# ---- design 1 ----
Design 1, a small window of the routed layout:
Bar = 10 um. Region (71, 10) to (111, 50) um. Cells in grey, sequential cells in the stronger grey; small squares are vias.
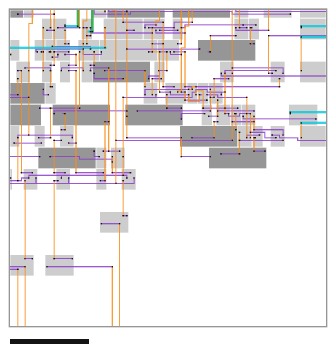

<file path="src/rtl/ternary_pkg.sv">
// rtl/ternary_pkg.sv - weight encoding, FSM states and saturating add shared by the ternary layer sequencer
package ternary_pkg;

  localparam logic [1:0] W_ZERO = 2'b00;
  localparam logic [1:0] W_POS  = 2'b01;
  localparam logic [1:0] W_NEG  = 2'b11;

  localparam int ACC_W_DEF = 7;

  // Working width of sat_add; accumulators up to this width are supported.
  localparam int SAT_W = 16;

  typedef enum logic [2:0] {
    S_IDLE,
    S_FETCH,
    S_LAST,
    S_OUT,
    S_DONE
  } state_t;

  // Signed add of two SAT_W-bit operands, clamped to the range of a w-bit signed value.
  function automatic logic signed [SAT_W-1:0] sat_add(
    input logic signed [SAT_W-1:0] a,
    input logic signed [SAT_W-1:0] b,
    input int                      w
  );
    logic signed [SAT_W:0] s;
    logic signed [SAT_W:0] hi;
    logic signed [SAT_W:0] lo;
    s  = {a[SAT_W-1], a} + {b[SAT_W-1], b};
    hi = (SAT_W+1)'((1 << (w - 1)) - 1);
    lo = ~hi;
    if (s > hi) begin
      return hi[SAT_W-1:0];
    end else if (s < lo) begin
      return lo[SAT_W-1:0];
    end
    return s[SAT_W-1:0];
  endfunction

endpackage

</file>
<file path="src/rtl/ternary_sat_accum.sv">
// rtl/ternary_sat_accum.sv - registered saturating accumulator of ternary weight x activation products
module ternary_sat_accum
  import ternary_pkg::*;
#(
  parameter int ACC_W = ACC_W_DEF
) (
  input  logic                    clk,
  input  logic                    rst,
  input  logic                    clr,
  input  logic                    en,
  input  logic [1:0]              x,
  input  logic [1:0]              w,
  output logic signed [ACC_W-1:0] acc
);

  logic signed [ACC_W-1:0] acc_q;
  logic signed [ACC_W-1:0] acc_d;
  logic signed [2:0]       prod;

  // Decode the ternary weight into a signed 3-bit product; code 10 behaves as zero.
  always_comb begin
    prod = 3'sd0;
    case (w)
      W_POS:   prod = $signed({1'b0, x});
      W_NEG:   prod = -$signed({1'b0, x});
      default: prod = 3'sd0;
    endcase
  end

  // Clear wins over accumulate; the two are never requested together by the sequencer.
  always_comb begin
    acc_d = acc_q;
    if (clr) begin
      acc_d = '0;
    end else if (en) begin
      acc_d = ACC_W'(sat_add(SAT_W'(acc_q), SAT_W'(prod), ACC_W));
    end
  end

  // Accumulator register.
  always_ff @(posedge clk) begin
    if (rst) begin
      acc_q <= '0;
    end else begin
      acc_q <= acc_d;
    end
  end

  assign acc = acc_q;

endmodule

</file>
<file path="src/rtl/ternary_layer_sequencer.sv">
// rtl/ternary_layer_sequencer.sv - ternary FC layer sequencer; TERNARY_SEQ_RELU_EN clamps negative results to zero
module ternary_layer_sequencer
  import ternary_pkg::*;
#(
  parameter  int N_IN  = 14,
  parameter  int N_OUT = 8,
  parameter  int ACC_W = ACC_W_DEF,
  parameter  int WA_W  = 7,
  localparam int IW    = (N_IN > 1) ? $clog2(N_IN) : 1,
  localparam int NW    = (N_OUT > 1) ? $clog2(N_OUT) : 1
) (
  input  logic              clk,
  input  logic              rst,
  input  logic              start,
  input  logic [2*N_IN-1:0] x_vec,
  output logic              busy,
  output logic              w_rd_en,
  output logic [WA_W-1:0]   w_addr,
  input  logic [1:0]        w_data,
  output logic              out_valid,
  input  logic              out_ready,
  output logic [ACC_W-1:0]  out_data,
  output logic [NW-1:0]     out_idx,
  output logic              layer_done
);

  localparam logic [IW-1:0] I_LAST = IW'(N_IN - 1);
  localparam logic [NW-1:0] N_LAST = NW'(N_OUT - 1);

  state_t              state_q, state_d;
  logic [2*N_IN-1:0]   x_q, x_d;
  logic [NW-1:0]       n_q, n_d;
  logic [IW-1:0]       i_q, i_d;
  logic [IW-1:0]       i_d1_q, i_d1_d;
  logic                rd_d1_q, rd_d1_d;
  logic                w_rd_en_q, w_rd_en_d;
  logic [WA_W-1:0]     w_addr_q, w_addr_d;
  logic                out_valid_q, out_valid_d;
  logic                layer_done_q, layer_done_d;
  logic                busy_q, busy_d;
  logic                acc_clr;
  logic [1:0]          x_sel;
  logic signed [ACC_W-1:0] acc;

  // Activation paired with the weight returning this cycle (issued one cycle earlier).
  assign x_sel = x_q[{i_d1_q, 1'b0} +: 2];

  ternary_sat_accum #(
    .ACC_W(ACC_W)
  ) u_accum (
    .clk (clk),
    .rst (rst),
    .clr (acc_clr),
    .en  (rd_d1_q),
    .x   (x_sel),
    .w   (w_data),
    .acc (acc)
  );

  // Next-state logic: read issue, neuron stepping and result handshake.
  always_comb begin
    state_d      = state_q;
    x_d          = x_q;
    n_d          = n_q;
    i_d          = i_q;
    i_d1_d       = i_q;
    rd_d1_d      = w_rd_en_q;
    w_rd_en_d    = 1'b0;
    w_addr_d     = w_addr_q;
    out_valid_d  = out_valid_q;
    layer_done_d = 1'b0;
    acc_clr      = 1'b0;
    case (state_q)
      S_IDLE: begin
        if (start) begin
          x_d       = x_vec;
          n_d       = '0;
          i_d       = '0;
          w_addr_d  = '0;
          w_rd_en_d = 1'b1;
          acc_clr   = 1'b1;
          state_d   = S_FETCH;
        end
      end
      S_FETCH: begin
        if (i_q == I_LAST) begin
          state_d = S_LAST;
        end else begin
          i_d       = i_q + 1'b1;
          w_addr_d  = w_addr_q + 1'b1;
          w_rd_en_d = 1'b1;
        end
      end
      S_LAST: begin
        out_valid_d = 1'b1;
        state_d     = S_OUT;
      end
      S_OUT: begin
        if (out_ready) begin
          out_valid_d = 1'b0;
          if (n_q != N_LAST) begin
            n_d       = n_q + 1'b1;
            i_d       = '0;
            w_addr_d  = w_addr_q + 1'b1;
            w_rd_en_d = 1'b1;
            acc_clr   = 1'b1;
            state_d   = S_FETCH;
          end else begin
            layer_done_d = 1'b1;
            state_d      = S_DONE;
          end
        end
      end
      S_DONE: begin
        state_d = S_IDLE;
      end
      default: begin
        state_d = S_IDLE;
      end
    endcase
    busy_d = (state_d != S_IDLE);
  end

  // State, counters and registered outputs; rst aborts any layer in flight.
  always_ff @(posedge clk) begin
    if (rst) begin
      state_q      <= S_IDLE;
      x_q          <= '0;
      n_q          <= '0;
      i_q          <= '0;
      i_d1_q       <= '0;
      rd_d1_q      <= 1'b0;
      w_rd_en_q    <= 1'b0;
      w_addr_q     <= '0;
      out_valid_q  <= 1'b0;
      layer_done_q <= 1'b0;
      busy_q       <= 1'b0;
    end else begin
      state_q      <= state_d;
      x_q          <= x_d;
      n_q          <= n_d;
      i_q          <= i_d;
      i_d1_q       <= i_d1_d;
      rd_d1_q      <= rd_d1_d;
      w_rd_en_q    <= w_rd_en_d;
      w_addr_q     <= w_addr_d;
      out_valid_q  <= out_valid_d;
      layer_done_q <= layer_done_d;
      busy_q       <= busy_d;
    end
  end

  // Present the finished accumulator only while a result is offered.
  always_comb begin
    out_data = '0;
`ifdef TERNARY_SEQ_RELU_EN
    if (out_valid_q && !acc[ACC_W-1]) begin
      out_data = acc;
    end
`else
    if (out_valid_q) begin
      out_data = acc;
    end
`endif
  end

  assign busy       = busy_q;
  assign w_rd_en    = w_rd_en_q;
  assign w_addr     = w_addr_q;
  assign out_valid  = out_valid_q;
  assign out_idx    = n_q;
  assign layer_done = layer_done_q;

endmodule
</file>
<file path="config.mk">
export PLATFORM = sky130hd
export DESIGN_NAME = ternary_layer_sequencer
export DESIGN_NICKNAME = d
export VERILOG_FILES = /design/src/rtl/ternary_pkg.sv /design/src/rtl/ternary_sat_accum.sv /design/src/rtl/ternary_layer_sequencer.sv
export SDC_FILE = /design/constraint.sdc
export NUM_CORES = 1
export LEC_CHECK = 0
export ABC_AREA = 1
export CAP_MARGIN = 5
export CORE_MARGIN = 10
export CORE_UTILIZATION = 30
export DETAILED_ROUTE_END_ITERATION = 10
export HOLD_SLACK_MARGIN = 0.1
export PLACE_DENSITY = 0.57
export SLEW_MARGIN = 20
export SYNTH_ARGS = -nofsm -noshare
export SYNTH_HDL_FRONTEND = slang
export SYNTH_SLANG_ARGS = --single-unit
</file>
<file path="constraint.sdc">
create_clock -name clk -period 3.4 [get_ports clk]
set_input_delay 0.85 -clock clk [delete_from_list [all_inputs] [get_ports clk]]
set_output_delay 0.85 -clock clk [all_outputs]
set_load 0.005 [all_outputs]
</file>
# ---- design 2 ----
`config.mk`:
```
export PLATFORM = sky130hd
export DESIGN_NAME = ball_motion_ctrl
export DESIGN_NICKNAME = d
export VERILOG_FILES = /design/src/rtl/ball_motion_ctrl.sv
export SDC_FILE = /design/constraint.sdc
export NUM_CORES = 1
export LEC_CHECK = 0
export CAP_MARGIN = 20
export CELL_PAD_IN_SITES_DETAIL_PLACEMENT = 0
export CELL_PAD_IN_SITES_GLOBAL_PLACEMENT = 2
export CORE_UTILIZATION = 29
export DETAILED_ROUTE_END_ITERATION = 8
export PLACE_DENSITY_LB_ADDON = 0.12
export SYNTH_ARGS = -nofsm -noshare
export SYNTH_HDL_FRONTEND = slang
export SYNTH_SLANG_ARGS = --single-unit
```
`constraint.sdc`:
```
create_clock -name clk -period 3.6 [get_ports clk]
set_clock_uncertainty 0.1 [all_clocks]
set_input_delay 0.36 -clock clk [delete_from_list [all_inputs] [get_ports clk]]
set_output_delay 0.36 -clock clk [all_outputs]
set_load 0.1 [all_outputs]
```
`src/rtl/ball_motion_ctrl.sv`:
```
// ---------------------------------------------------------------------------
// ball_motion_ctrl
//
// Frame-paced sequencer for the breakout ball. Every movement step it erases
// the ball at its current position, works out the next direction and position
// (wall, ceiling and paddle bounces, bottom-row game over) and then redraws
// the ball. The ball X/Y/direction state lives here, and the shared VGA plot
// port is driven through a request/acknowledge handshake.
//
// Ports:
//   clk          system clock, all state changes on the rising edge
//   resetn       asynchronous active-low reset
//   start        one-cycle pulse: launch from IDLE, restart from OVER
//   frame_tick   one-cycle pulse: request one movement step
//   paddle_x     paddle left edge (paddle spans paddle_x..paddle_x+PADDLE_W-1)
//   plot_ack     plotter accepted the current pixel
//   plot_req     pixel write request
//   plot_x/y     pixel coordinates
//   plot_colour  pixel colour
//   ball_x/y     current ball position
//   dir          bit0 set = X decreasing, bit1 set = Y decreasing
//   game_over    ball reached the bottom row without a paddle bounce
//   busy         high while erasing, calculating or drawing
// ---------------------------------------------------------------------------
module ball_motion_ctrl #(
  parameter int          SCREEN_W    = 160,
  parameter int          SCREEN_H    = 120,
  parameter int          START_X     = 80,
  parameter int          START_Y     = 60,
  parameter logic [1:0]  START_DIR   = 2'b00,
  parameter int          PADDLE_Y    = 110,
  parameter int          PADDLE_W    = 16,
  parameter logic [2:0]  BALL_COLOUR = 3'b111,
  parameter logic [2:0]  BG_COLOUR   = 3'b000
) (
  input  logic       clk,
  input  logic       resetn,
  input  logic       start,
  input  logic       frame_tick,
  input  logic [9:0] paddle_x,
  input  logic       plot_ack,
  output logic       plot_req,
  output logic [9:0] plot_x,
  output logic [9:0] plot_y,
  output logic [2:0] plot_colour,
  output logic [9:0] ball_x,
  output logic [9:0] ball_y,
  output logic [1:0] dir,
  output logic       game_over,
  output logic       busy
);

  localparam logic [9:0]  X_MAX       = 10'(SCREEN_W - 1);
  localparam logic [9:0]  Y_MAX       = 10'(SCREEN_H - 1);
  localparam logic [9:0]  PADDLE_ROW  = 10'(PADDLE_Y - 1);
  localparam logic [10:0] PADDLE_SPAN = 11'(PADDLE_W - 1);
  localparam logic [9:0]  START_X_V   = 10'(START_X);
  localparam logic [9:0]  START_Y_V   = 10'(START_Y);

  typedef enum logic [2:0] {
    S_IDLE,
    S_WAIT,
    S_ERASE,
    S_CALC,
    S_DRAW,
    S_OVER
  } state_e;

  state_e      state_q, state_d;
  logic [9:0]  ball_x_q, ball_x_d;
  logic [9:0]  ball_y_q, ball_y_d;
  logic [1:0]  dir_q, dir_d;
  logic        pending_q, pending_d;
  logic        plot_req_q, plot_req_d;
  logic [9:0]  plot_x_q, plot_x_d;
  logic [9:0]  plot_y_q, plot_y_d;
  logic [2:0]  plot_colour_q, plot_colour_d;
  logic        game_over_q, game_over_d;
  logic        busy_q, busy_d;

  logic        x_flip;
  logic        y_flip;
  logic [10:0] paddle_hi;
  logic        on_paddle;
  logic        paddle_hit;
  logic        hit_bottom;
  logic [1:0]  calc_dir;
  logic [9:0]  step_x;
  logic [9:0]  step_y;

  // Collision evaluation on the current position and direction. The paddle
  // right edge is formed at 11 bits so a paddle near the top of the 10-bit
  // range cannot wrap around and appear to cover the left of the screen.
  // The stepped position uses the already-bounced direction, so a ball on a
  // wall or corner moves back into the playfield in the same calculation.
  always_comb begin
    x_flip     = (dir_q[0] && (ball_x_q == 10'd0)) ||
                 (!dir_q[0] && (ball_x_q == X_MAX));
    y_flip     = dir_q[1] && (ball_y_q == 10'd0);
    paddle_hi  = {1'b0, paddle_x} + PADDLE_SPAN;
    on_paddle  = ({1'b0, ball_x_q} >= {1'b0, paddle_x}) &&
                 ({1'b0, ball_x_q} <= paddle_hi);
    paddle_hit = !dir_q[1] && (ball_y_q == PADDLE_ROW) && on_paddle;
    hit_bottom = !dir_q[1] && (ball_y_q == Y_MAX) && !paddle_hit;

    calc_dir[0] = dir_q[0] ^ x_flip;
    if (paddle_hit) begin
      calc_dir[1] = 1'b1;
    end else if (y_flip) begin
      calc_dir[1] = 1'b0;
    end else begin
      calc_dir[1] = dir_q[1];
    end

    step_x = calc_dir[0] ? (ball_x_q - 10'd1) : (ball_x_q + 10'd1);
    step_y = calc_dir[1] ? (ball_y_q - 10'd1) : (ball_y_q + 10'd1);
  end

  // Sequencer next state plus ball/tick bookkeeping. A tick that lands while
  // a step is already in progress is remembered once in pending so it is not
  // lost; ticks are meaningless before launch and after game over.
  always_comb begin
    state_d   = state_q;
    ball_x_d  = ball_x_q;
    ball_y_d  = ball_y_q;
    dir_d     = dir_q;
    pending_d = pending_q;

    if (frame_tick && (state_q inside {S_ERASE, S_CALC, S_DRAW})) begin
      pending_d = 1'b1;
    end

    unique case (state_q)
      S_IDLE: begin
        if (start) begin
          state_d = S_DRAW;
        end
      end
      S_WAIT: begin
        if (frame_tick || pending_q) begin
          state_d   = S_ERASE;
          pending_d = 1'b0;
        end
      end
      S_ERASE: begin
        if (plot_ack) begin
          state_d = S_CALC;
        end
      end
      S_CALC: begin
        dir_d = calc_dir;
        if (hit_bottom) begin
          state_d = S_OVER;
        end else begin
          ball_x_d = step_x;
          ball_y_d = step_y;
          state_d  = S_DRAW;
        end
      end
      S_DRAW: begin
        if (plot_ack) begin
          state_d = S_WAIT;
        end
      end
      S_OVER: begin
        if (start) begin
          ball_x_d = START_X_V;
          ball_y_d = START_Y_V;
          dir_d    = START_DIR;
          state_d  = S_DRAW;
        end
      end
      default: begin
        state_d = S_IDLE;
      end
    endcase
  end

  // Registered outputs are derived from the next state so that plot_req,
  // busy and game_over line up exactly with the state they describe. Plot
  // coordinates are only reloaded while a request is being presented; since
  // the ball does not move during ERASE or DRAW they stay stable until ack.
  always_comb begin
    plot_req_d    = (state_d == S_ERASE) || (state_d == S_DRAW);
    plot_x_d      = plot_x_q;
    plot_y_d      = plot_y_q;
    plot_colour_d = plot_colour_q;
    if (plot_req_d) begin
      plot_x_d      = ball_x_d;
      plot_y_d      = ball_y_d;
      plot_colour_d = (state_d == S_DRAW) ? BALL_COLOUR : BG_COLOUR;
    end
    game_over_d = (state_d == S_OVER);
    busy_d      = state_d inside {S_ERASE, S_CALC, S_DRAW};
  end

  // State and output registers.
  always_ff @(posedge clk or negedge resetn) begin
    if (!resetn) begin
      state_q       <= S_IDLE;
      ball_x_q      <= START_X_V;
      ball_y_q      <= START_Y_V;
      dir_q         <= START_DIR;
      pending_q     <= 1'b0;
      plot_req_q    <= 1'b0;
      plot_x_q      <= 10'd0;
      plot_y_q      <= 10'd0;
      plot_colour_q <= 3'd0;
      game_over_q   <= 1'b0;
      busy_q        <= 1'b0;
    end else begin
      state_q       <= state_d;
      ball_x_q      <= ball_x_d;
      ball_y_q      <= ball_y_d;
      dir_q         <= dir_d;
      pending_q     <= pending_d;
      plot_req_q    <= plot_req_d;
      plot_x_q      <= plot_x_d;
      plot_y_q      <= plot_y_d;
      plot_colour_q <= plot_colour_d;
      game_over_q   <= game_over_d;
      busy_q        <= busy_d;
    end
  end

  assign plot_req    = plot_req_q;
  assign plot_x      = plot_x_q;
  assign plot_y      = plot_y_q;
  assign plot_colour = plot_colour_q;
  assign ball_x      = ball_x_q;
  assign ball_y      = ball_y_q;
  assign dir         = dir_q;
  assign game_over   = game_over_q;
  assign busy        = busy_q;

endmodule

```
# ---- design 3 ----
## src/rtl/m_axil_fsb_pkg.sv

```systemverilog
// m_axil_fsb_pkg: shared types and constants for the FSB -> AXI-Lite ring writer.
//   state_t     : top-level FSM states
//   fsb_pkt_t   : one 80-bit FSB packet
//   build_slot  : packs a packet plus sequence byte into the 128-bit ring slot image
package m_axil_fsb_pkg;

    typedef enum logic [1:0] {
        IDLE  = 2'd0,
        ISSUE = 2'd1,
        RESP  = 2'd2,
        NEXT  = 2'd3
    } state_t;

    typedef logic [79:0] fsb_pkt_t;

    localparam int unsigned SLOT_BYTES     = 16;
    localparam int unsigned WORDS_PER_SLOT = 4;
    localparam logic [15:0] MAGIC          = 16'hFB5A;
    localparam logic [1:0]  AXI_RESP_OKAY  = 2'b00;

    // Word 3 (top 32 bits) carries magic + sequence so the host can treat it as the
    // slot-valid marker; it is also the last word written.
    function automatic logic [127:0] build_slot(input fsb_pkt_t pkt, input logic [7:0] seq);
        return {MAGIC, 8'h00, seq, 16'h0000, pkt[79:64], pkt[63:32], pkt[31:0]};
    endfunction

endpackage

```

## src/rtl/m_axil_fsb_beat_issuer.sv

```systemverilog
// m_axil_fsb_beat_issuer: drives one AXI-Lite write (AW + W) per start pulse.
//   clk, rst       : clock, asynchronous active-high reset
//   start_i        : load addr_i/data_i and raise both valids next cycle
//   addr_i, data_i : payload for the beat being started
//   m_axi_aw*/w*   : AW and W channels; each valid drops on its own handshake
//   issue_done_o   : high in the cycle the last outstanding handshake completes
module m_axil_fsb_beat_issuer (
    input  logic        clk,
    input  logic        rst,
    input  logic        start_i,
    input  logic [31:0] addr_i,
    input  logic [31:0] data_i,
    output logic [31:0] m_axi_awaddr,
    output logic        m_axi_awvalid,
    input  logic        m_axi_awready,
    output logic [31:0] m_axi_wdata,
    output logic [3:0]  m_axi_wstrb,
    output logic        m_axi_wvalid,
    input  logic        m_axi_wready,
    output logic        issue_done_o
);

    logic        aw_pend_q, aw_pend_d;
    logic        w_pend_q,  w_pend_d;
    logic [31:0] awaddr_q,  awaddr_d;
    logic [31:0] wdata_q,   wdata_d;

    // Next-state for the two independent channel-pending flags and payload holds
    always_comb begin
        aw_pend_d = aw_pend_q;
        w_pend_d  = w_pend_q;
        awaddr_d  = awaddr_q;
        wdata_d   = wdata_q;
        if (start_i) begin
            aw_pend_d = 1'b1;
            w_pend_d  = 1'b1;
            awaddr_d  = addr_i;
            wdata_d   = data_i;
        end else begin
            if (aw_pend_q && m_axi_awready) begin
                aw_pend_d = 1'b0;
            end else begin
                aw_pend_d = aw_pend_q;
            end
            if (w_pend_q && m_axi_wready) begin
                w_pend_d = 1'b0;
            end else begin
                w_pend_d = w_pend_q;
            end
        end
    end

    // Channel flags and payload registers
    always_ff @(posedge clk or posedge rst) begin
        if (rst) begin
            aw_pend_q <= 1'b0;
            w_pend_q  <= 1'b0;
            awaddr_q  <= 32'h0000_0000;
            wdata_q   <= 32'h0000_0000;
        end else begin
            aw_pend_q <= aw_pend_d;
            w_pend_q  <= w_pend_d;
            awaddr_q  <= awaddr_d;
            wdata_q   <= wdata_d;
        end
    end

    assign m_axi_awaddr  = awaddr_q;
    assign m_axi_awvalid = aw_pend_q;
    assign m_axi_wdata   = wdata_q;
    assign m_axi_wstrb   = 4'hF;
    assign m_axi_wvalid  = w_pend_q;

    // Complete when every channel still pending handshakes this cycle
    assign issue_done_o = (aw_pend_q | w_pend_q) &
                          (~aw_pend_q | m_axi_awready) &
                          (~w_pend_q  | m_axi_wready);

endmodule

```

## src/rtl/m_axil_fsb_master.sv

```systemverilog
// m_axil_fsb_master: writes each accepted 80-bit FSB packet as four 32-bit AXI-Lite
// writes into a host ring of RING_PKTS 16-byte slots starting at BASE_ADDR.
//   clk_main_a0, rst_main      : clock, asynchronous active-high reset
//   fsb_v_i/fsb_data_i/ready_o : packet input, accepted only in IDLE
//   m_axi_aw*/w*/b*            : AXI-Lite write master, one write outstanding
//   wr_ptr_o                   : next ring slot to be written
//   pkt_cnt_o                  : packets fully written (wraps at 2^32)
//   err_cnt_o                  : non-OKAY responses (saturating)
// Optional: define M_AXIL_FSB_TIMEOUT_EN to give up on a missing B response after
// TIMEOUT_CYC cycles in RESP (counted as an error).
module m_axil_fsb_master
    import m_axil_fsb_pkg::*;
#(
    parameter int unsigned FSB_WIDTH   = 80,
    parameter logic [31:0] BASE_ADDR   = 32'h0000_1000,
    parameter int unsigned RING_PKTS   = 16,
    parameter int unsigned TIMEOUT_CYC = 1024
) (
    input  logic                         clk_main_a0,
    input  logic                         rst_main,
    input  logic                         fsb_v_i,
    input  logic [FSB_WIDTH-1:0]         fsb_data_i,
    output logic                         fsb_ready_o,
    output logic [31:0]                  m_axi_awaddr,
    output logic                         m_axi_awvalid,
    input  logic                         m_axi_awready,
    output logic [31:0]                  m_axi_wdata,
    output logic [3:0]                   m_axi_wstrb,
    output logic                         m_axi_wvalid,
    input  logic                         m_axi_wready,
    input  logic [1:0]                   m_axi_bresp,
    input  logic                         m_axi_bvalid,
    output logic                         m_axi_bready,
    output logic [$clog2(RING_PKTS)-1:0] wr_ptr_o,
    output logic [31:0]                  pkt_cnt_o,
    output logic [15:0]                  err_cnt_o
);

    localparam int unsigned PW = $clog2(RING_PKTS);

    if (FSB_WIDTH != 80) begin : g_bad_width
        $error("m_axil_fsb_master: FSB_WIDTH must be 80");
    end
    if (BASE_ADDR[3:0] != 4'h0) begin : g_bad_base
        $error("m_axil_fsb_master: BASE_ADDR must be 16-byte aligned");
    end
    if (RING_PKTS < 2 || RING_PKTS > 256 || (RING_PKTS & (RING_PKTS - 1)) != 0) begin : g_bad_ring
        $error("m_axil_fsb_master: RING_PKTS must be a power of two in 2..256");
    end
    if (TIMEOUT_CYC < 1) begin : g_bad_tmo
        $error("m_axil_fsb_master: TIMEOUT_CYC must be at least 1");
    end

    state_t          state_q, state_d;
    logic [1:0]      beat_q, beat_d;
    logic [127:0]    slot_q, slot_d;
    logic [PW-1:0]   wr_ptr_q, wr_ptr_d;
    logic [31:0]     pkt_cnt_q, pkt_cnt_d;
    logic [15:0]     err_cnt_q, err_cnt_d;
    logic            ready_q, ready_d;
    logic            bready_q, bready_d;
    logic            start_s;
    logic            issue_done_s;
    logic            beat_end_s;
    logic            err_inc_s;
    logic [31:0]     beat_addr_s;
    logic [31:0]     beat_word_s;
`ifdef M_AXIL_FSB_TIMEOUT_EN
    localparam int unsigned TW = $clog2(TIMEOUT_CYC + 1);
    logic [TW-1:0]   tmo_q, tmo_d;
    logic            tmo_fire_s;
`endif

    // FSM next-state, slot capture, counters and beat launch
    always_comb begin
        state_d    = state_q;
        beat_d     = beat_q;
        slot_d     = slot_q;
        wr_ptr_d   = wr_ptr_q;
        pkt_cnt_d  = pkt_cnt_q;
        err_cnt_d  = err_cnt_q;
        start_s    = 1'b0;
        beat_end_s = 1'b0;
        err_inc_s  = 1'b0;
`ifdef M_AXIL_FSB_TIMEOUT_EN
        tmo_d      = '0;
        // bvalid in the same cycle wins over the timeout
        tmo_fire_s = (state_q == RESP) && !m_axi_bvalid && (tmo_q == TW'(TIMEOUT_CYC - 1));
`endif
        case (state_q)
            IDLE: begin
                if (fsb_v_i && ready_q) begin
                    slot_d  = build_slot(fsb_data_i, pkt_cnt_q[7:0]);
                    beat_d  = 2'd0;
                    start_s = 1'b1;
                    state_d = ISSUE;
                end else begin
                    state_d = IDLE;
                end
            end
            ISSUE: begin
                if (issue_done_s) begin
                    state_d = RESP;
                end else begin
                    state_d = ISSUE;
                end
            end
            RESP: begin
                if (m_axi_bvalid && bready_q) begin
                    beat_end_s = 1'b1;
                    err_inc_s  = (m_axi_bresp != AXI_RESP_OKAY);
`ifdef M_AXIL_FSB_TIMEOUT_EN
                end else if (tmo_fire_s) begin
                    beat_end_s = 1'b1;
                    err_inc_s  = 1'b1;
                end else begin
                    tmo_d = tmo_q + TW'(1);
`else
                end else begin
                    beat_end_s = 1'b0;
`endif
                end
                if (beat_end_s) begin
                    if (beat_q == 2'(WORDS_PER_SLOT - 1)) begin
                        state_d = NEXT;
                    end else begin
                        beat_d  = beat_q + 2'd1;
                        start_s = 1'b1;
                        state_d = ISSUE;
                    end
                end else begin
                    state_d = RESP;
                end
            end
            NEXT: begin
                wr_ptr_d  = wr_ptr_q + PW'(1);
                pkt_cnt_d = pkt_cnt_q + 32'd1;
                state_d   = IDLE;
            end
            default: begin
                state_d = IDLE;
            end
        endcase

        if (err_inc_s && (err_cnt_q != 16'hFFFF)) begin
            err_cnt_d = err_cnt_q + 16'd1;
        end else begin
            err_cnt_d = err_cnt_q;
        end

        ready_d     = (state_d == IDLE);
        bready_d    = (state_d == RESP);
        beat_addr_s = BASE_ADDR + 32'(wr_ptr_q) * 32'(SLOT_BYTES) + 32'(beat_d) * 32'd4;
        beat_word_s = slot_d[{beat_d, 5'b00000} +: 32];
    end

    // FSM state, slot image, counters and registered handshake outputs
    always_ff @(posedge clk_main_a0 or posedge rst_main) begin
        if (rst_main) begin
            state_q   <= IDLE;
            beat_q    <= 2'd0;
            slot_q    <= 128'd0;
            wr_ptr_q  <= '0;
            pkt_cnt_q <= 32'd0;
            err_cnt_q <= 16'd0;
            ready_q   <= 1'b0;
            bready_q  <= 1'b0;
`ifdef M_AXIL_FSB_TIMEOUT_EN
            tmo_q     <= '0;
`endif
        end else begin
            state_q   <= state_d;
            beat_q    <= beat_d;
            slot_q    <= slot_d;
            wr_ptr_q  <= wr_ptr_d;
            pkt_cnt_q <= pkt_cnt_d;
            err_cnt_q <= err_cnt_d;
            ready_q   <= ready_d;
            bready_q  <= bready_d;
`ifdef M_AXIL_FSB_TIMEOUT_EN
            tmo_q     <= tmo_d;
`endif
        end
    end

    m_axil_fsb_beat_issuer u_issuer (
        .clk           (clk_main_a0),
        .rst           (rst_main),
        .start_i       (start_s),
        .addr_i        (beat_addr_s),
        .data_i        (beat_word_s),
        .m_axi_awaddr  (m_axi_awaddr),
        .m_axi_awvalid (m_axi_awvalid),
        .m_axi_awready (m_axi_awready),
        .m_axi_wdata   (m_axi_wdata),
        .m_axi_wstrb   (m_axi_wstrb),
        .m_axi_wvalid  (m_axi_wvalid),
        .m_axi_wready  (m_axi_wready),
        .issue_done_o  (issue_done_s)
    );

    assign fsb_ready_o  = ready_q;
    assign m_axi_bready = bready_q;
    assign wr_ptr_o     = wr_ptr_q;
    assign pkt_cnt_o    = pkt_cnt_q;
    assign err_cnt_o    = err_cnt_q;

endmodule

```

## config.mk

```make
export PLATFORM = sky130hd
export DESIGN_NAME = m_axil_fsb_master
export DESIGN_NICKNAME = d
export VERILOG_FILES = /design/src/rtl/m_axil_fsb_pkg.sv /design/src/rtl/m_axil_fsb_beat_issuer.sv /design/src/rtl/m_axil_fsb_master.sv
export SDC_FILE = /design/constraint.sdc
export NUM_CORES = 1
export LEC_CHECK = 0
export CAP_MARGIN = 20
export CELL_PAD_IN_SITES_DETAIL_PLACEMENT = 1
export CELL_PAD_IN_SITES_GLOBAL_PLACEMENT = 1
export CORE_UTILIZATION = 45
export DETAILED_ROUTE_END_ITERATION = 16
export PLACE_DENSITY = 0.85
export SETUP_SLACK_MARGIN = 0.02
export SYNTH_ARGS = -nofsm -noshare
export SYNTH_HDL_FRONTEND = slang
export SYNTH_HIERARCHICAL = 1
export SYNTH_SLANG_ARGS = --single-unit
```

## constraint.sdc

```tcl
create_clock -name clk_main_a0 -period 12.3 [get_ports clk_main_a0]
set_clock_uncertainty 0.2 [all_clocks]
set_input_delay 1.23 -clock clk_main_a0 [delete_from_list [all_inputs] [get_ports clk_main_a0]]
set_output_delay 1.23 -clock clk_main_a0 [all_outputs]
set_load 0.005 [all_outputs]
```

Design 2, a small window of the routed layout:
Bar = 10 um. Region (65, 8) to (105, 48) um. Cells in grey, sequential cells in the stronger grey; small squares are vias.
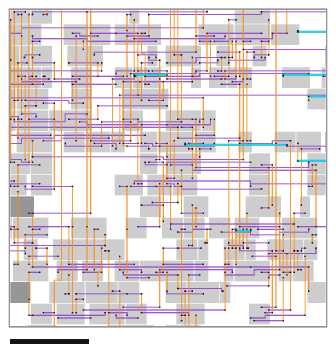
layer	colour
metal 1	purple
metal 2	orange
metal 3	cyan
most frequent	buf_4 (26), ha_1 (19), xnor2_1 (7)
cells with their middle in the window	105
sequential cells in the window	0

==> Changelog: implementation, design 2 <==
## Implementation

* Clock-pin slew of the registers on the worst-case setup and hold paths at approximately 0.08 ns
* Data required, critical path at 3.70 ns
* DR top layer: met4
* Top FF cell, synth: dfrtp_1
* Final setup fails at 14
* Worst-case clock buffer depth at 2
* Met2 WL post-DR at ~5.5 mm
* Worst endpoint data arrival time at between 4 and 5 ns
* Total number of vias at between 3000 and 4000
* Pin count of the biggest net entering global routing at 38
* Failing checks: negative setup slack
* Tap cells at roughly 150
* Vias in the first global route at between 3000 and 4000
* Register area share after synthesis at 35.2%
* Status: complete, but fails checks
* Largest type area fraction at a little under a third
* Flop area at 0.00127 mm^2
* RSZ-0062 raised after global routing: yes
* Most used routing layer: met2
* Commonest Layout Cell: buf_4
* # DRC at 0
* Die Y at between 100 and 150 um
* Synthesized instance count at ~390
* Worst Max-Slew Pin Slew at 0.979 ns
* CP top delay family: AND-OR/OR-AND gates
* Post-route setup TNS at -3.64 ns
* CTS tree: built
* P_leak at around 2.5 nW
* Die area at approximately 0.013 mm^2
* ANT nets after route at 0
* Top cells by count: dfrtp_1, nand2_1, ha_1, nor2_1, inv_1
* Core Util at FP at between 20 and 30%
* Overall power at ~5.2 mW
* CP Class: in2reg
* Cell count in the Yosys report at around 390
* YS warnings at 0
* Met2 usage at between 30% and 40%
* Post-synthesis async set-or-reset flop share at 100%
* Post CTS Setup Buffer Count at 11
* # rows at roughly 40
* Fmax at 251 MHz
* Seq cells post-synth at about 50
* Core Util, Final at about 46%
* Worst setup margin at -0.390 ns
* Fill cell total of the finished layout at between 1000 and 1500
* Htree depth at 2
* Pwr Density at 947 mW/mm^2
* CORE AREA at around 0.012 mm^2
* DP HPWL at just over 8 mm
* Yosys chip area at 0.00358 mm^2
* Reg2reg setup slack at -0.11 ns
* Crit path capture type: register
* Logic area at 0.00246 mm^2
* Yosys cell types at roughly 60
==> design 2: kinds of logic (layout without fill, tap and decap cells) <==
family | count (synthesis) | in the layout | synth area share, %
adders and majority gates | 39 | 39 | 14.1
xor gates and xnor gates | 18 | 18 | 4.41
muxes | 11 | 11 | 3.99
buffers and inverters | 41 | 182 | 4.86
and+or+nand+nor | 146 | 146 | 20.0
AOI/OAI and AO/OA | 89 | 89 | 17.5
DFF | 50 | 50 | 35.2
==> design 2: power breakdown <==
group,switching [mW],internal [mW]
logic,2.37,1.22
clock network,0.240,0.334
registers,0.254,0.784
total,2.87,2.34
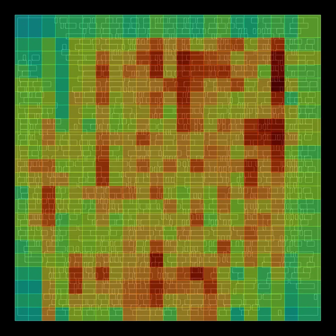
Design 3: track usage over the die
GRT met1 Usage: 29.9%
met3 Usage GRT: 4.21%
most used routing layer: met2
Global Route Usage Sum: 24.5%

==> Changelog: implementation, design 3 <==
## Implementation

* Status: finished, final reports clean
* Levels on crit path at 7
* Fin. Hold Viols at 0
* Worst setup margin at ~8.5 ns
* Die area at about 0.024 mm^2
* Post CTS Setup Buffer Count at 0
* Core Util, Final at between 60% and 70%
* Top FF cell, synth: dfrtp_1
* Setup crit start kind: input pin
* Largest type area fraction at 58.7%
* Drt pass-1 iters at 4
* Routed Wire Length at 28.9 mm
* Critical Path End: u_issuer/m_axi_wdata[13]
* Fill cell total of the finished layout at 2434
* # rows at about 56
* Placed Cells at roughly 1400
* Critical R2R Capture: u_issuer/m_axi_wdata[13]
* Reg with most FFs: slot_q
* Worst Max-Slew Pin Slew at 0.945 ns
* Vias in the first global route at approximately 8300
* Worst Setup Slack post-DPL at just under 8 ns
* HP Class: reg2reg
* Synthesized cell area at between 0.01 and 0.015 mm^2
* And-or/or-and share of the synthesized area at 0.967%
* Internal cell power at 1.35 mW
* WP buf/inv at 2
* DR iter-0 viols at approximately 310
* Yosys chip area at 0.0107 mm^2
* Pwr Density at between 100 and 150 mW/mm^2
* Worst endpoint data arrival time at around 4 ns
* Clock network fraction of total power at about 48%
* Crit path capture type: register
* Dominant combinational family: simple AND/OR/NAND/NOR gates
* CORE AREA at about 0.023 mm^2
* Die width at approximately 160 um
* Total number of vias at between 7000 and 8000
* Reg2reg setup slack at about 9 ns
* Final setup fails at 0
* Final slew viol count at 0
* P_leak at slightly below 7 nW
* Share of cells above drive strength 1 at 15.0%
* Most common cell in the netlist: nand2_1
* CP cell instances: clkdlybuf4s50_1, nand4bb_4, o211ai_1, o21ai_4, buf_4, mux4_2, mux2_2
* Post-CTS Hold Fix Bufs at 0
* Post-route setup TNS at 0 ns
* Clock latency at the later pin of the worst-skew pair at around 0.54 ns
* CP Max Fanout at 38
* Max FFs per register at ~130
* Global-route wire length before repair at roughly 46 mm
* Post-synth top area cell: dfrtp_1
* Worst Hold Launch: pkt_cnt_o[31]
* Synthesized instance count at 885
* Design Area, Final at between 0.01 and 0.015 mm^2
* Total sequential power at between 800 and 900 uW
* Comb power frac at under 10%
* Final Non-Filler Cells at about 1400
* # clock sinks at approximately 250
* I/O pins at between 200 and 250
* Switching power total at around 350 uW
* Antenna violations before repair at 1
* CP peak stage delay at ~0.61 ns
* Worst hold stages at 1
* DP HPWL at about 19 mm
design 3: per-layer routing:
| metal | vias to the layer above | track usage [%] |
|---|---|---|
| li1 | 3363 | - |
| met1 | 3821 | 29.9 |
| met2 | 182 | 44.2 |
| met3 | 47 | 4.21 |
| met4 | 0 | 7.56 |
| met5 | - | 0 |
design 3: cell type report:
type / count / area share, %
antenna: 1 / 0.0178
clock buffer: 35 / 5.38
clock inverter: 13 / 1.11
inverter: 12 / 0.383
multi-input combinational: 597 / 30.1
sequential: 252 / 44.9
tap: 319 / 2.84
timing repair buffer: 215 / 15.3
Design 1, logic cells by family:
Bar = 20 um.
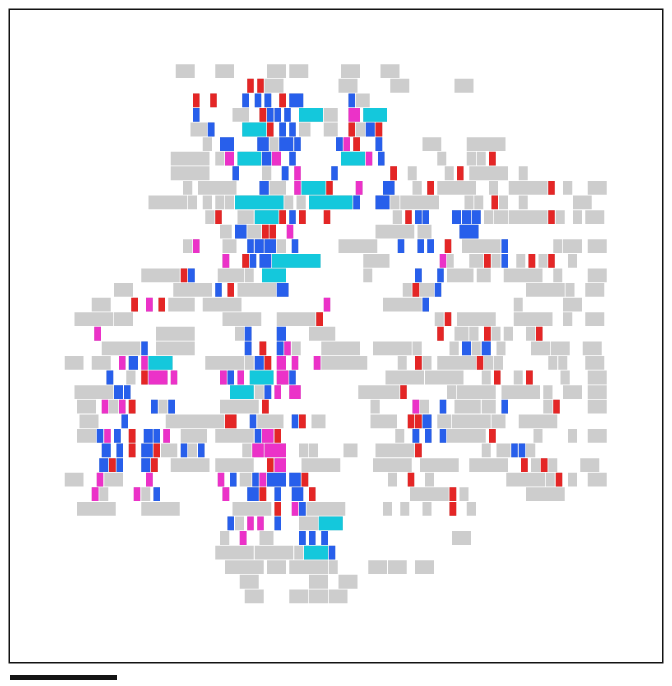
family	colour	cells	most used
inv cells	red	74	inv_1
nor cells	magenta	48	nor2_1
fa/ha/maj cells	cyan	16	ha_1
nand cells	blue	111	nand2_1
Commonest Layout Cell: nand2_1
Final Non-Filler Cells: 639
combinational share of cell area: 38.5%

Design 1, met3 routing:
Bar = 20 um.
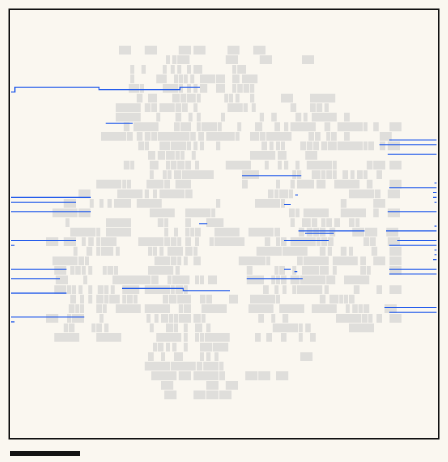
nets with wire on the layer	38
share of all routed wire	6.2%
main direction	horizontal
met3 Usage GRT: 4.21%
Routed Wire Length: 7.79 mm
total number of vias: 2877

About 'a small window of the routed layout' of design 1:
layer	colour
metal 1	purple
metal 3	cyan
metal 2	orange
metal 4	green
sequential cells in the window	9
cells with their middle in the window	59
most frequent	inv_1 (11), a21oi_1 (9), dfxtp_1 (9)
netlist names of flops here include	`x_q` (9)

==> Changelog: implementation, design 1 <==
## Implementation

* Status: finished, final reports clean
* Comb power frac at roughly 17%
* Slowest library cell on the worst path: dfxtp_2
* Worst Hold Launch: w_rd_en
* Simple-Gate Area Share at approximately 22%
* Syn_area_per_cell at between 7 and 8 um^2
* # rows at 37
* # Max-Cap Violations at 0
* Yosys chip area at about 0.0031 mm^2
* Cell count in the Yosys report at between 400 and 500
* Total sequential power at between 700 and 800 uW
* DR top layer: met4
* Post-synth top area cell: dfxtp_1
* Flop area at around 0.0012 mm^2
* Non-Clock Inverter Count at about 74
-- design 1: through the flow --
stage	power [mW]	hold slack, ns	TNS, ns	worst slack (ns)	instance area (um^2)
6_report	1.65	0.422	0	0.223	4040
3_5_place_dp	1.06	0.416	-0.162	-0.0690	3800
5_1_grt	1.76	0.443	-0.0481	-0.0236	4040
3_3_place_gp	1.05	0.417	0	0.101	3800
2_1_floorplan	0.959	0.420	0	0.134	3090
4_1_cts	1.67	0.426	0	0.0687	3980
-- design 1: what timing repair did --
action,4_1_cts,5_1_grt
setup endpoints to repair,3,7
hold endpoints to repair,0,0
gates resized,2,16

# ---- design 4 ----
Design 4, M1 wires:
Bar = 20 um. Supply wires on this layer in grey.
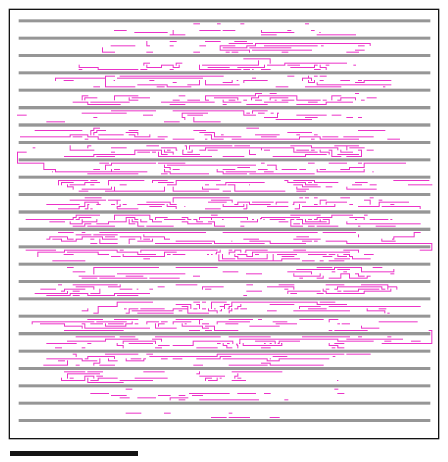

**config.mk**
```make
export PLATFORM = sky130hd
export DESIGN_NAME = sm_dut_mc
export DESIGN_NICKNAME = d
export VERILOG_FILES = /design/src/rtl/sm_dut_mc.sv
export SDC_FILE = /design/constraint.sdc
export NUM_CORES = 1
export LEC_CHECK = 0
export ABC_AREA = 0
export CAP_MARGIN = 20
export CORE_UTILIZATION = 54
export CTS_CLUSTER_SIZE = 16
export DETAILED_ROUTE_END_ITERATION = 6
export PLACE_DENSITY = 0.86
export REMOVE_ABC_BUFFERS = 1
export SETUP_SLACK_MARGIN = 0.1
export SLEW_MARGIN = 40
export SYNTH_ARGS = -nofsm -noshare
export SYNTH_HDL_FRONTEND = slang
export SYNTH_SLANG_ARGS = --single-unit
```
**constraint.sdc**
```tcl
create_clock -name clk -period 2.66 [get_ports clk]
set_input_delay 0.532 -clock clk [delete_from_list [all_inputs] [get_ports clk]]
set_output_delay 0.532 -clock clk [all_outputs]
set_load 0.005 [all_outputs]
```
**src/rtl/sm_dut_mc.sv**
```systemverilog
// Multi-channel burst accumulator: each channel sums BURST samples, and completed sums are
// arbitrated round-robin onto one valid/ready output. Optional early flush: SM_DUT_MC_FLUSH_EN.

module sm_dut_mc_ch #(
    parameter int IW    = 8,
    parameter int BURST = 4,
    parameter int OW    = 10,
    parameter int LW    = 3
) (
    input  logic          clk,
    input  logic          rst,
    input  logic          dval,
    input  logic [IW-1:0] din,
    input  logic          grant,
`ifdef SM_DUT_MC_FLUSH_EN
    input  logic          flush,
    output logic [LW-1:0] len,
`endif
    output logic          rdy,
    output logic          full,
    output logic [OW-1:0] sum
);
    typedef enum logic {S_ACC, S_FULL} st_t;

    st_t           st_q;
    logic [LW-1:0] cnt_q;
    logic [OW-1:0] sum_q;
    logic          acc;
    logic [LW-1:0] cnt_inc;
    logic [OW-1:0] sum_inc;

    assign acc     = dval && (st_q == S_ACC);
    assign cnt_inc = cnt_q + 1'b1;
    assign sum_inc = sum_q + {{(OW-IW){1'b0}}, din};

    always_ff @(posedge clk) begin
        if (rst) begin
            st_q  <= S_ACC;
            cnt_q <= '0;
            sum_q <= '0;
        end else begin
            case (st_q)
                S_ACC: begin
                    if (acc) begin
                        sum_q <= sum_inc;
                        cnt_q <= cnt_inc;
                    end
                    if (acc && cnt_inc == LW'(BURST))
                        st_q <= S_FULL;
`ifdef SM_DUT_MC_FLUSH_EN
                    // A beat coinciding with flush is already folded into sum/cnt above.
                    else if (flush && (acc || cnt_q != '0))
                        st_q <= S_FULL;
`endif
                end
                S_FULL: begin
                    if (grant) begin
                        st_q  <= S_ACC;
                        cnt_q <= '0;
                        sum_q <= '0;
                    end
                end
                default: st_q <= S_ACC;
            endcase
        end
    end

    assign rdy  = (st_q == S_ACC);
    assign full = (st_q == S_FULL);
    assign sum  = sum_q;
`ifdef SM_DUT_MC_FLUSH_EN
    assign len  = cnt_q;
`endif
endmodule

module sm_dut_mc #(
    parameter int  NCH   = 2,
    parameter int  IW    = 8,
    parameter int  BURST = 4,
    localparam int OW    = IW + $clog2(BURST),
    localparam int CW    = (NCH > 1) ? $clog2(NCH) : 1,
    localparam int LW    = $clog2(BURST + 1)
) (
    input  logic                    clk,
    input  logic                    rst,
    input  logic [NCH-1:0]          i_dval,
    output logic [NCH-1:0]          i_rdy,
    input  logic [NCH-1:0][IW-1:0]  i,
`ifdef SM_DUT_MC_FLUSH_EN
    input  logic [NCH-1:0]          i_flush,
    output logic [LW-1:0]           o_len,
`endif
    output logic                    o_dval,
    input  logic                    o_rdy,
    output logic [OW-1:0]           o,
    output logic [CW-1:0]           o_ch
);
    logic [NCH-1:0]         full;
    logic [NCH-1:0]         gnt;
    logic [NCH-1:0][OW-1:0] sums;
    logic                   slot_free;
    logic                   found;
    logic [CW-1:0]          gnt_idx;
    logic [CW-1:0]          last_q;
    logic                   o_dval_q;
    logic [OW-1:0]          o_q;
    logic [CW-1:0]          o_ch_q;
`ifdef SM_DUT_MC_FLUSH_EN
    logic [NCH-1:0][LW-1:0] lens;
    logic [LW-1:0]          o_len_q;
`endif

    for (genvar k = 0; k < NCH; k++) begin : g_ch
        sm_dut_mc_ch #(.IW(IW), .BURST(BURST), .OW(OW), .LW(LW)) u_ch (
            .clk   (clk),
            .rst   (rst),
            .dval  (i_dval[k]),
            .din   (i[k]),
            .grant (gnt[k]),
`ifdef SM_DUT_MC_FLUSH_EN
            .flush (i_flush[k]),
            .len   (lens[k]),
`endif
            .rdy   (i_rdy[k]),
            .full  (full[k]),
            .sum   (sums[k])
        );
    end

    assign slot_free = !o_dval_q || o_rdy;

    // First FULL channel after the last grant, wrapping; nothing granted while the slot is busy.
    always_comb begin
        found   = 1'b0;
        gnt_idx = '0;
        gnt     = '0;
        if (slot_free) begin
            for (int j = 1; j <= NCH; j++) begin
                if (!found && full[(int'(last_q) + j) % NCH]) begin
                    found   = 1'b1;
                    gnt_idx = CW'((int'(last_q) + j) % NCH);
                end
            end
        end
        if (found)
            gnt[gnt_idx] = 1'b1;
    end

    always_ff @(posedge clk) begin
        if (rst) begin
            o_dval_q <= 1'b0;
            o_q      <= '0;
            o_ch_q   <= '0;
            last_q   <= CW'(NCH - 1);
`ifdef SM_DUT_MC_FLUSH_EN
            o_len_q  <= '0;
`endif
        end else if (slot_free) begin
            if (found) begin
                o_dval_q <= 1'b1;
                o_q      <= sums[gnt_idx];
                o_ch_q   <= gnt_idx;
                last_q   <= gnt_idx;
`ifdef SM_DUT_MC_FLUSH_EN
                o_len_q  <= lens[gnt_idx];
`endif
            end else begin
                o_dval_q <= 1'b0;
            end
        end
    end

    assign o_dval = o_dval_q;
    assign o      = o_q;
    assign o_ch   = o_ch_q;
`ifdef SM_DUT_MC_FLUSH_EN
    assign o_len  = o_len_q;
`endif
endmodule

```
# ---- design 5 ----
[config.mk]
export PLATFORM = sky130hd
export DESIGN_NAME = sync_fifo_ctrl
export DESIGN_NICKNAME = d
export VERILOG_FILES = /design/src/rtl/fifo_pkg.sv /design/src/rtl/sync_fifo_mem.sv /design/src/rtl/sync_fifo_ctrl.sv
export SDC_FILE = /design/constraint.sdc
export NUM_CORES = 1
export LEC_CHECK = 0
export CELL_PAD_IN_SITES_DETAIL_PLACEMENT = 1
export CELL_PAD_IN_SITES_GLOBAL_PLACEMENT = 1
export CORE_UTILIZATION = 51
export CTS_CLUSTER_DIAMETER = 200
export DETAILED_ROUTE_END_ITERATION = 10
export PLACE_DENSITY_LB_ADDON = 0.1
export SKIP_LAST_GASP = 1
export SYNTH_ARGS = -nofsm -noshare
export SYNTH_HDL_FRONTEND = slang
export SYNTH_HIERARCHICAL = 1
export SYNTH_SLANG_ARGS = --single-unit
[constraint.sdc]
create_clock -name clk -period 3.5 [get_ports clk]
set_input_delay 0.875 -clock clk [delete_from_list [all_inputs] [get_ports clk]]
set_output_delay 0.875 -clock clk [all_outputs]
set_load 0.01 [all_outputs]
[src/rtl/fifo_pkg.sv]
// Shared constants, count-width helper and bundled status type for the single-clock FIFO.
package fifo_pkg;

    localparam int FIFO_DEF_DATA_W = 8;
    localparam int FIFO_DEF_DEPTH  = 16;

    // Occupancy must represent 0..depth inclusive, hence one bit beyond the address width.
    function automatic int fifo_cnt_w(input int depth);
        return $clog2(depth) + 1;
    endfunction

    typedef struct packed {
        logic full;
        logic almost_full;
        logic empty;
        logic almost_empty;
        logic overflow;
        logic underflow;
    } fifo_status_t;

endpackage

[src/rtl/sync_fifo_mem.sv]
// Simple dual-port storage for the FIFO: synchronous write, asynchronous read.
module sync_fifo_mem import fifo_pkg::*; #(
    parameter int DATA_W = FIFO_DEF_DATA_W,
    parameter int DEPTH  = FIFO_DEF_DEPTH,
    localparam int ADDR_W = $clog2(DEPTH)
) (
    input  logic              clk,
    input  logic              wr_en,
    input  logic [ADDR_W-1:0] wr_addr,
    input  logic [DATA_W-1:0] wr_data,
    input  logic [ADDR_W-1:0] rd_addr,
    output logic [DATA_W-1:0] rd_data
);

    logic [DATA_W-1:0] mem [DEPTH];

    always_ff @(posedge clk) begin
        if (wr_en) begin
            mem[wr_addr] <= wr_data;
        end
    end

    assign rd_data = mem[rd_addr];

endmodule

[src/rtl/sync_fifo_ctrl.sv]
// Single-clock FIFO controller: pointers, occupancy, registered flags and read port.
// Define SYNC_FIFO_FWFT_EN for first-word-fall-through reads; default is 1-cycle registered reads.
module sync_fifo_ctrl import fifo_pkg::*; #(
    parameter int DATA_W    = FIFO_DEF_DATA_W,
    parameter int DEPTH     = FIFO_DEF_DEPTH,
    parameter int AF_THRESH = DEPTH - 2,
    parameter int AE_THRESH = 2
) (
    input  logic                          clk,
    input  logic                          rst,
    input  logic [DATA_W-1:0]             din,
    input  logic                          wr_en,
    output logic                          full,
    output logic                          almost_full,
    output logic                          overflow,
    input  logic                          rd_en,
    output logic [DATA_W-1:0]             dout,
    output logic                          valid,
    output logic                          empty,
    output logic                          almost_empty,
    output logic                          underflow,
    output logic [fifo_cnt_w(DEPTH)-1:0]  data_count
);

    localparam int ADDR_W = $clog2(DEPTH);
    localparam int CNT_W  = fifo_cnt_w(DEPTH);

    logic [ADDR_W-1:0] wr_ptr_reg;
    logic [ADDR_W-1:0] rd_ptr_reg;
    logic [CNT_W-1:0]  count_reg;
    logic [CNT_W-1:0]  count_next;
    fifo_status_t      status_reg;
    fifo_status_t      status_next;
    logic [DATA_W-1:0] mem_rd_data;
    logic              wr_acc;
    logic              rd_acc;

    // Flags are computed from the next count so they land together with it.
    always_comb begin
        wr_acc     = wr_en && !status_reg.full;
        rd_acc     = rd_en && !status_reg.empty;
        count_next = count_reg;
        if (wr_acc && !rd_acc) begin
            count_next = count_reg + CNT_W'(1);
        end else if (rd_acc && !wr_acc) begin
            count_next = count_reg - CNT_W'(1);
        end
        status_next.full         = (count_next == CNT_W'(DEPTH));
        status_next.almost_full  = (count_next >= CNT_W'(AF_THRESH));
        status_next.empty        = (count_next == '0);
        status_next.almost_empty = (count_next <= CNT_W'(AE_THRESH));
        status_next.overflow     = wr_en && status_reg.full;
        status_next.underflow    = rd_en && status_reg.empty;
    end

    always_ff @(posedge clk) begin
        if (rst) begin
            wr_ptr_reg <= '0;
            rd_ptr_reg <= '0;
            count_reg  <= '0;
            status_reg <= '{full: 1'b0, almost_full: 1'b0, empty: 1'b1,
                            almost_empty: 1'b1, overflow: 1'b0, underflow: 1'b0};
        end else begin
            if (wr_acc) begin
                wr_ptr_reg <= wr_ptr_reg + ADDR_W'(1);
            end
            if (rd_acc) begin
                rd_ptr_reg <= rd_ptr_reg + ADDR_W'(1);
            end
            count_reg  <= count_next;
            status_reg <= status_next;
        end
    end

    sync_fifo_mem #(
        .DATA_W (DATA_W),
        .DEPTH  (DEPTH)
    ) u_mem (
        .clk     (clk),
        .wr_en   (wr_acc && !rst),
        .wr_addr (wr_ptr_reg),
        .wr_data (din),
        .rd_addr (rd_ptr_reg),
        .rd_data (mem_rd_data)
    );

`ifdef SYNC_FIFO_FWFT_EN
    assign dout  = mem_rd_data;
    assign valid = !status_reg.empty;
`else
    logic [DATA_W-1:0] dout_reg;
    logic              valid_reg;

    always_ff @(posedge clk) begin
        if (rst) begin
            dout_reg  <= '0;
            valid_reg <= 1'b0;
        end else begin
            valid_reg <= rd_acc;
            if (rd_acc) begin
                dout_reg <= mem_rd_data;
            end
        end
    end

    assign dout  = dout_reg;
    assign valid = valid_reg;
`endif

    assign full         = status_reg.full;
    assign almost_full  = status_reg.almost_full;
    assign empty        = status_reg.empty;
    assign almost_empty = status_reg.almost_empty;
    assign overflow     = status_reg.overflow;
    assign underflow    = status_reg.underflow;
    assign data_count   = count_reg;

endmodule
# ---- design 6 ----
--- src/rtl/mult_datapath_if.sv ---
// mult_datapath_if: handshake and data bundle between the A/B/Op controller
// and the multiply datapath.
//   master : controller side, drives habA/habB/habOp and in_a/in_b,
//            observes fimA/fimB/fimOp and result
//   slave  : datapath side, the mirror image
// Parameter WIDTH sets the operand width; result is 2*WIDTH bits.
interface mult_datapath_if #(parameter int WIDTH = 8);
    logic               habA;
    logic               habB;
    logic               habOp;
    logic [WIDTH-1:0]   in_a;
    logic [WIDTH-1:0]   in_b;
    logic               fimA;
    logic               fimB;
    logic               fimOp;
    logic [2*WIDTH-1:0] result;

    modport master (output habA, habB, habOp, in_a, in_b,
                    input  fimA, fimB, fimOp, result);
    modport slave  (input  habA, habB, habOp, in_a, in_b,
                    output fimA, fimB, fimOp, result);
endinterface

--- src/rtl/mult_datapath.sv ---
// mult_datapath: responder beside the A/B/Op controller FSM.
//   habA/habB load the operand registers and are answered by fimA/fimB.
//   habOp runs a fixed-latency shift-add multiply of reg_a*reg_b and is
//   answered by fimOp with the product on result.
// Ports:
//   clk  - system clock, rising edge
//   rst  - synchronous, active-high reset
//   bus  - mult_datapath_if.slave (hab*, in_a/in_b in; fim*, result out)
// Parameter WIDTH: operand width; multiply takes exactly WIDTH cycles.
// Build option SIGNED_MUL_EN: operands are two's complement; magnitudes
// are multiplied and the product is negated as it is written to result.
module mult_datapath #(
    parameter int WIDTH = 8
) (
    input  logic            clk,
    input  logic            rst,
    mult_datapath_if.slave  bus
);
    localparam int CW = (WIDTH > 1) ? $clog2(WIDTH) : 1;
    localparam logic [CW-1:0] LAST = CW'(WIDTH - 1);

    typedef enum logic [1:0] {IDLE, BUSY, DONE} state_t;

    state_t               state, state_nxt;
    logic [WIDTH-1:0]     reg_a, reg_b;
    logic                 fim_a, fim_b, fim_op;
    logic [2*WIDTH-1:0]   acc, mcand, res;
    logic [WIDTH-1:0]     mplier;
    logic [CW-1:0]        cnt;
    logic [2*WIDTH-1:0]   acc_nxt;
    logic [WIDTH-1:0]     a_op, b_op;
    logic                 start, step, finish;

`ifdef SIGNED_MUL_EN
    logic sign;
    // Magnitudes are exact in WIDTH unsigned bits, including the most
    // negative value.
    assign a_op = reg_a[WIDTH-1] ? -reg_a : reg_a;
    assign b_op = reg_b[WIDTH-1] ? -reg_b : reg_b;
`else
    assign a_op = reg_a;
    assign b_op = reg_b;
`endif

    assign start   = (state == IDLE) && bus.habOp;
    assign step    = (state == BUSY) && bus.habOp;
    assign finish  = step && (cnt == LAST);
    assign acc_nxt = acc + (mplier[0] ? mcand : '0);

    always_comb begin
        state_nxt = state;
        case (state)
            IDLE:    if (bus.habOp) state_nxt = BUSY;
            // Dropping habOp mid-multiply abandons the partial product.
            BUSY:    if (!bus.habOp) state_nxt = IDLE;
                     else if (cnt == LAST) state_nxt = DONE;
            DONE:    if (!bus.habOp) state_nxt = IDLE;
            default: state_nxt = IDLE;
        endcase
    end

    always_ff @(posedge clk) begin
        if (rst) state <= IDLE;
        else     state <= state_nxt;
    end

    always_ff @(posedge clk) begin
        if (rst) begin
            reg_a  <= '0;
            reg_b  <= '0;
            fim_a  <= 1'b0;
            fim_b  <= 1'b0;
            fim_op <= 1'b0;
            acc    <= '0;
            mcand  <= '0;
            mplier <= '0;
            cnt    <= '0;
            res    <= '0;
`ifdef SIGNED_MUL_EN
            sign   <= 1'b0;
`endif
        end else begin
            // Operand registers are frozen while a multiply is in flight.
            if (state != BUSY) begin
                if (bus.habA && !fim_a) begin
                    reg_a <= bus.in_a;
                    fim_a <= 1'b1;
                end else if (!bus.habA) begin
                    fim_a <= 1'b0;
                end
                if (bus.habB && !fim_b) begin
                    reg_b <= bus.in_b;
                    fim_b <= 1'b1;
                end else if (!bus.habB) begin
                    fim_b <= 1'b0;
                end
            end

            if (start) begin
                acc    <= '0;
                mcand  <= {{WIDTH{1'b0}}, a_op};
                mplier <= b_op;
                cnt    <= '0;
`ifdef SIGNED_MUL_EN
                sign   <= reg_a[WIDTH-1] ^ reg_b[WIDTH-1];
`endif
            end else if (step) begin
                acc    <= acc_nxt;
                mcand  <= mcand << 1;
                mplier <= mplier >> 1;
                cnt    <= cnt + 1'b1;
            end

            // The last iteration's sum goes straight to result, so no extra
            // cycle is spent moving acc across.
            if (finish) begin
`ifdef SIGNED_MUL_EN
                res <= sign ? -acc_nxt : acc_nxt;
`else
                res <= acc_nxt;
`endif
            end

            fim_op <= (state_nxt == DONE);
        end
    end

    assign bus.fimA   = fim_a;
    assign bus.fimB   = fim_b;
    assign bus.fimOp  = fim_op;
    assign bus.result = res;
endmodule

--- src/flat_wrapper.sv ---
// flat-port wrapper written by rule: the top's interface ports become plain ports
module mult_datapath_flat 
#(
    parameter int WIDTH = 8
)
  (clk, rst, bus_habA, bus_habB, bus_habOp, bus_in_a, bus_in_b, bus_fimA, bus_fimB, bus_fimOp, bus_result);
  mult_datapath_if #(.WIDTH(WIDTH)) bus_i ();
  input  logic clk;
  input  logic rst;
  input wire logic [$bits(bus_i.habA)-1:0] bus_habA;
  input wire logic [$bits(bus_i.habB)-1:0] bus_habB;
  input wire logic [$bits(bus_i.habOp)-1:0] bus_habOp;
  input wire logic [$bits(bus_i.in_a)-1:0] bus_in_a;
  input wire logic [$bits(bus_i.in_b)-1:0] bus_in_b;
  output wire logic [$bits(bus_i.fimA)-1:0] bus_fimA;
  output wire logic [$bits(bus_i.fimB)-1:0] bus_fimB;
  output wire logic [$bits(bus_i.fimOp)-1:0] bus_fimOp;
  output wire logic [$bits(bus_i.result)-1:0] bus_result;
  assign bus_i.habA = bus_habA;
  assign bus_i.habB = bus_habB;
  assign bus_i.habOp = bus_habOp;
  assign bus_i.in_a = bus_in_a;
  assign bus_i.in_b = bus_in_b;
  assign bus_fimA = bus_i.fimA;
  assign bus_fimB = bus_i.fimB;
  assign bus_fimOp = bus_i.fimOp;
  assign bus_result = bus_i.result;
  mult_datapath #(.WIDTH(WIDTH)) u_core (.clk(clk), .rst(rst), .bus(bus_i));
endmodule
--- config.mk ---
export PLATFORM = sky130hd
export DESIGN_NAME = mult_datapath_flat
export DESIGN_NICKNAME = d
export VERILOG_FILES = /design/src/rtl/mult_datapath_if.sv /design/src/rtl/mult_datapath.sv /design/src/flat_wrapper.sv
export SDC_FILE = /design/constraint.sdc
export NUM_CORES = 1
export LEC_CHECK = 0
export CAP_MARGIN = 20
export CORE_MARGIN = 8
export CORE_UTILIZATION = 56
export CTS_CLUSTER_SIZE = 25
export DETAILED_ROUTE_END_ITERATION = 7
export PLACE_DENSITY_LB_ADDON = 0.2
export SYNTH_ARGS = -nofsm -noshare
export SYNTH_HDL_FRONTEND = slang
export SYNTH_SLANG_ARGS = --single-unit
--- constraint.sdc ---
create_clock -name clk -period 3.1 [get_ports clk]
set_input_delay 0.31 -clock clk [delete_from_list [all_inputs] [get_ports clk]]
set_output_delay 0.31 -clock clk [all_outputs]
set_load 0.03 [all_outputs]
# ---- design 7 ----
<file path="src/rtl/tx_sched_pkg.sv">
// ---------------------------------------------------------------------------
// tx_sched_pkg
// Shared types and defaults for the outbound status-byte scheduler.
//   state_t      : handshake FSM states (IDLE, LOAD, WAIT_DONE, GAP)
//   byte_t       : one UART payload byte
//   DEF_*        : default parameter values used by tx_msg_sched/rr_arbiter
//   rr_wrap_inc  : index + 1 modulo n, used to advance the round-robin pointer
// ---------------------------------------------------------------------------
package tx_sched_pkg;

  typedef enum logic [1:0] {
    ST_IDLE      = 2'd0,
    ST_LOAD      = 2'd1,
    ST_WAIT_DONE = 2'd2,
    ST_GAP       = 2'd3
  } state_t;

  typedef logic [7:0] byte_t;

  localparam int DEF_NUM_REQ    = 3;
  localparam int DEF_GAP_CYCLES = 2;
  localparam int DEF_TX_TIMEOUT = 65535;

  function automatic int rr_wrap_inc(input int idx, input int n);
    return (idx + 1 >= n) ? 0 : idx + 1;
  endfunction

endpackage

</file>
<file path="src/rtl/tx_msg_sched_rr_arbiter.sv">
// ---------------------------------------------------------------------------
// rr_arbiter
// Purely combinational round-robin pick: the first set bit of i_pending at or
// after i_ptr, wrapping past the top index back to 0.
// Ports:
//   i_pending [NUM_REQ]  request vector (holding registers occupied)
//   i_ptr     [IDX_W]    index with highest priority this round
//   o_grant   [NUM_REQ]  one-hot grant (all zero when nothing pending)
//   o_idx     [IDX_W]    binary index of the granted requester
//   o_any                at least one requester pending
// ---------------------------------------------------------------------------
module rr_arbiter
  import tx_sched_pkg::*;
#(
  parameter int NUM_REQ = DEF_NUM_REQ,
  parameter int IDX_W   = (NUM_REQ > 1) ? $clog2(NUM_REQ) : 1
) (
  input  logic [NUM_REQ-1:0] i_pending,
  input  logic [IDX_W-1:0]   i_ptr,
  output logic [NUM_REQ-1:0] o_grant,
  output logic [IDX_W-1:0]   o_idx,
  output logic               o_any
);

  always_comb begin
    int  w_cand;
    logic w_found;
    o_grant = '0;
    o_idx   = '0;
    w_found = 1'b0;
    w_cand  = 0;
    // Scan NUM_REQ slots starting at the pointer; the first hit wins.
    for (int k = 0; k < NUM_REQ; k++) begin
      w_cand = int'(i_ptr) + k;
      if (w_cand >= NUM_REQ) begin
        w_cand = w_cand - NUM_REQ;
      end
      if (!w_found && i_pending[w_cand[IDX_W-1:0]]) begin
        w_found                    = 1'b1;
        o_grant[w_cand[IDX_W-1:0]] = 1'b1;
        o_idx                      = w_cand[IDX_W-1:0];
      end
    end
    o_any = w_found;
  end

endmodule

</file>
<file path="src/rtl/tx_msg_sched.sv">
// ---------------------------------------------------------------------------
// tx_msg_sched
// Buffers one status byte per requester and feeds them, round-robin, to the
// shared UART transmitter. Sequences trmt/tx_done, leaves GAP_CYCLES idle
// clocks between frames and drops a frame whose tx_done never arrives.
//
// Handshake: a requester posts by pulsing req[i] with its byte on
// req_data[8i+7:8i]. The post is accepted when holding register i is empty
// (or is being emptied in that same cycle); acceptance is reported by a
// one-cycle ack[i] on the following cycle. A post to an occupied register is
// silently ignored. done[i] pulses in the cycle the tx_done rising edge is
// seen for requester i's frame; a dropped (timed-out) frame gives no done.
//
// Ports:
//   clk, rst_n         clock, synchronous active-low reset
//   req, req_data      per-requester post strobe and bytes
//   ack, done, pending per-requester accept / completion / occupied flags
//   trmt, tx_data      start strobe and byte to UART_tx
//   tx_done            UART_tx completion level (rising edge = frame sent)
//   busy               FSM not in IDLE
//   timeout_err,clr_err sticky abandoned-frame flag and its clear
//   dbg_state          current FSM state
// ---------------------------------------------------------------------------
module tx_msg_sched
  import tx_sched_pkg::*;
#(
  parameter int NUM_REQ    = DEF_NUM_REQ,
  parameter int GAP_CYCLES = DEF_GAP_CYCLES,
  parameter int TX_TIMEOUT = DEF_TX_TIMEOUT
) (
  input  logic                 clk,
  input  logic                 rst_n,
  input  logic [NUM_REQ-1:0]   req,
  input  logic [8*NUM_REQ-1:0] req_data,
  output logic [NUM_REQ-1:0]   ack,
  output logic [NUM_REQ-1:0]   done,
  output logic [NUM_REQ-1:0]   pending,
  output logic                 trmt,
  output logic [7:0]           tx_data,
  input  logic                 tx_done,
  output logic                 busy,
  output logic                 timeout_err,
  input  logic                 clr_err,
  output state_t               dbg_state
);

  localparam int IDX_W = (NUM_REQ > 1) ? $clog2(NUM_REQ) : 1;
  localparam int CNT_W = $clog2(TX_TIMEOUT + 1);
  localparam int GAP_W = (GAP_CYCLES > 1) ? $clog2(GAP_CYCLES) : 1;

  // Last WAIT_DONE cycle before the frame is abandoned, and last GAP cycle.
  localparam logic [CNT_W-1:0] TO_LAST  = CNT_W'(TX_TIMEOUT - 1);
  localparam logic [GAP_W-1:0] GAP_LAST = GAP_W'(GAP_CYCLES - 1);

  // FSM
  state_t r_state;
  state_t w_state_nxt;

  // Datapath registers
  byte_t              r_hold [NUM_REQ];
  logic [NUM_REQ-1:0] r_pending;
  logic [NUM_REQ-1:0] r_ack;
  logic               r_trmt;
  byte_t              r_tx_data;
  logic [IDX_W-1:0]   r_ptr;
  logic [IDX_W-1:0]   r_gnt_idx;
  logic [CNT_W-1:0]   r_cnt;
  logic [GAP_W-1:0]   r_gap;
  logic               r_tx_done_q;
  logic               r_timeout_err;

  // Combinational helpers
  logic [NUM_REQ-1:0] w_arb_grant;
  logic [IDX_W-1:0]   w_arb_idx;
  logic               w_arb_any;
  logic               w_tx_edge;
  logic               w_frame_ok;
  logic               w_frame_to;
  logic               w_frame_end;
  logic               w_grant_now;
  logic [NUM_REQ-1:0] w_gnt_vec;
  logic [NUM_REQ-1:0] w_clr_vec;
  logic [NUM_REQ-1:0] w_accept;

  rr_arbiter #(
    .NUM_REQ (NUM_REQ),
    .IDX_W   (IDX_W)
  ) u_arb (
    .i_pending (r_pending),
    .i_ptr     (r_ptr),
    .o_grant   (w_arb_grant),
    .o_idx     (w_arb_idx),
    .o_any     (w_arb_any)
  );

  // Only the IDLE decision consumes the arbiter; the one-hot form is kept
  // for observability of the live arbitration result.
  assign w_grant_now = (r_state == ST_IDLE) && w_arb_any && (|w_arb_grant);

  // tx_done is a level; only its 0->1 transition completes a frame.
  assign w_tx_edge   = tx_done & ~r_tx_done_q;
  assign w_frame_ok  = (r_state == ST_WAIT_DONE) && w_tx_edge;
  assign w_frame_to  = (r_state == ST_WAIT_DONE) && !w_tx_edge && (r_cnt == TO_LAST);
  assign w_frame_end = w_frame_ok | w_frame_to;

  assign w_gnt_vec = NUM_REQ'(1) << r_gnt_idx;
  assign w_clr_vec = w_frame_end ? w_gnt_vec : '0;

  // A register being emptied this cycle can take a new byte: set wins.
  assign w_accept  = req & (~r_pending | w_clr_vec);

  // -------------------------------------------------------------------------
  // FSM state register
  // -------------------------------------------------------------------------
  always_ff @(posedge clk) begin
    if (!rst_n) begin
      r_state <= ST_IDLE;
    end else begin
      r_state <= w_state_nxt;
    end
  end

  // -------------------------------------------------------------------------
  // FSM next-state logic
  // -------------------------------------------------------------------------
  always_comb begin
    w_state_nxt = r_state;
    case (r_state)
      ST_IDLE: begin
        if (w_grant_now) begin
          w_state_nxt = ST_LOAD;
        end
      end
      ST_LOAD: begin
        w_state_nxt = ST_WAIT_DONE;
      end
      ST_WAIT_DONE: begin
        if (w_frame_end) begin
          w_state_nxt = ST_GAP;
        end
      end
      ST_GAP: begin
        if (r_gap == GAP_LAST) begin
          w_state_nxt = ST_IDLE;
        end
      end
      default: begin
        w_state_nxt = ST_IDLE;
      end
    endcase
  end

  // -------------------------------------------------------------------------
  // Holding registers: written only on an accepted post, so a post to one
  // requester never touches the byte already latched into tx_data.
  // -------------------------------------------------------------------------
  always_ff @(posedge clk) begin
    if (!rst_n) begin
      for (int i = 0; i < NUM_REQ; i++) begin
        r_hold[i] <= '0;
      end
    end else begin
      for (int i = 0; i < NUM_REQ; i++) begin
        if (w_accept[i]) begin
          r_hold[i] <= req_data[8*i +: 8];
        end
      end
    end
  end

  // -------------------------------------------------------------------------
  // Flags, strobes, counters and round-robin pointer
  // -------------------------------------------------------------------------
  always_ff @(posedge clk) begin
    if (!rst_n) begin
      r_pending     <= '0;
      r_ack         <= '0;
      r_trmt        <= 1'b0;
      r_tx_data     <= '0;
      r_ptr         <= '0;
      r_gnt_idx     <= '0;
      r_cnt         <= '0;
      r_gap         <= '0;
      r_tx_done_q   <= 1'b0;
      r_timeout_err <= 1'b0;
    end else begin
      r_ack       <= w_accept;
      r_pending   <= (r_pending & ~w_clr_vec) | w_accept;
      r_tx_done_q <= tx_done;

      // trmt is registered off LOAD so it lands in the first WAIT_DONE cycle
      // with tx_data already stable for a full clock.
      r_trmt <= (r_state == ST_LOAD);

      // tx_data and the grant index are captured once per frame, in IDLE.
      if (w_grant_now) begin
        r_tx_data <= r_hold[w_arb_idx];
        r_gnt_idx <= w_arb_idx;
      end

      if (r_state == ST_LOAD) begin
        r_cnt <= '0;
      end else if ((r_state == ST_WAIT_DONE) && !w_frame_end) begin
        r_cnt <= r_cnt + 1'b1;
      end

      if ((r_state == ST_GAP) && (r_gap != GAP_LAST)) begin
        r_gap <= r_gap + 1'b1;
      end else begin
        r_gap <= '0;
      end

      // Pointer moves past the served requester whether it succeeded or not.
      if (w_frame_end) begin
        r_ptr <= IDX_W'(rr_wrap_inc(int'(r_gnt_idx), NUM_REQ));
      end

      if (w_frame_to) begin
        r_timeout_err <= 1'b1;
      end else if (clr_err) begin
        r_timeout_err <= 1'b0;
      end
    end
  end

  assign ack         = r_ack;
  assign pending     = r_pending;
  assign done        = w_frame_ok ? w_gnt_vec : '0;
  assign trmt        = r_trmt;
  assign tx_data     = r_tx_data;
  assign busy        = (r_state != ST_IDLE);
  assign timeout_err = r_timeout_err;
  assign dbg_state   = r_state;

endmodule

</file>
<file path="config.mk">
export PLATFORM = sky130hd
export DESIGN_NAME = tx_msg_sched
export DESIGN_NICKNAME = d
export VERILOG_FILES = /design/src/rtl/tx_sched_pkg.sv /design/src/rtl/tx_msg_sched_rr_arbiter.sv /design/src/rtl/tx_msg_sched.sv
export SDC_FILE = /design/constraint.sdc
export NUM_CORES = 1
export LEC_CHECK = 0
export ABC_AREA = 1
export CORE_MARGIN = 2
export CORE_UTILIZATION = 38
export CTS_CLUSTER_SIZE = 14
export DETAILED_ROUTE_END_ITERATION = 10
export DONT_BUFFER_PORTS = 1
export PLACE_DENSITY = 0.51
export SLEW_MARGIN = 20
export SYNTH_ARGS = -nofsm -noshare
export SYNTH_HDL_FRONTEND = slang
export SYNTH_SLANG_ARGS = --single-unit
</file>
<file path="constraint.sdc">
create_clock -name clk -period 2.6 [get_ports clk]
set_input_delay 0.78 -clock clk [delete_from_list [all_inputs] [get_ports clk]]
set_output_delay 0.78 -clock clk [all_outputs]
set_load 0.1 [all_outputs]
</file>

==> notes/layouts.md <==
Pictures saved along the way, in no particular order.

Track usage over the die.
image #1
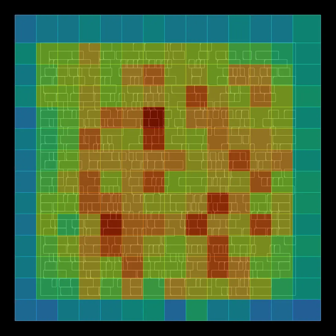
image #2
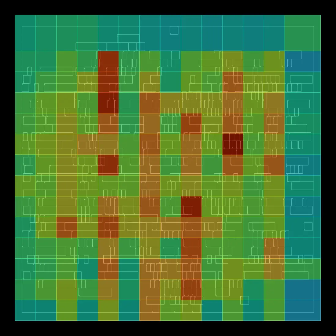
image #3
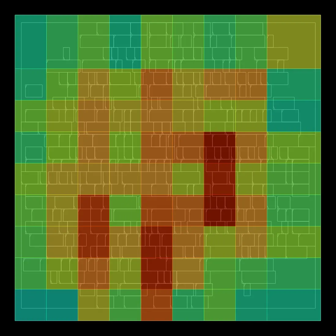
image #4
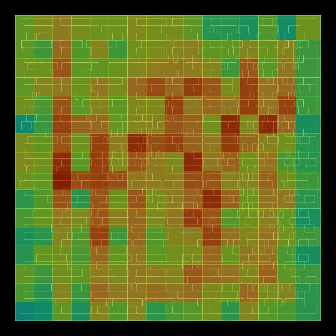
Of these, least wire per cell: image #2
Of these, lowest utilization: image #2
| picture | from |
|---|---|
| image #4 | design 5 |
| image #3 | design 4 |
| image #1 | design 6 |
| image #2 | design 7 |

Design 5, met3 routing:
Bar = 20 um.
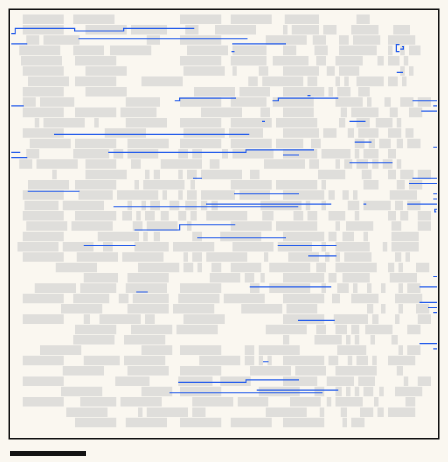
wire length on this layer	671 um
main direction	horizontal
longest straight run	51.1 um
total number of vias: 3374
met3 Usage GRT: 5.72%
Routed Wire Length: 13.2 mm

==> Changelog: implementation, design 5 <==
## Implementation

* Status: finished, final reports clean
* # Max-Cap Violations at 0
* Critical R2R Capture: dout[5]
* Tool warnings at 27
* Dominant combinational family: multiplexers
* Congestion Overflow GR at 0
* Met2 WL post-DR at between 6 and 7 mm
* Switching power total at 1.13 mW
* Die area at roughly 0.013 mm^2
* CTS root buf: clkbuf_16
* RePlAce Congestion at 0.816
* Crit path capture type: register
* GRT met1 Usage at between 30% and 40%
* Post-synth top area cell: edfxtp_1
* P_leak at between 2 and 2.5 nW
* Layout area overhead at 18.4%
* Worst Max-Slew Pin Slew at 0.840 ns
* WL met1 at roughly 5.7 mm
* TritonCTS Buffers at 17
* Antenna cells at 0
* Setup crit start kind: input pin
* Seq cells post-synth at between 150 and 200
* Post-synthesis async set-or-reset flop share at 0%
* Yosys cell types at approximately 43
* Share of cells above drive strength 1 at between 10% and 20%
* PortBufs at 31
* Data required, critical path at about 3.6 ns
* HP Class: reg2reg
* # nets final at 431
* Simple-Gate Area Share at under 10%
* Net Count, Synth at 377
* Final slew viol count at 0
* Overall power at roughly 4.8 mW
* Clock latency at the later pin of the worst-skew pair at between 0.4 and 0.5 ns
* Clock-pin slew of the registers on the worst-case setup and hold paths at ~0.050 ns
* YS warnings at 6
* Most used routing layer: met2
* Flop area at approximately 0.0044 mm^2
* Via/cell ratio at 5.88
* Max rail drop VDD at between 0.4 and 0.5 mV
* Resized Gates After CTS at 0
* Worst hold stages at 2
* Post-CTS Hold Fix Bufs at 0
* Sequential Power Share at about 45%
* Worst setup margin at approximately 0.77 ns
* Core Util, Final at between 60% and 70%
* # DRC at 0
* Die Y at ~110 um
* Per-cell routed wire length at approximately 23 um
* Internal cell power at 3.71 mW
* Register area share after synthesis at just over 70%
* DR top layer: met4
* Most common cell in the netlist: edfxtp_1
* Hold endpoint: dout[3]
* Post-route setup TNS at 0 ns
* Design Area, Final at roughly 0.0074 mm^2
* CP Class: in2reg
* Post CTS Setup Buffer Count at 0
* And-or/or-and share of the synthesized area at about 4.5%
* Pin count of the biggest net entering global routing at 36
* Synthesized cell area at roughly 0.0062 mm^2
* Top FF cell, synth: edfxtp_1
* Max FFs per register at approximately 130
* Switching Share at between 20% and 30%
* Relative slew margins at roughly 44%
* Hold Slack at roughly 0.45 ns
* R2R Path Start: rd_ptr_reg[0]
* Synthesized instance count at 361
design 5: worst max-delay path, stage by stage:
cell             delay [ns]
clkdlybuf4s50_1        0.51
nand2b_1               0.23
nor2_1                 0.34
or3b_2                 0.53
nor3_1                 0.16
buf_4                  0.21
design 5: area by class of cell:
class | instances | share of cell area [%]
Clock buffer | 22 | 6.01
Clock inverter | 9 | 2.29
Inverter | 4 | 0.203
Multi-Input combinational cell | 183 | 22.9
Sequential cell | 156 | 59.6
Tap cell | 147 | 2.49
Timing Repair Buffer | 53 | 6.44
Design 4, a small window of the routed layout:
Bar = 10 um. Region (27, 0) to (67, 40) um. Cells in grey, sequential cells in the stronger grey; small squares are vias.
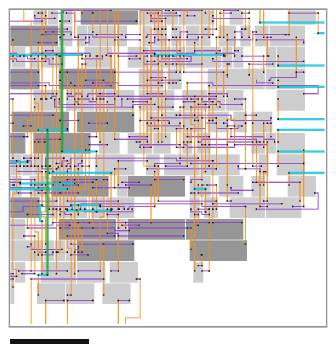
layer	colour
metal 1	purple
metal 4	green
metal 2	orange
metal 3	cyan
cells with their middle in the window	117
sequential cells in the window	15
netlist names of flops here include	`g_ch.u_ch.sum` (9), `o` (6)
most frequent	dfxtp_1 (15), nor2_1 (14), clkdlybuf4s50_1 (13)

## Picture notes: 'M1 wires' of design 4
nets with wire on the layer	323
share of all routed wire	46%
wire length on this layer	2370 um
GRT met1 Usage: 32.3%
Routed Wire Length: 5.13 mm

==> Changelog: implementation, design 4 <==
## Implementation

* Status: finished, final reports clean
* Worst Hold Launch: o[9]
* DP HPWL at between 3 and 4 mm
* Die area at between 0.004 and 0.005 mm^2
* Htree depth at 2
* Cell count in the Yosys report at 275
* Relative slew margins at between 40% and 50%
* WL met1 at around 2.4 mm
* Resized Gates After CTS at 0
* Hold endpoint: o[9]
* Crit path from: i[0]
* Most used routing layer: met2
* Placed cell areas at 0.00267 mm^2
* Non-clk buf share at between 10 and 15%
* Die width at approximately 67 um
* Pwr Density at 513 mW/mm^2
* Syn_area_per_cell at 8.29 um^2
* Critical Path End: g_ch[0].u_ch.sum[8]
* R2R Path Start: g_ch[0].u_ch.sum[0]
* Yosys cell types at ~43
* Data required, critical path at approximately 2.8 ns
* Adder Area Share at about an eighth
* Worst Max-Slew Pin Slew at between 0.7 and 0.8 ns
* Yosys chip area at about 0.0023 mm^2
* Share of cells above drive strength 1 at approximately 6.4%
* RSZ-0062 raised after global routing: no
* HP Class: reg2reg
* Switching power total at a little over 400 uW
* Core Util, Final at 68.3%
* Synth area leaders: dfxtp_1, ha_1, a21oi_1
* Non-Clock Inverter Count at 18
* Met3 Usage GRT at between 4 and 5%
* Final Non-Filler Cells at 361
* RePlAce Congestion at just under 0.9
* Max rail drop VDD at roughly 0.45 mV
==> design 4: power by group through the flow <==
stage          clock [mW]  sequential (mW)  combinational (mW)
2_1_floorplan           0            0.690               0.225
3_3_place_gp            0            0.702               0.316
3_5_place_dp            0            0.703               0.326
4_1_cts             0.400            0.689               0.329
5_1_grt             0.428            0.695               0.369
6_report            0.390            0.691               0.330
==> design 4: sequential cells by signal (all words and copies together) (netlist names) <==
name and flops:
g_ch.u_ch.sum 20, o 10, g_ch.u_ch.cnt_q 6, g_ch.u_ch.full 2, last_q 1, o_ch 1, o_dval 1
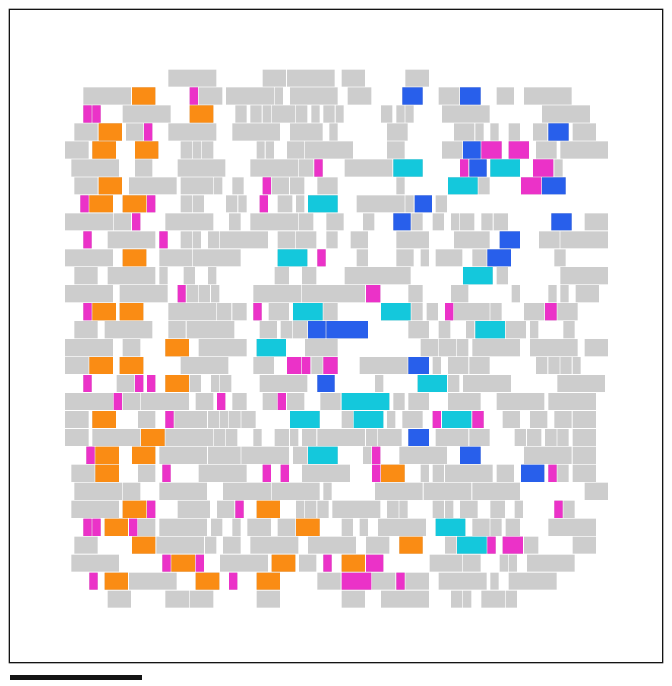
Design 6: logic cells by family
Bar = 20 um.
family	colour	cells	most used
nor cells	magenta	59	nor2_1
non-inverting ao/oa cells	blue	18	a22o_1
fa/ha/maj cells	cyan	18	ha_1
mux cells	orange	33	mux2i_1
Final Non-Filler Cells: 539
Commonest Layout Cell: dfxtp_1
combinational share of cell area: 47.5%

==> Changelog: implementation, design 6 <==
## Implementation

* Status: finished, final reports clean
* Design Area, Final at around 0.0044 mm^2
* Power Clock at 697 uW
* # Max-Cap Violations at 0
* RePlAce Congestion at 0.866
* CTS root buf: clkbuf_8
* Non-Clock Inverter Count at 3
* WP buf/inv at 0
* Resized Gates After CTS at 0
* Crit path capture type: register
* # DRC at 0
* Core Util at FP at a little under three fifths
* Switching Share at between 20% and 30%
* I/O pins at roughly 40
* Net Count, Synth at roughly 460
* Max rail drop VDD at slightly above 0.3 mV
* Seq cells post-synth at 80
* # rows at 30
* CP top delay family: AND-OR/OR-AND gates
* Synthesized cell area at around 0.0038 mm^2
* Syn_area_per_cell at 9.01 um^2
* Dominant combinational family: simple AND/OR/NAND/NOR gates
* Dominant class by area: multi-input combinational cells
* Synthesized instance count at 425
* Setup crit start kind: register
* Share of cells above drive strength 1 at under 10%
* Synth area leaders: dfxtp_1, mux2i_1, ha_1
* Clk_buf instances at 13
* DR iter-0 viols at roughly 140
* YS warnings at 0
[design 6: metal layers]
layer	global-route usage, %	part of all wire, %
met1	23.7	46
met2	30.7	49
met3	4.37	4.0
met4	8.15	1.5
met5	0	0
[design 6: placed cells by master (no fill, tap or decap), drive strengths merged, types with 8 or more instances in the layout]
cell type,count
mux2i,33
xnor2,8
dfxtp,80
and2,15
o21ai,11
nand2,45
a211oi,15
buf,9
nor2,48
ha,17
a21oi,34
clkdlybuf4s50,38
clkbuf,13
nand3,22
Design 7, M1 wires:
Bar = 20 um. Supply wires on this layer in grey.
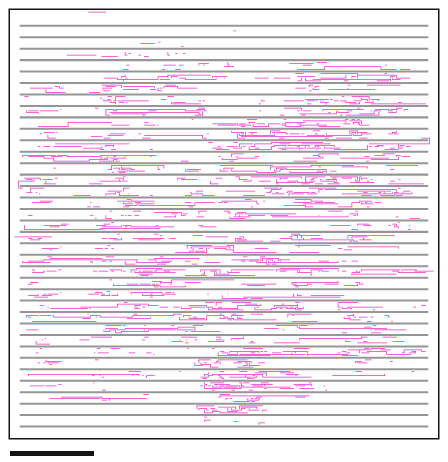
share of all routed wire	44%
longest straight run	26.2 um
main direction	horizontal
wire length on this layer	3280 um
total number of vias: 2788
GRT met1 Usage: 18.9%
Routed Wire Length: 7.49 mm

==> Changelog: implementation, design 7 <==
## Implementation

* Status: finished, final reports clean
* Total sequential power at 1.27 mW
* P_leak at around 1.9 nW
* Die width at roughly 100 um
* Final setup fails at 0
* Antenna violations before repair at 0
* Worst hold stages at 3
* Vias in the first global route at between 2000 and 3000
* Crit path from: dbg_state[0]
* Simple-Gate Area Share at 31.3%
* Global Route Usage Sum at between 15 and 20%
* CP peak stage delay at ~0.34 ns
* Post-CTS Hold Fix Bufs at 0
* Crit share post-route at 93.5%
* Dominant logic cell types in the final layout: nand2_1, inv_1, dfxtp_1
* Most common cell in the netlist: nand2_1
* Layout area overhead at 14.8%
* Tool warnings at 33
* Fill cell total of the finished layout at 927
* # rows at 35
* I/O pins at between 50 and 60
* Htree depth at 3
* XOR-XNOR Cells, Area Fraction at roughly 1.4%
* Non-clk bufs at 25
* Worst r2r path cells at 12
* Via/cell ratio at 4.44
* Dominant class by area: multi-input combinational cells
* Relative slew margins at just under 60%
* Hold endpoint: r_gap
* Power Clock at 823 uW
* Number of enable flip-flop cells at 24
* CTS tree: built
* Global-route wire length before repair at 12.6 mm
* Combinational power at around 1.8 mW
* Die Y at between 100 and 150 um
design 7: worst max-delay path, delay by kind of cell (launching register included):
family	cells	cell delay (ns)
DFF	1	0.34
adders and majority gates	1	0.17
buffers and inverters	4	0.50
and+or+nand+nor	2	0.31
design 7: per-layer routing:
layer | wire (um) | up-vias | global-route usage [%]
met1 | 3280 | 1215 | 18.9
li1 | - | 1500 | -
met5 | 0 | - | 0
met3 | 402 | 12 | 4.83
met4 | 157 | 0 | 6.34
met2 | 3650 | 61 | 27.1


==> gallery <==
Logic cells by family.
shot_01.png
Bar = 20 um.
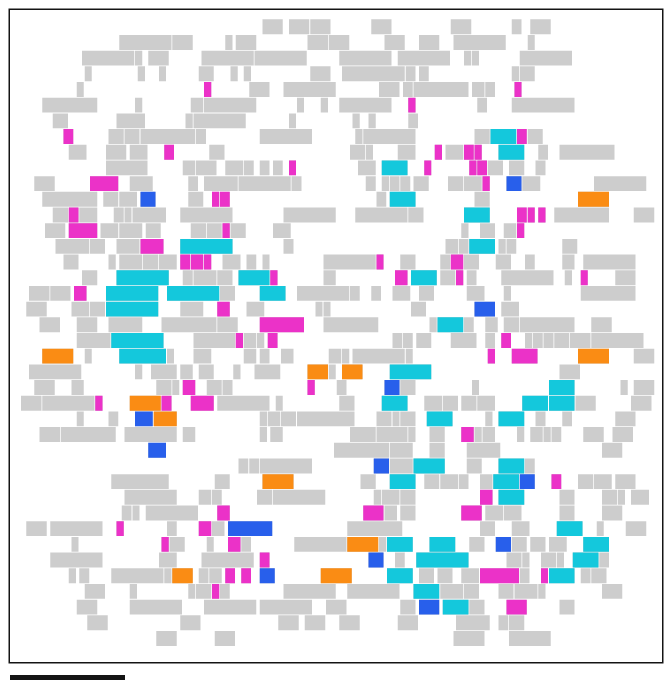
shot_02.png
Bar = 20 um.
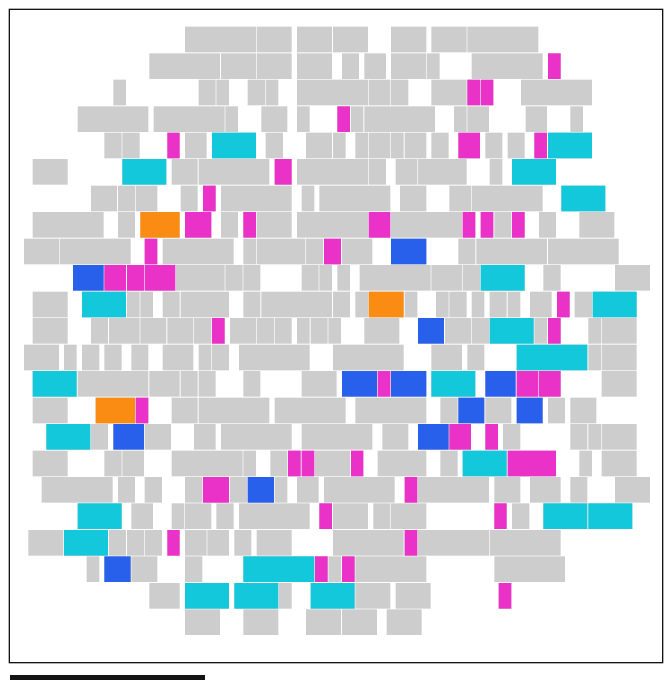
shot_03.png
Bar = 20 um.
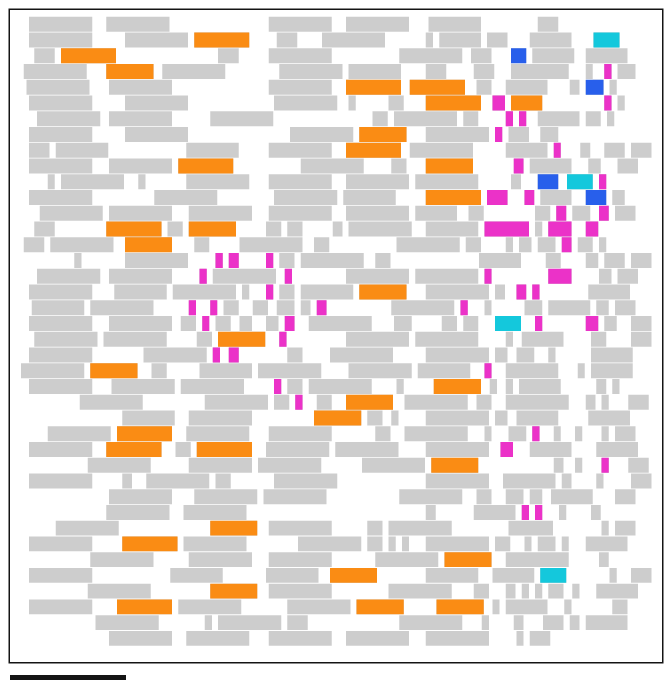
shot_04.png
Bar = 20 um.
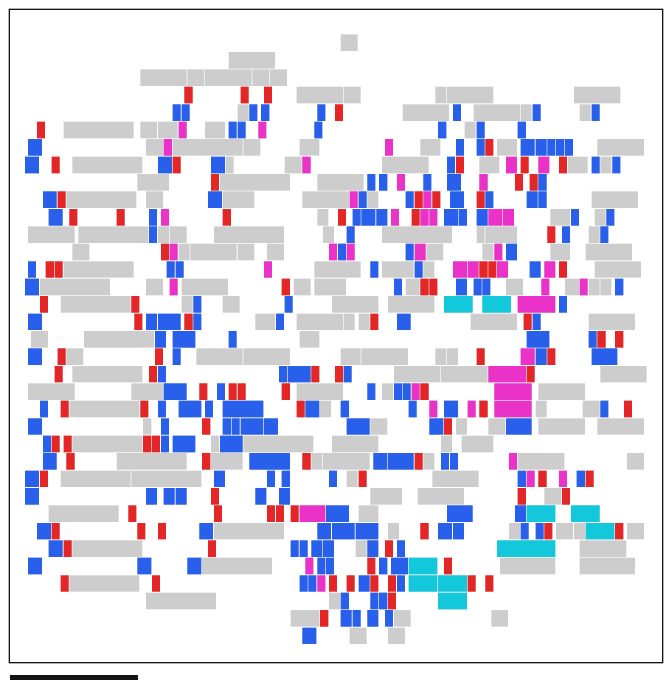
shot_05.png
Bar = 50 um.
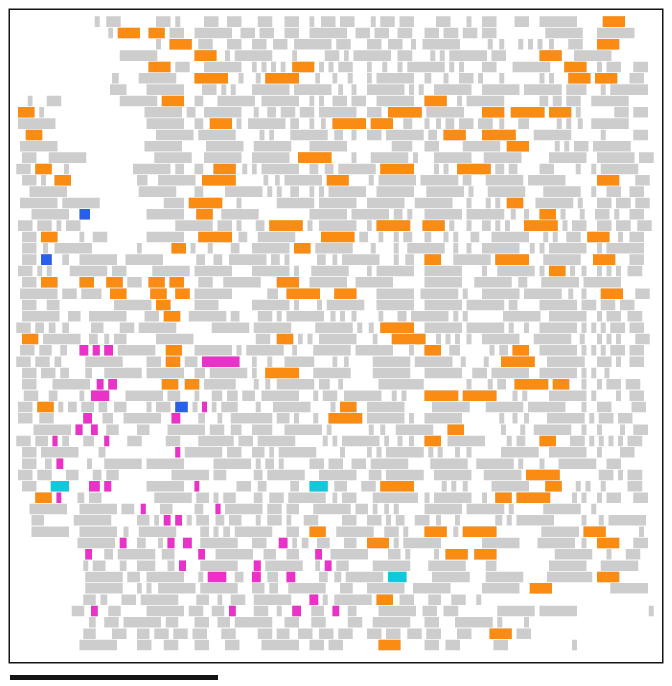
design 4 -> shot_02.png
design 3 -> shot_05.png
design 2 -> shot_01.png
design 5 -> shot_03.png
design 7 -> shot_04.png
The one with the smallest die is shot_02.png.
The one with the largest die is shot_05.png.

Key to shot_01.png:
family	colour	cells	most used
mux cells	orange	11	mux2_4
nor cells	magenta	64	nor2_1
fa/ha/maj cells	cyan	39	ha_1
non-inverting ao/oa cells	blue	13	o21a_1


==> layout pictures side by side <==
M1 wires.
panel A
Bar = 20 um. Supply wires on this layer in grey.
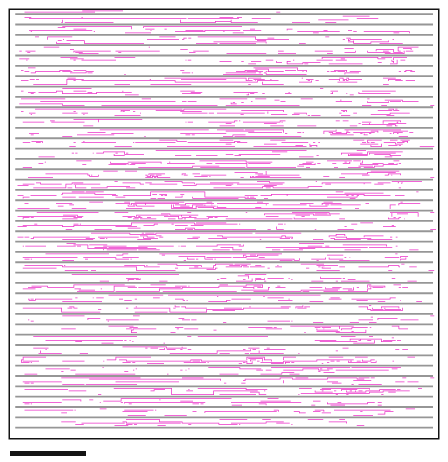
panel B
Bar = 20 um. Supply wires on this layer in grey.
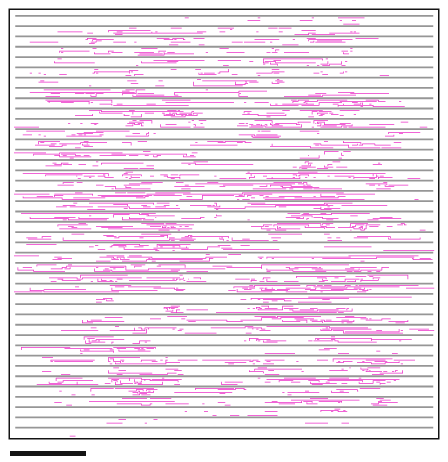
panel C
Bar = 20 um. Supply wires on this layer in grey.
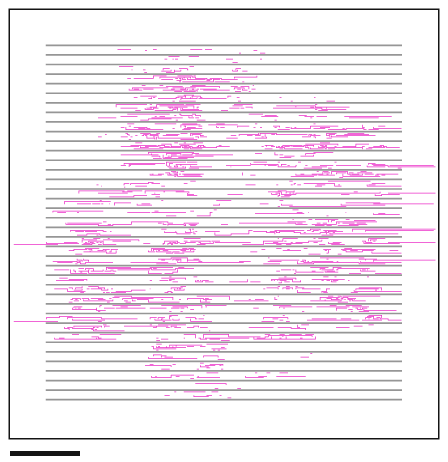
panel D
Bar = 20 um. Supply wires on this layer in grey.
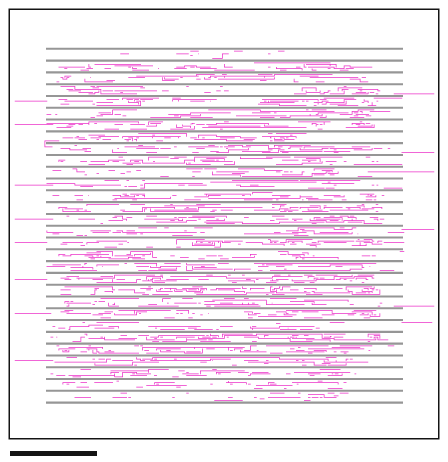
panel E
Bar = 50 um. Supply wires on this layer in grey.
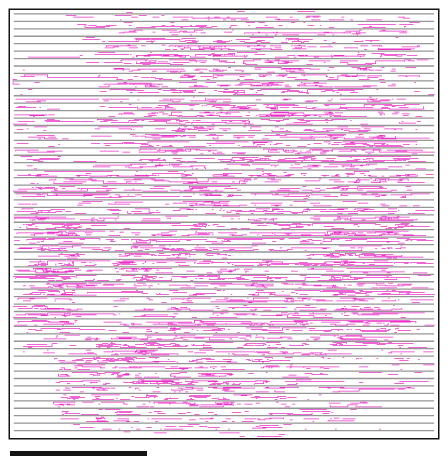
panel A -> design 5
panel E -> design 3
panel C -> design 1
panel D -> design 6
panel B -> design 2

Key to panel B:
longest straight run	36.8 um
share of all routed wire	46%
main direction	horizontal

Power is estimated from default activity; no workload was simulated.
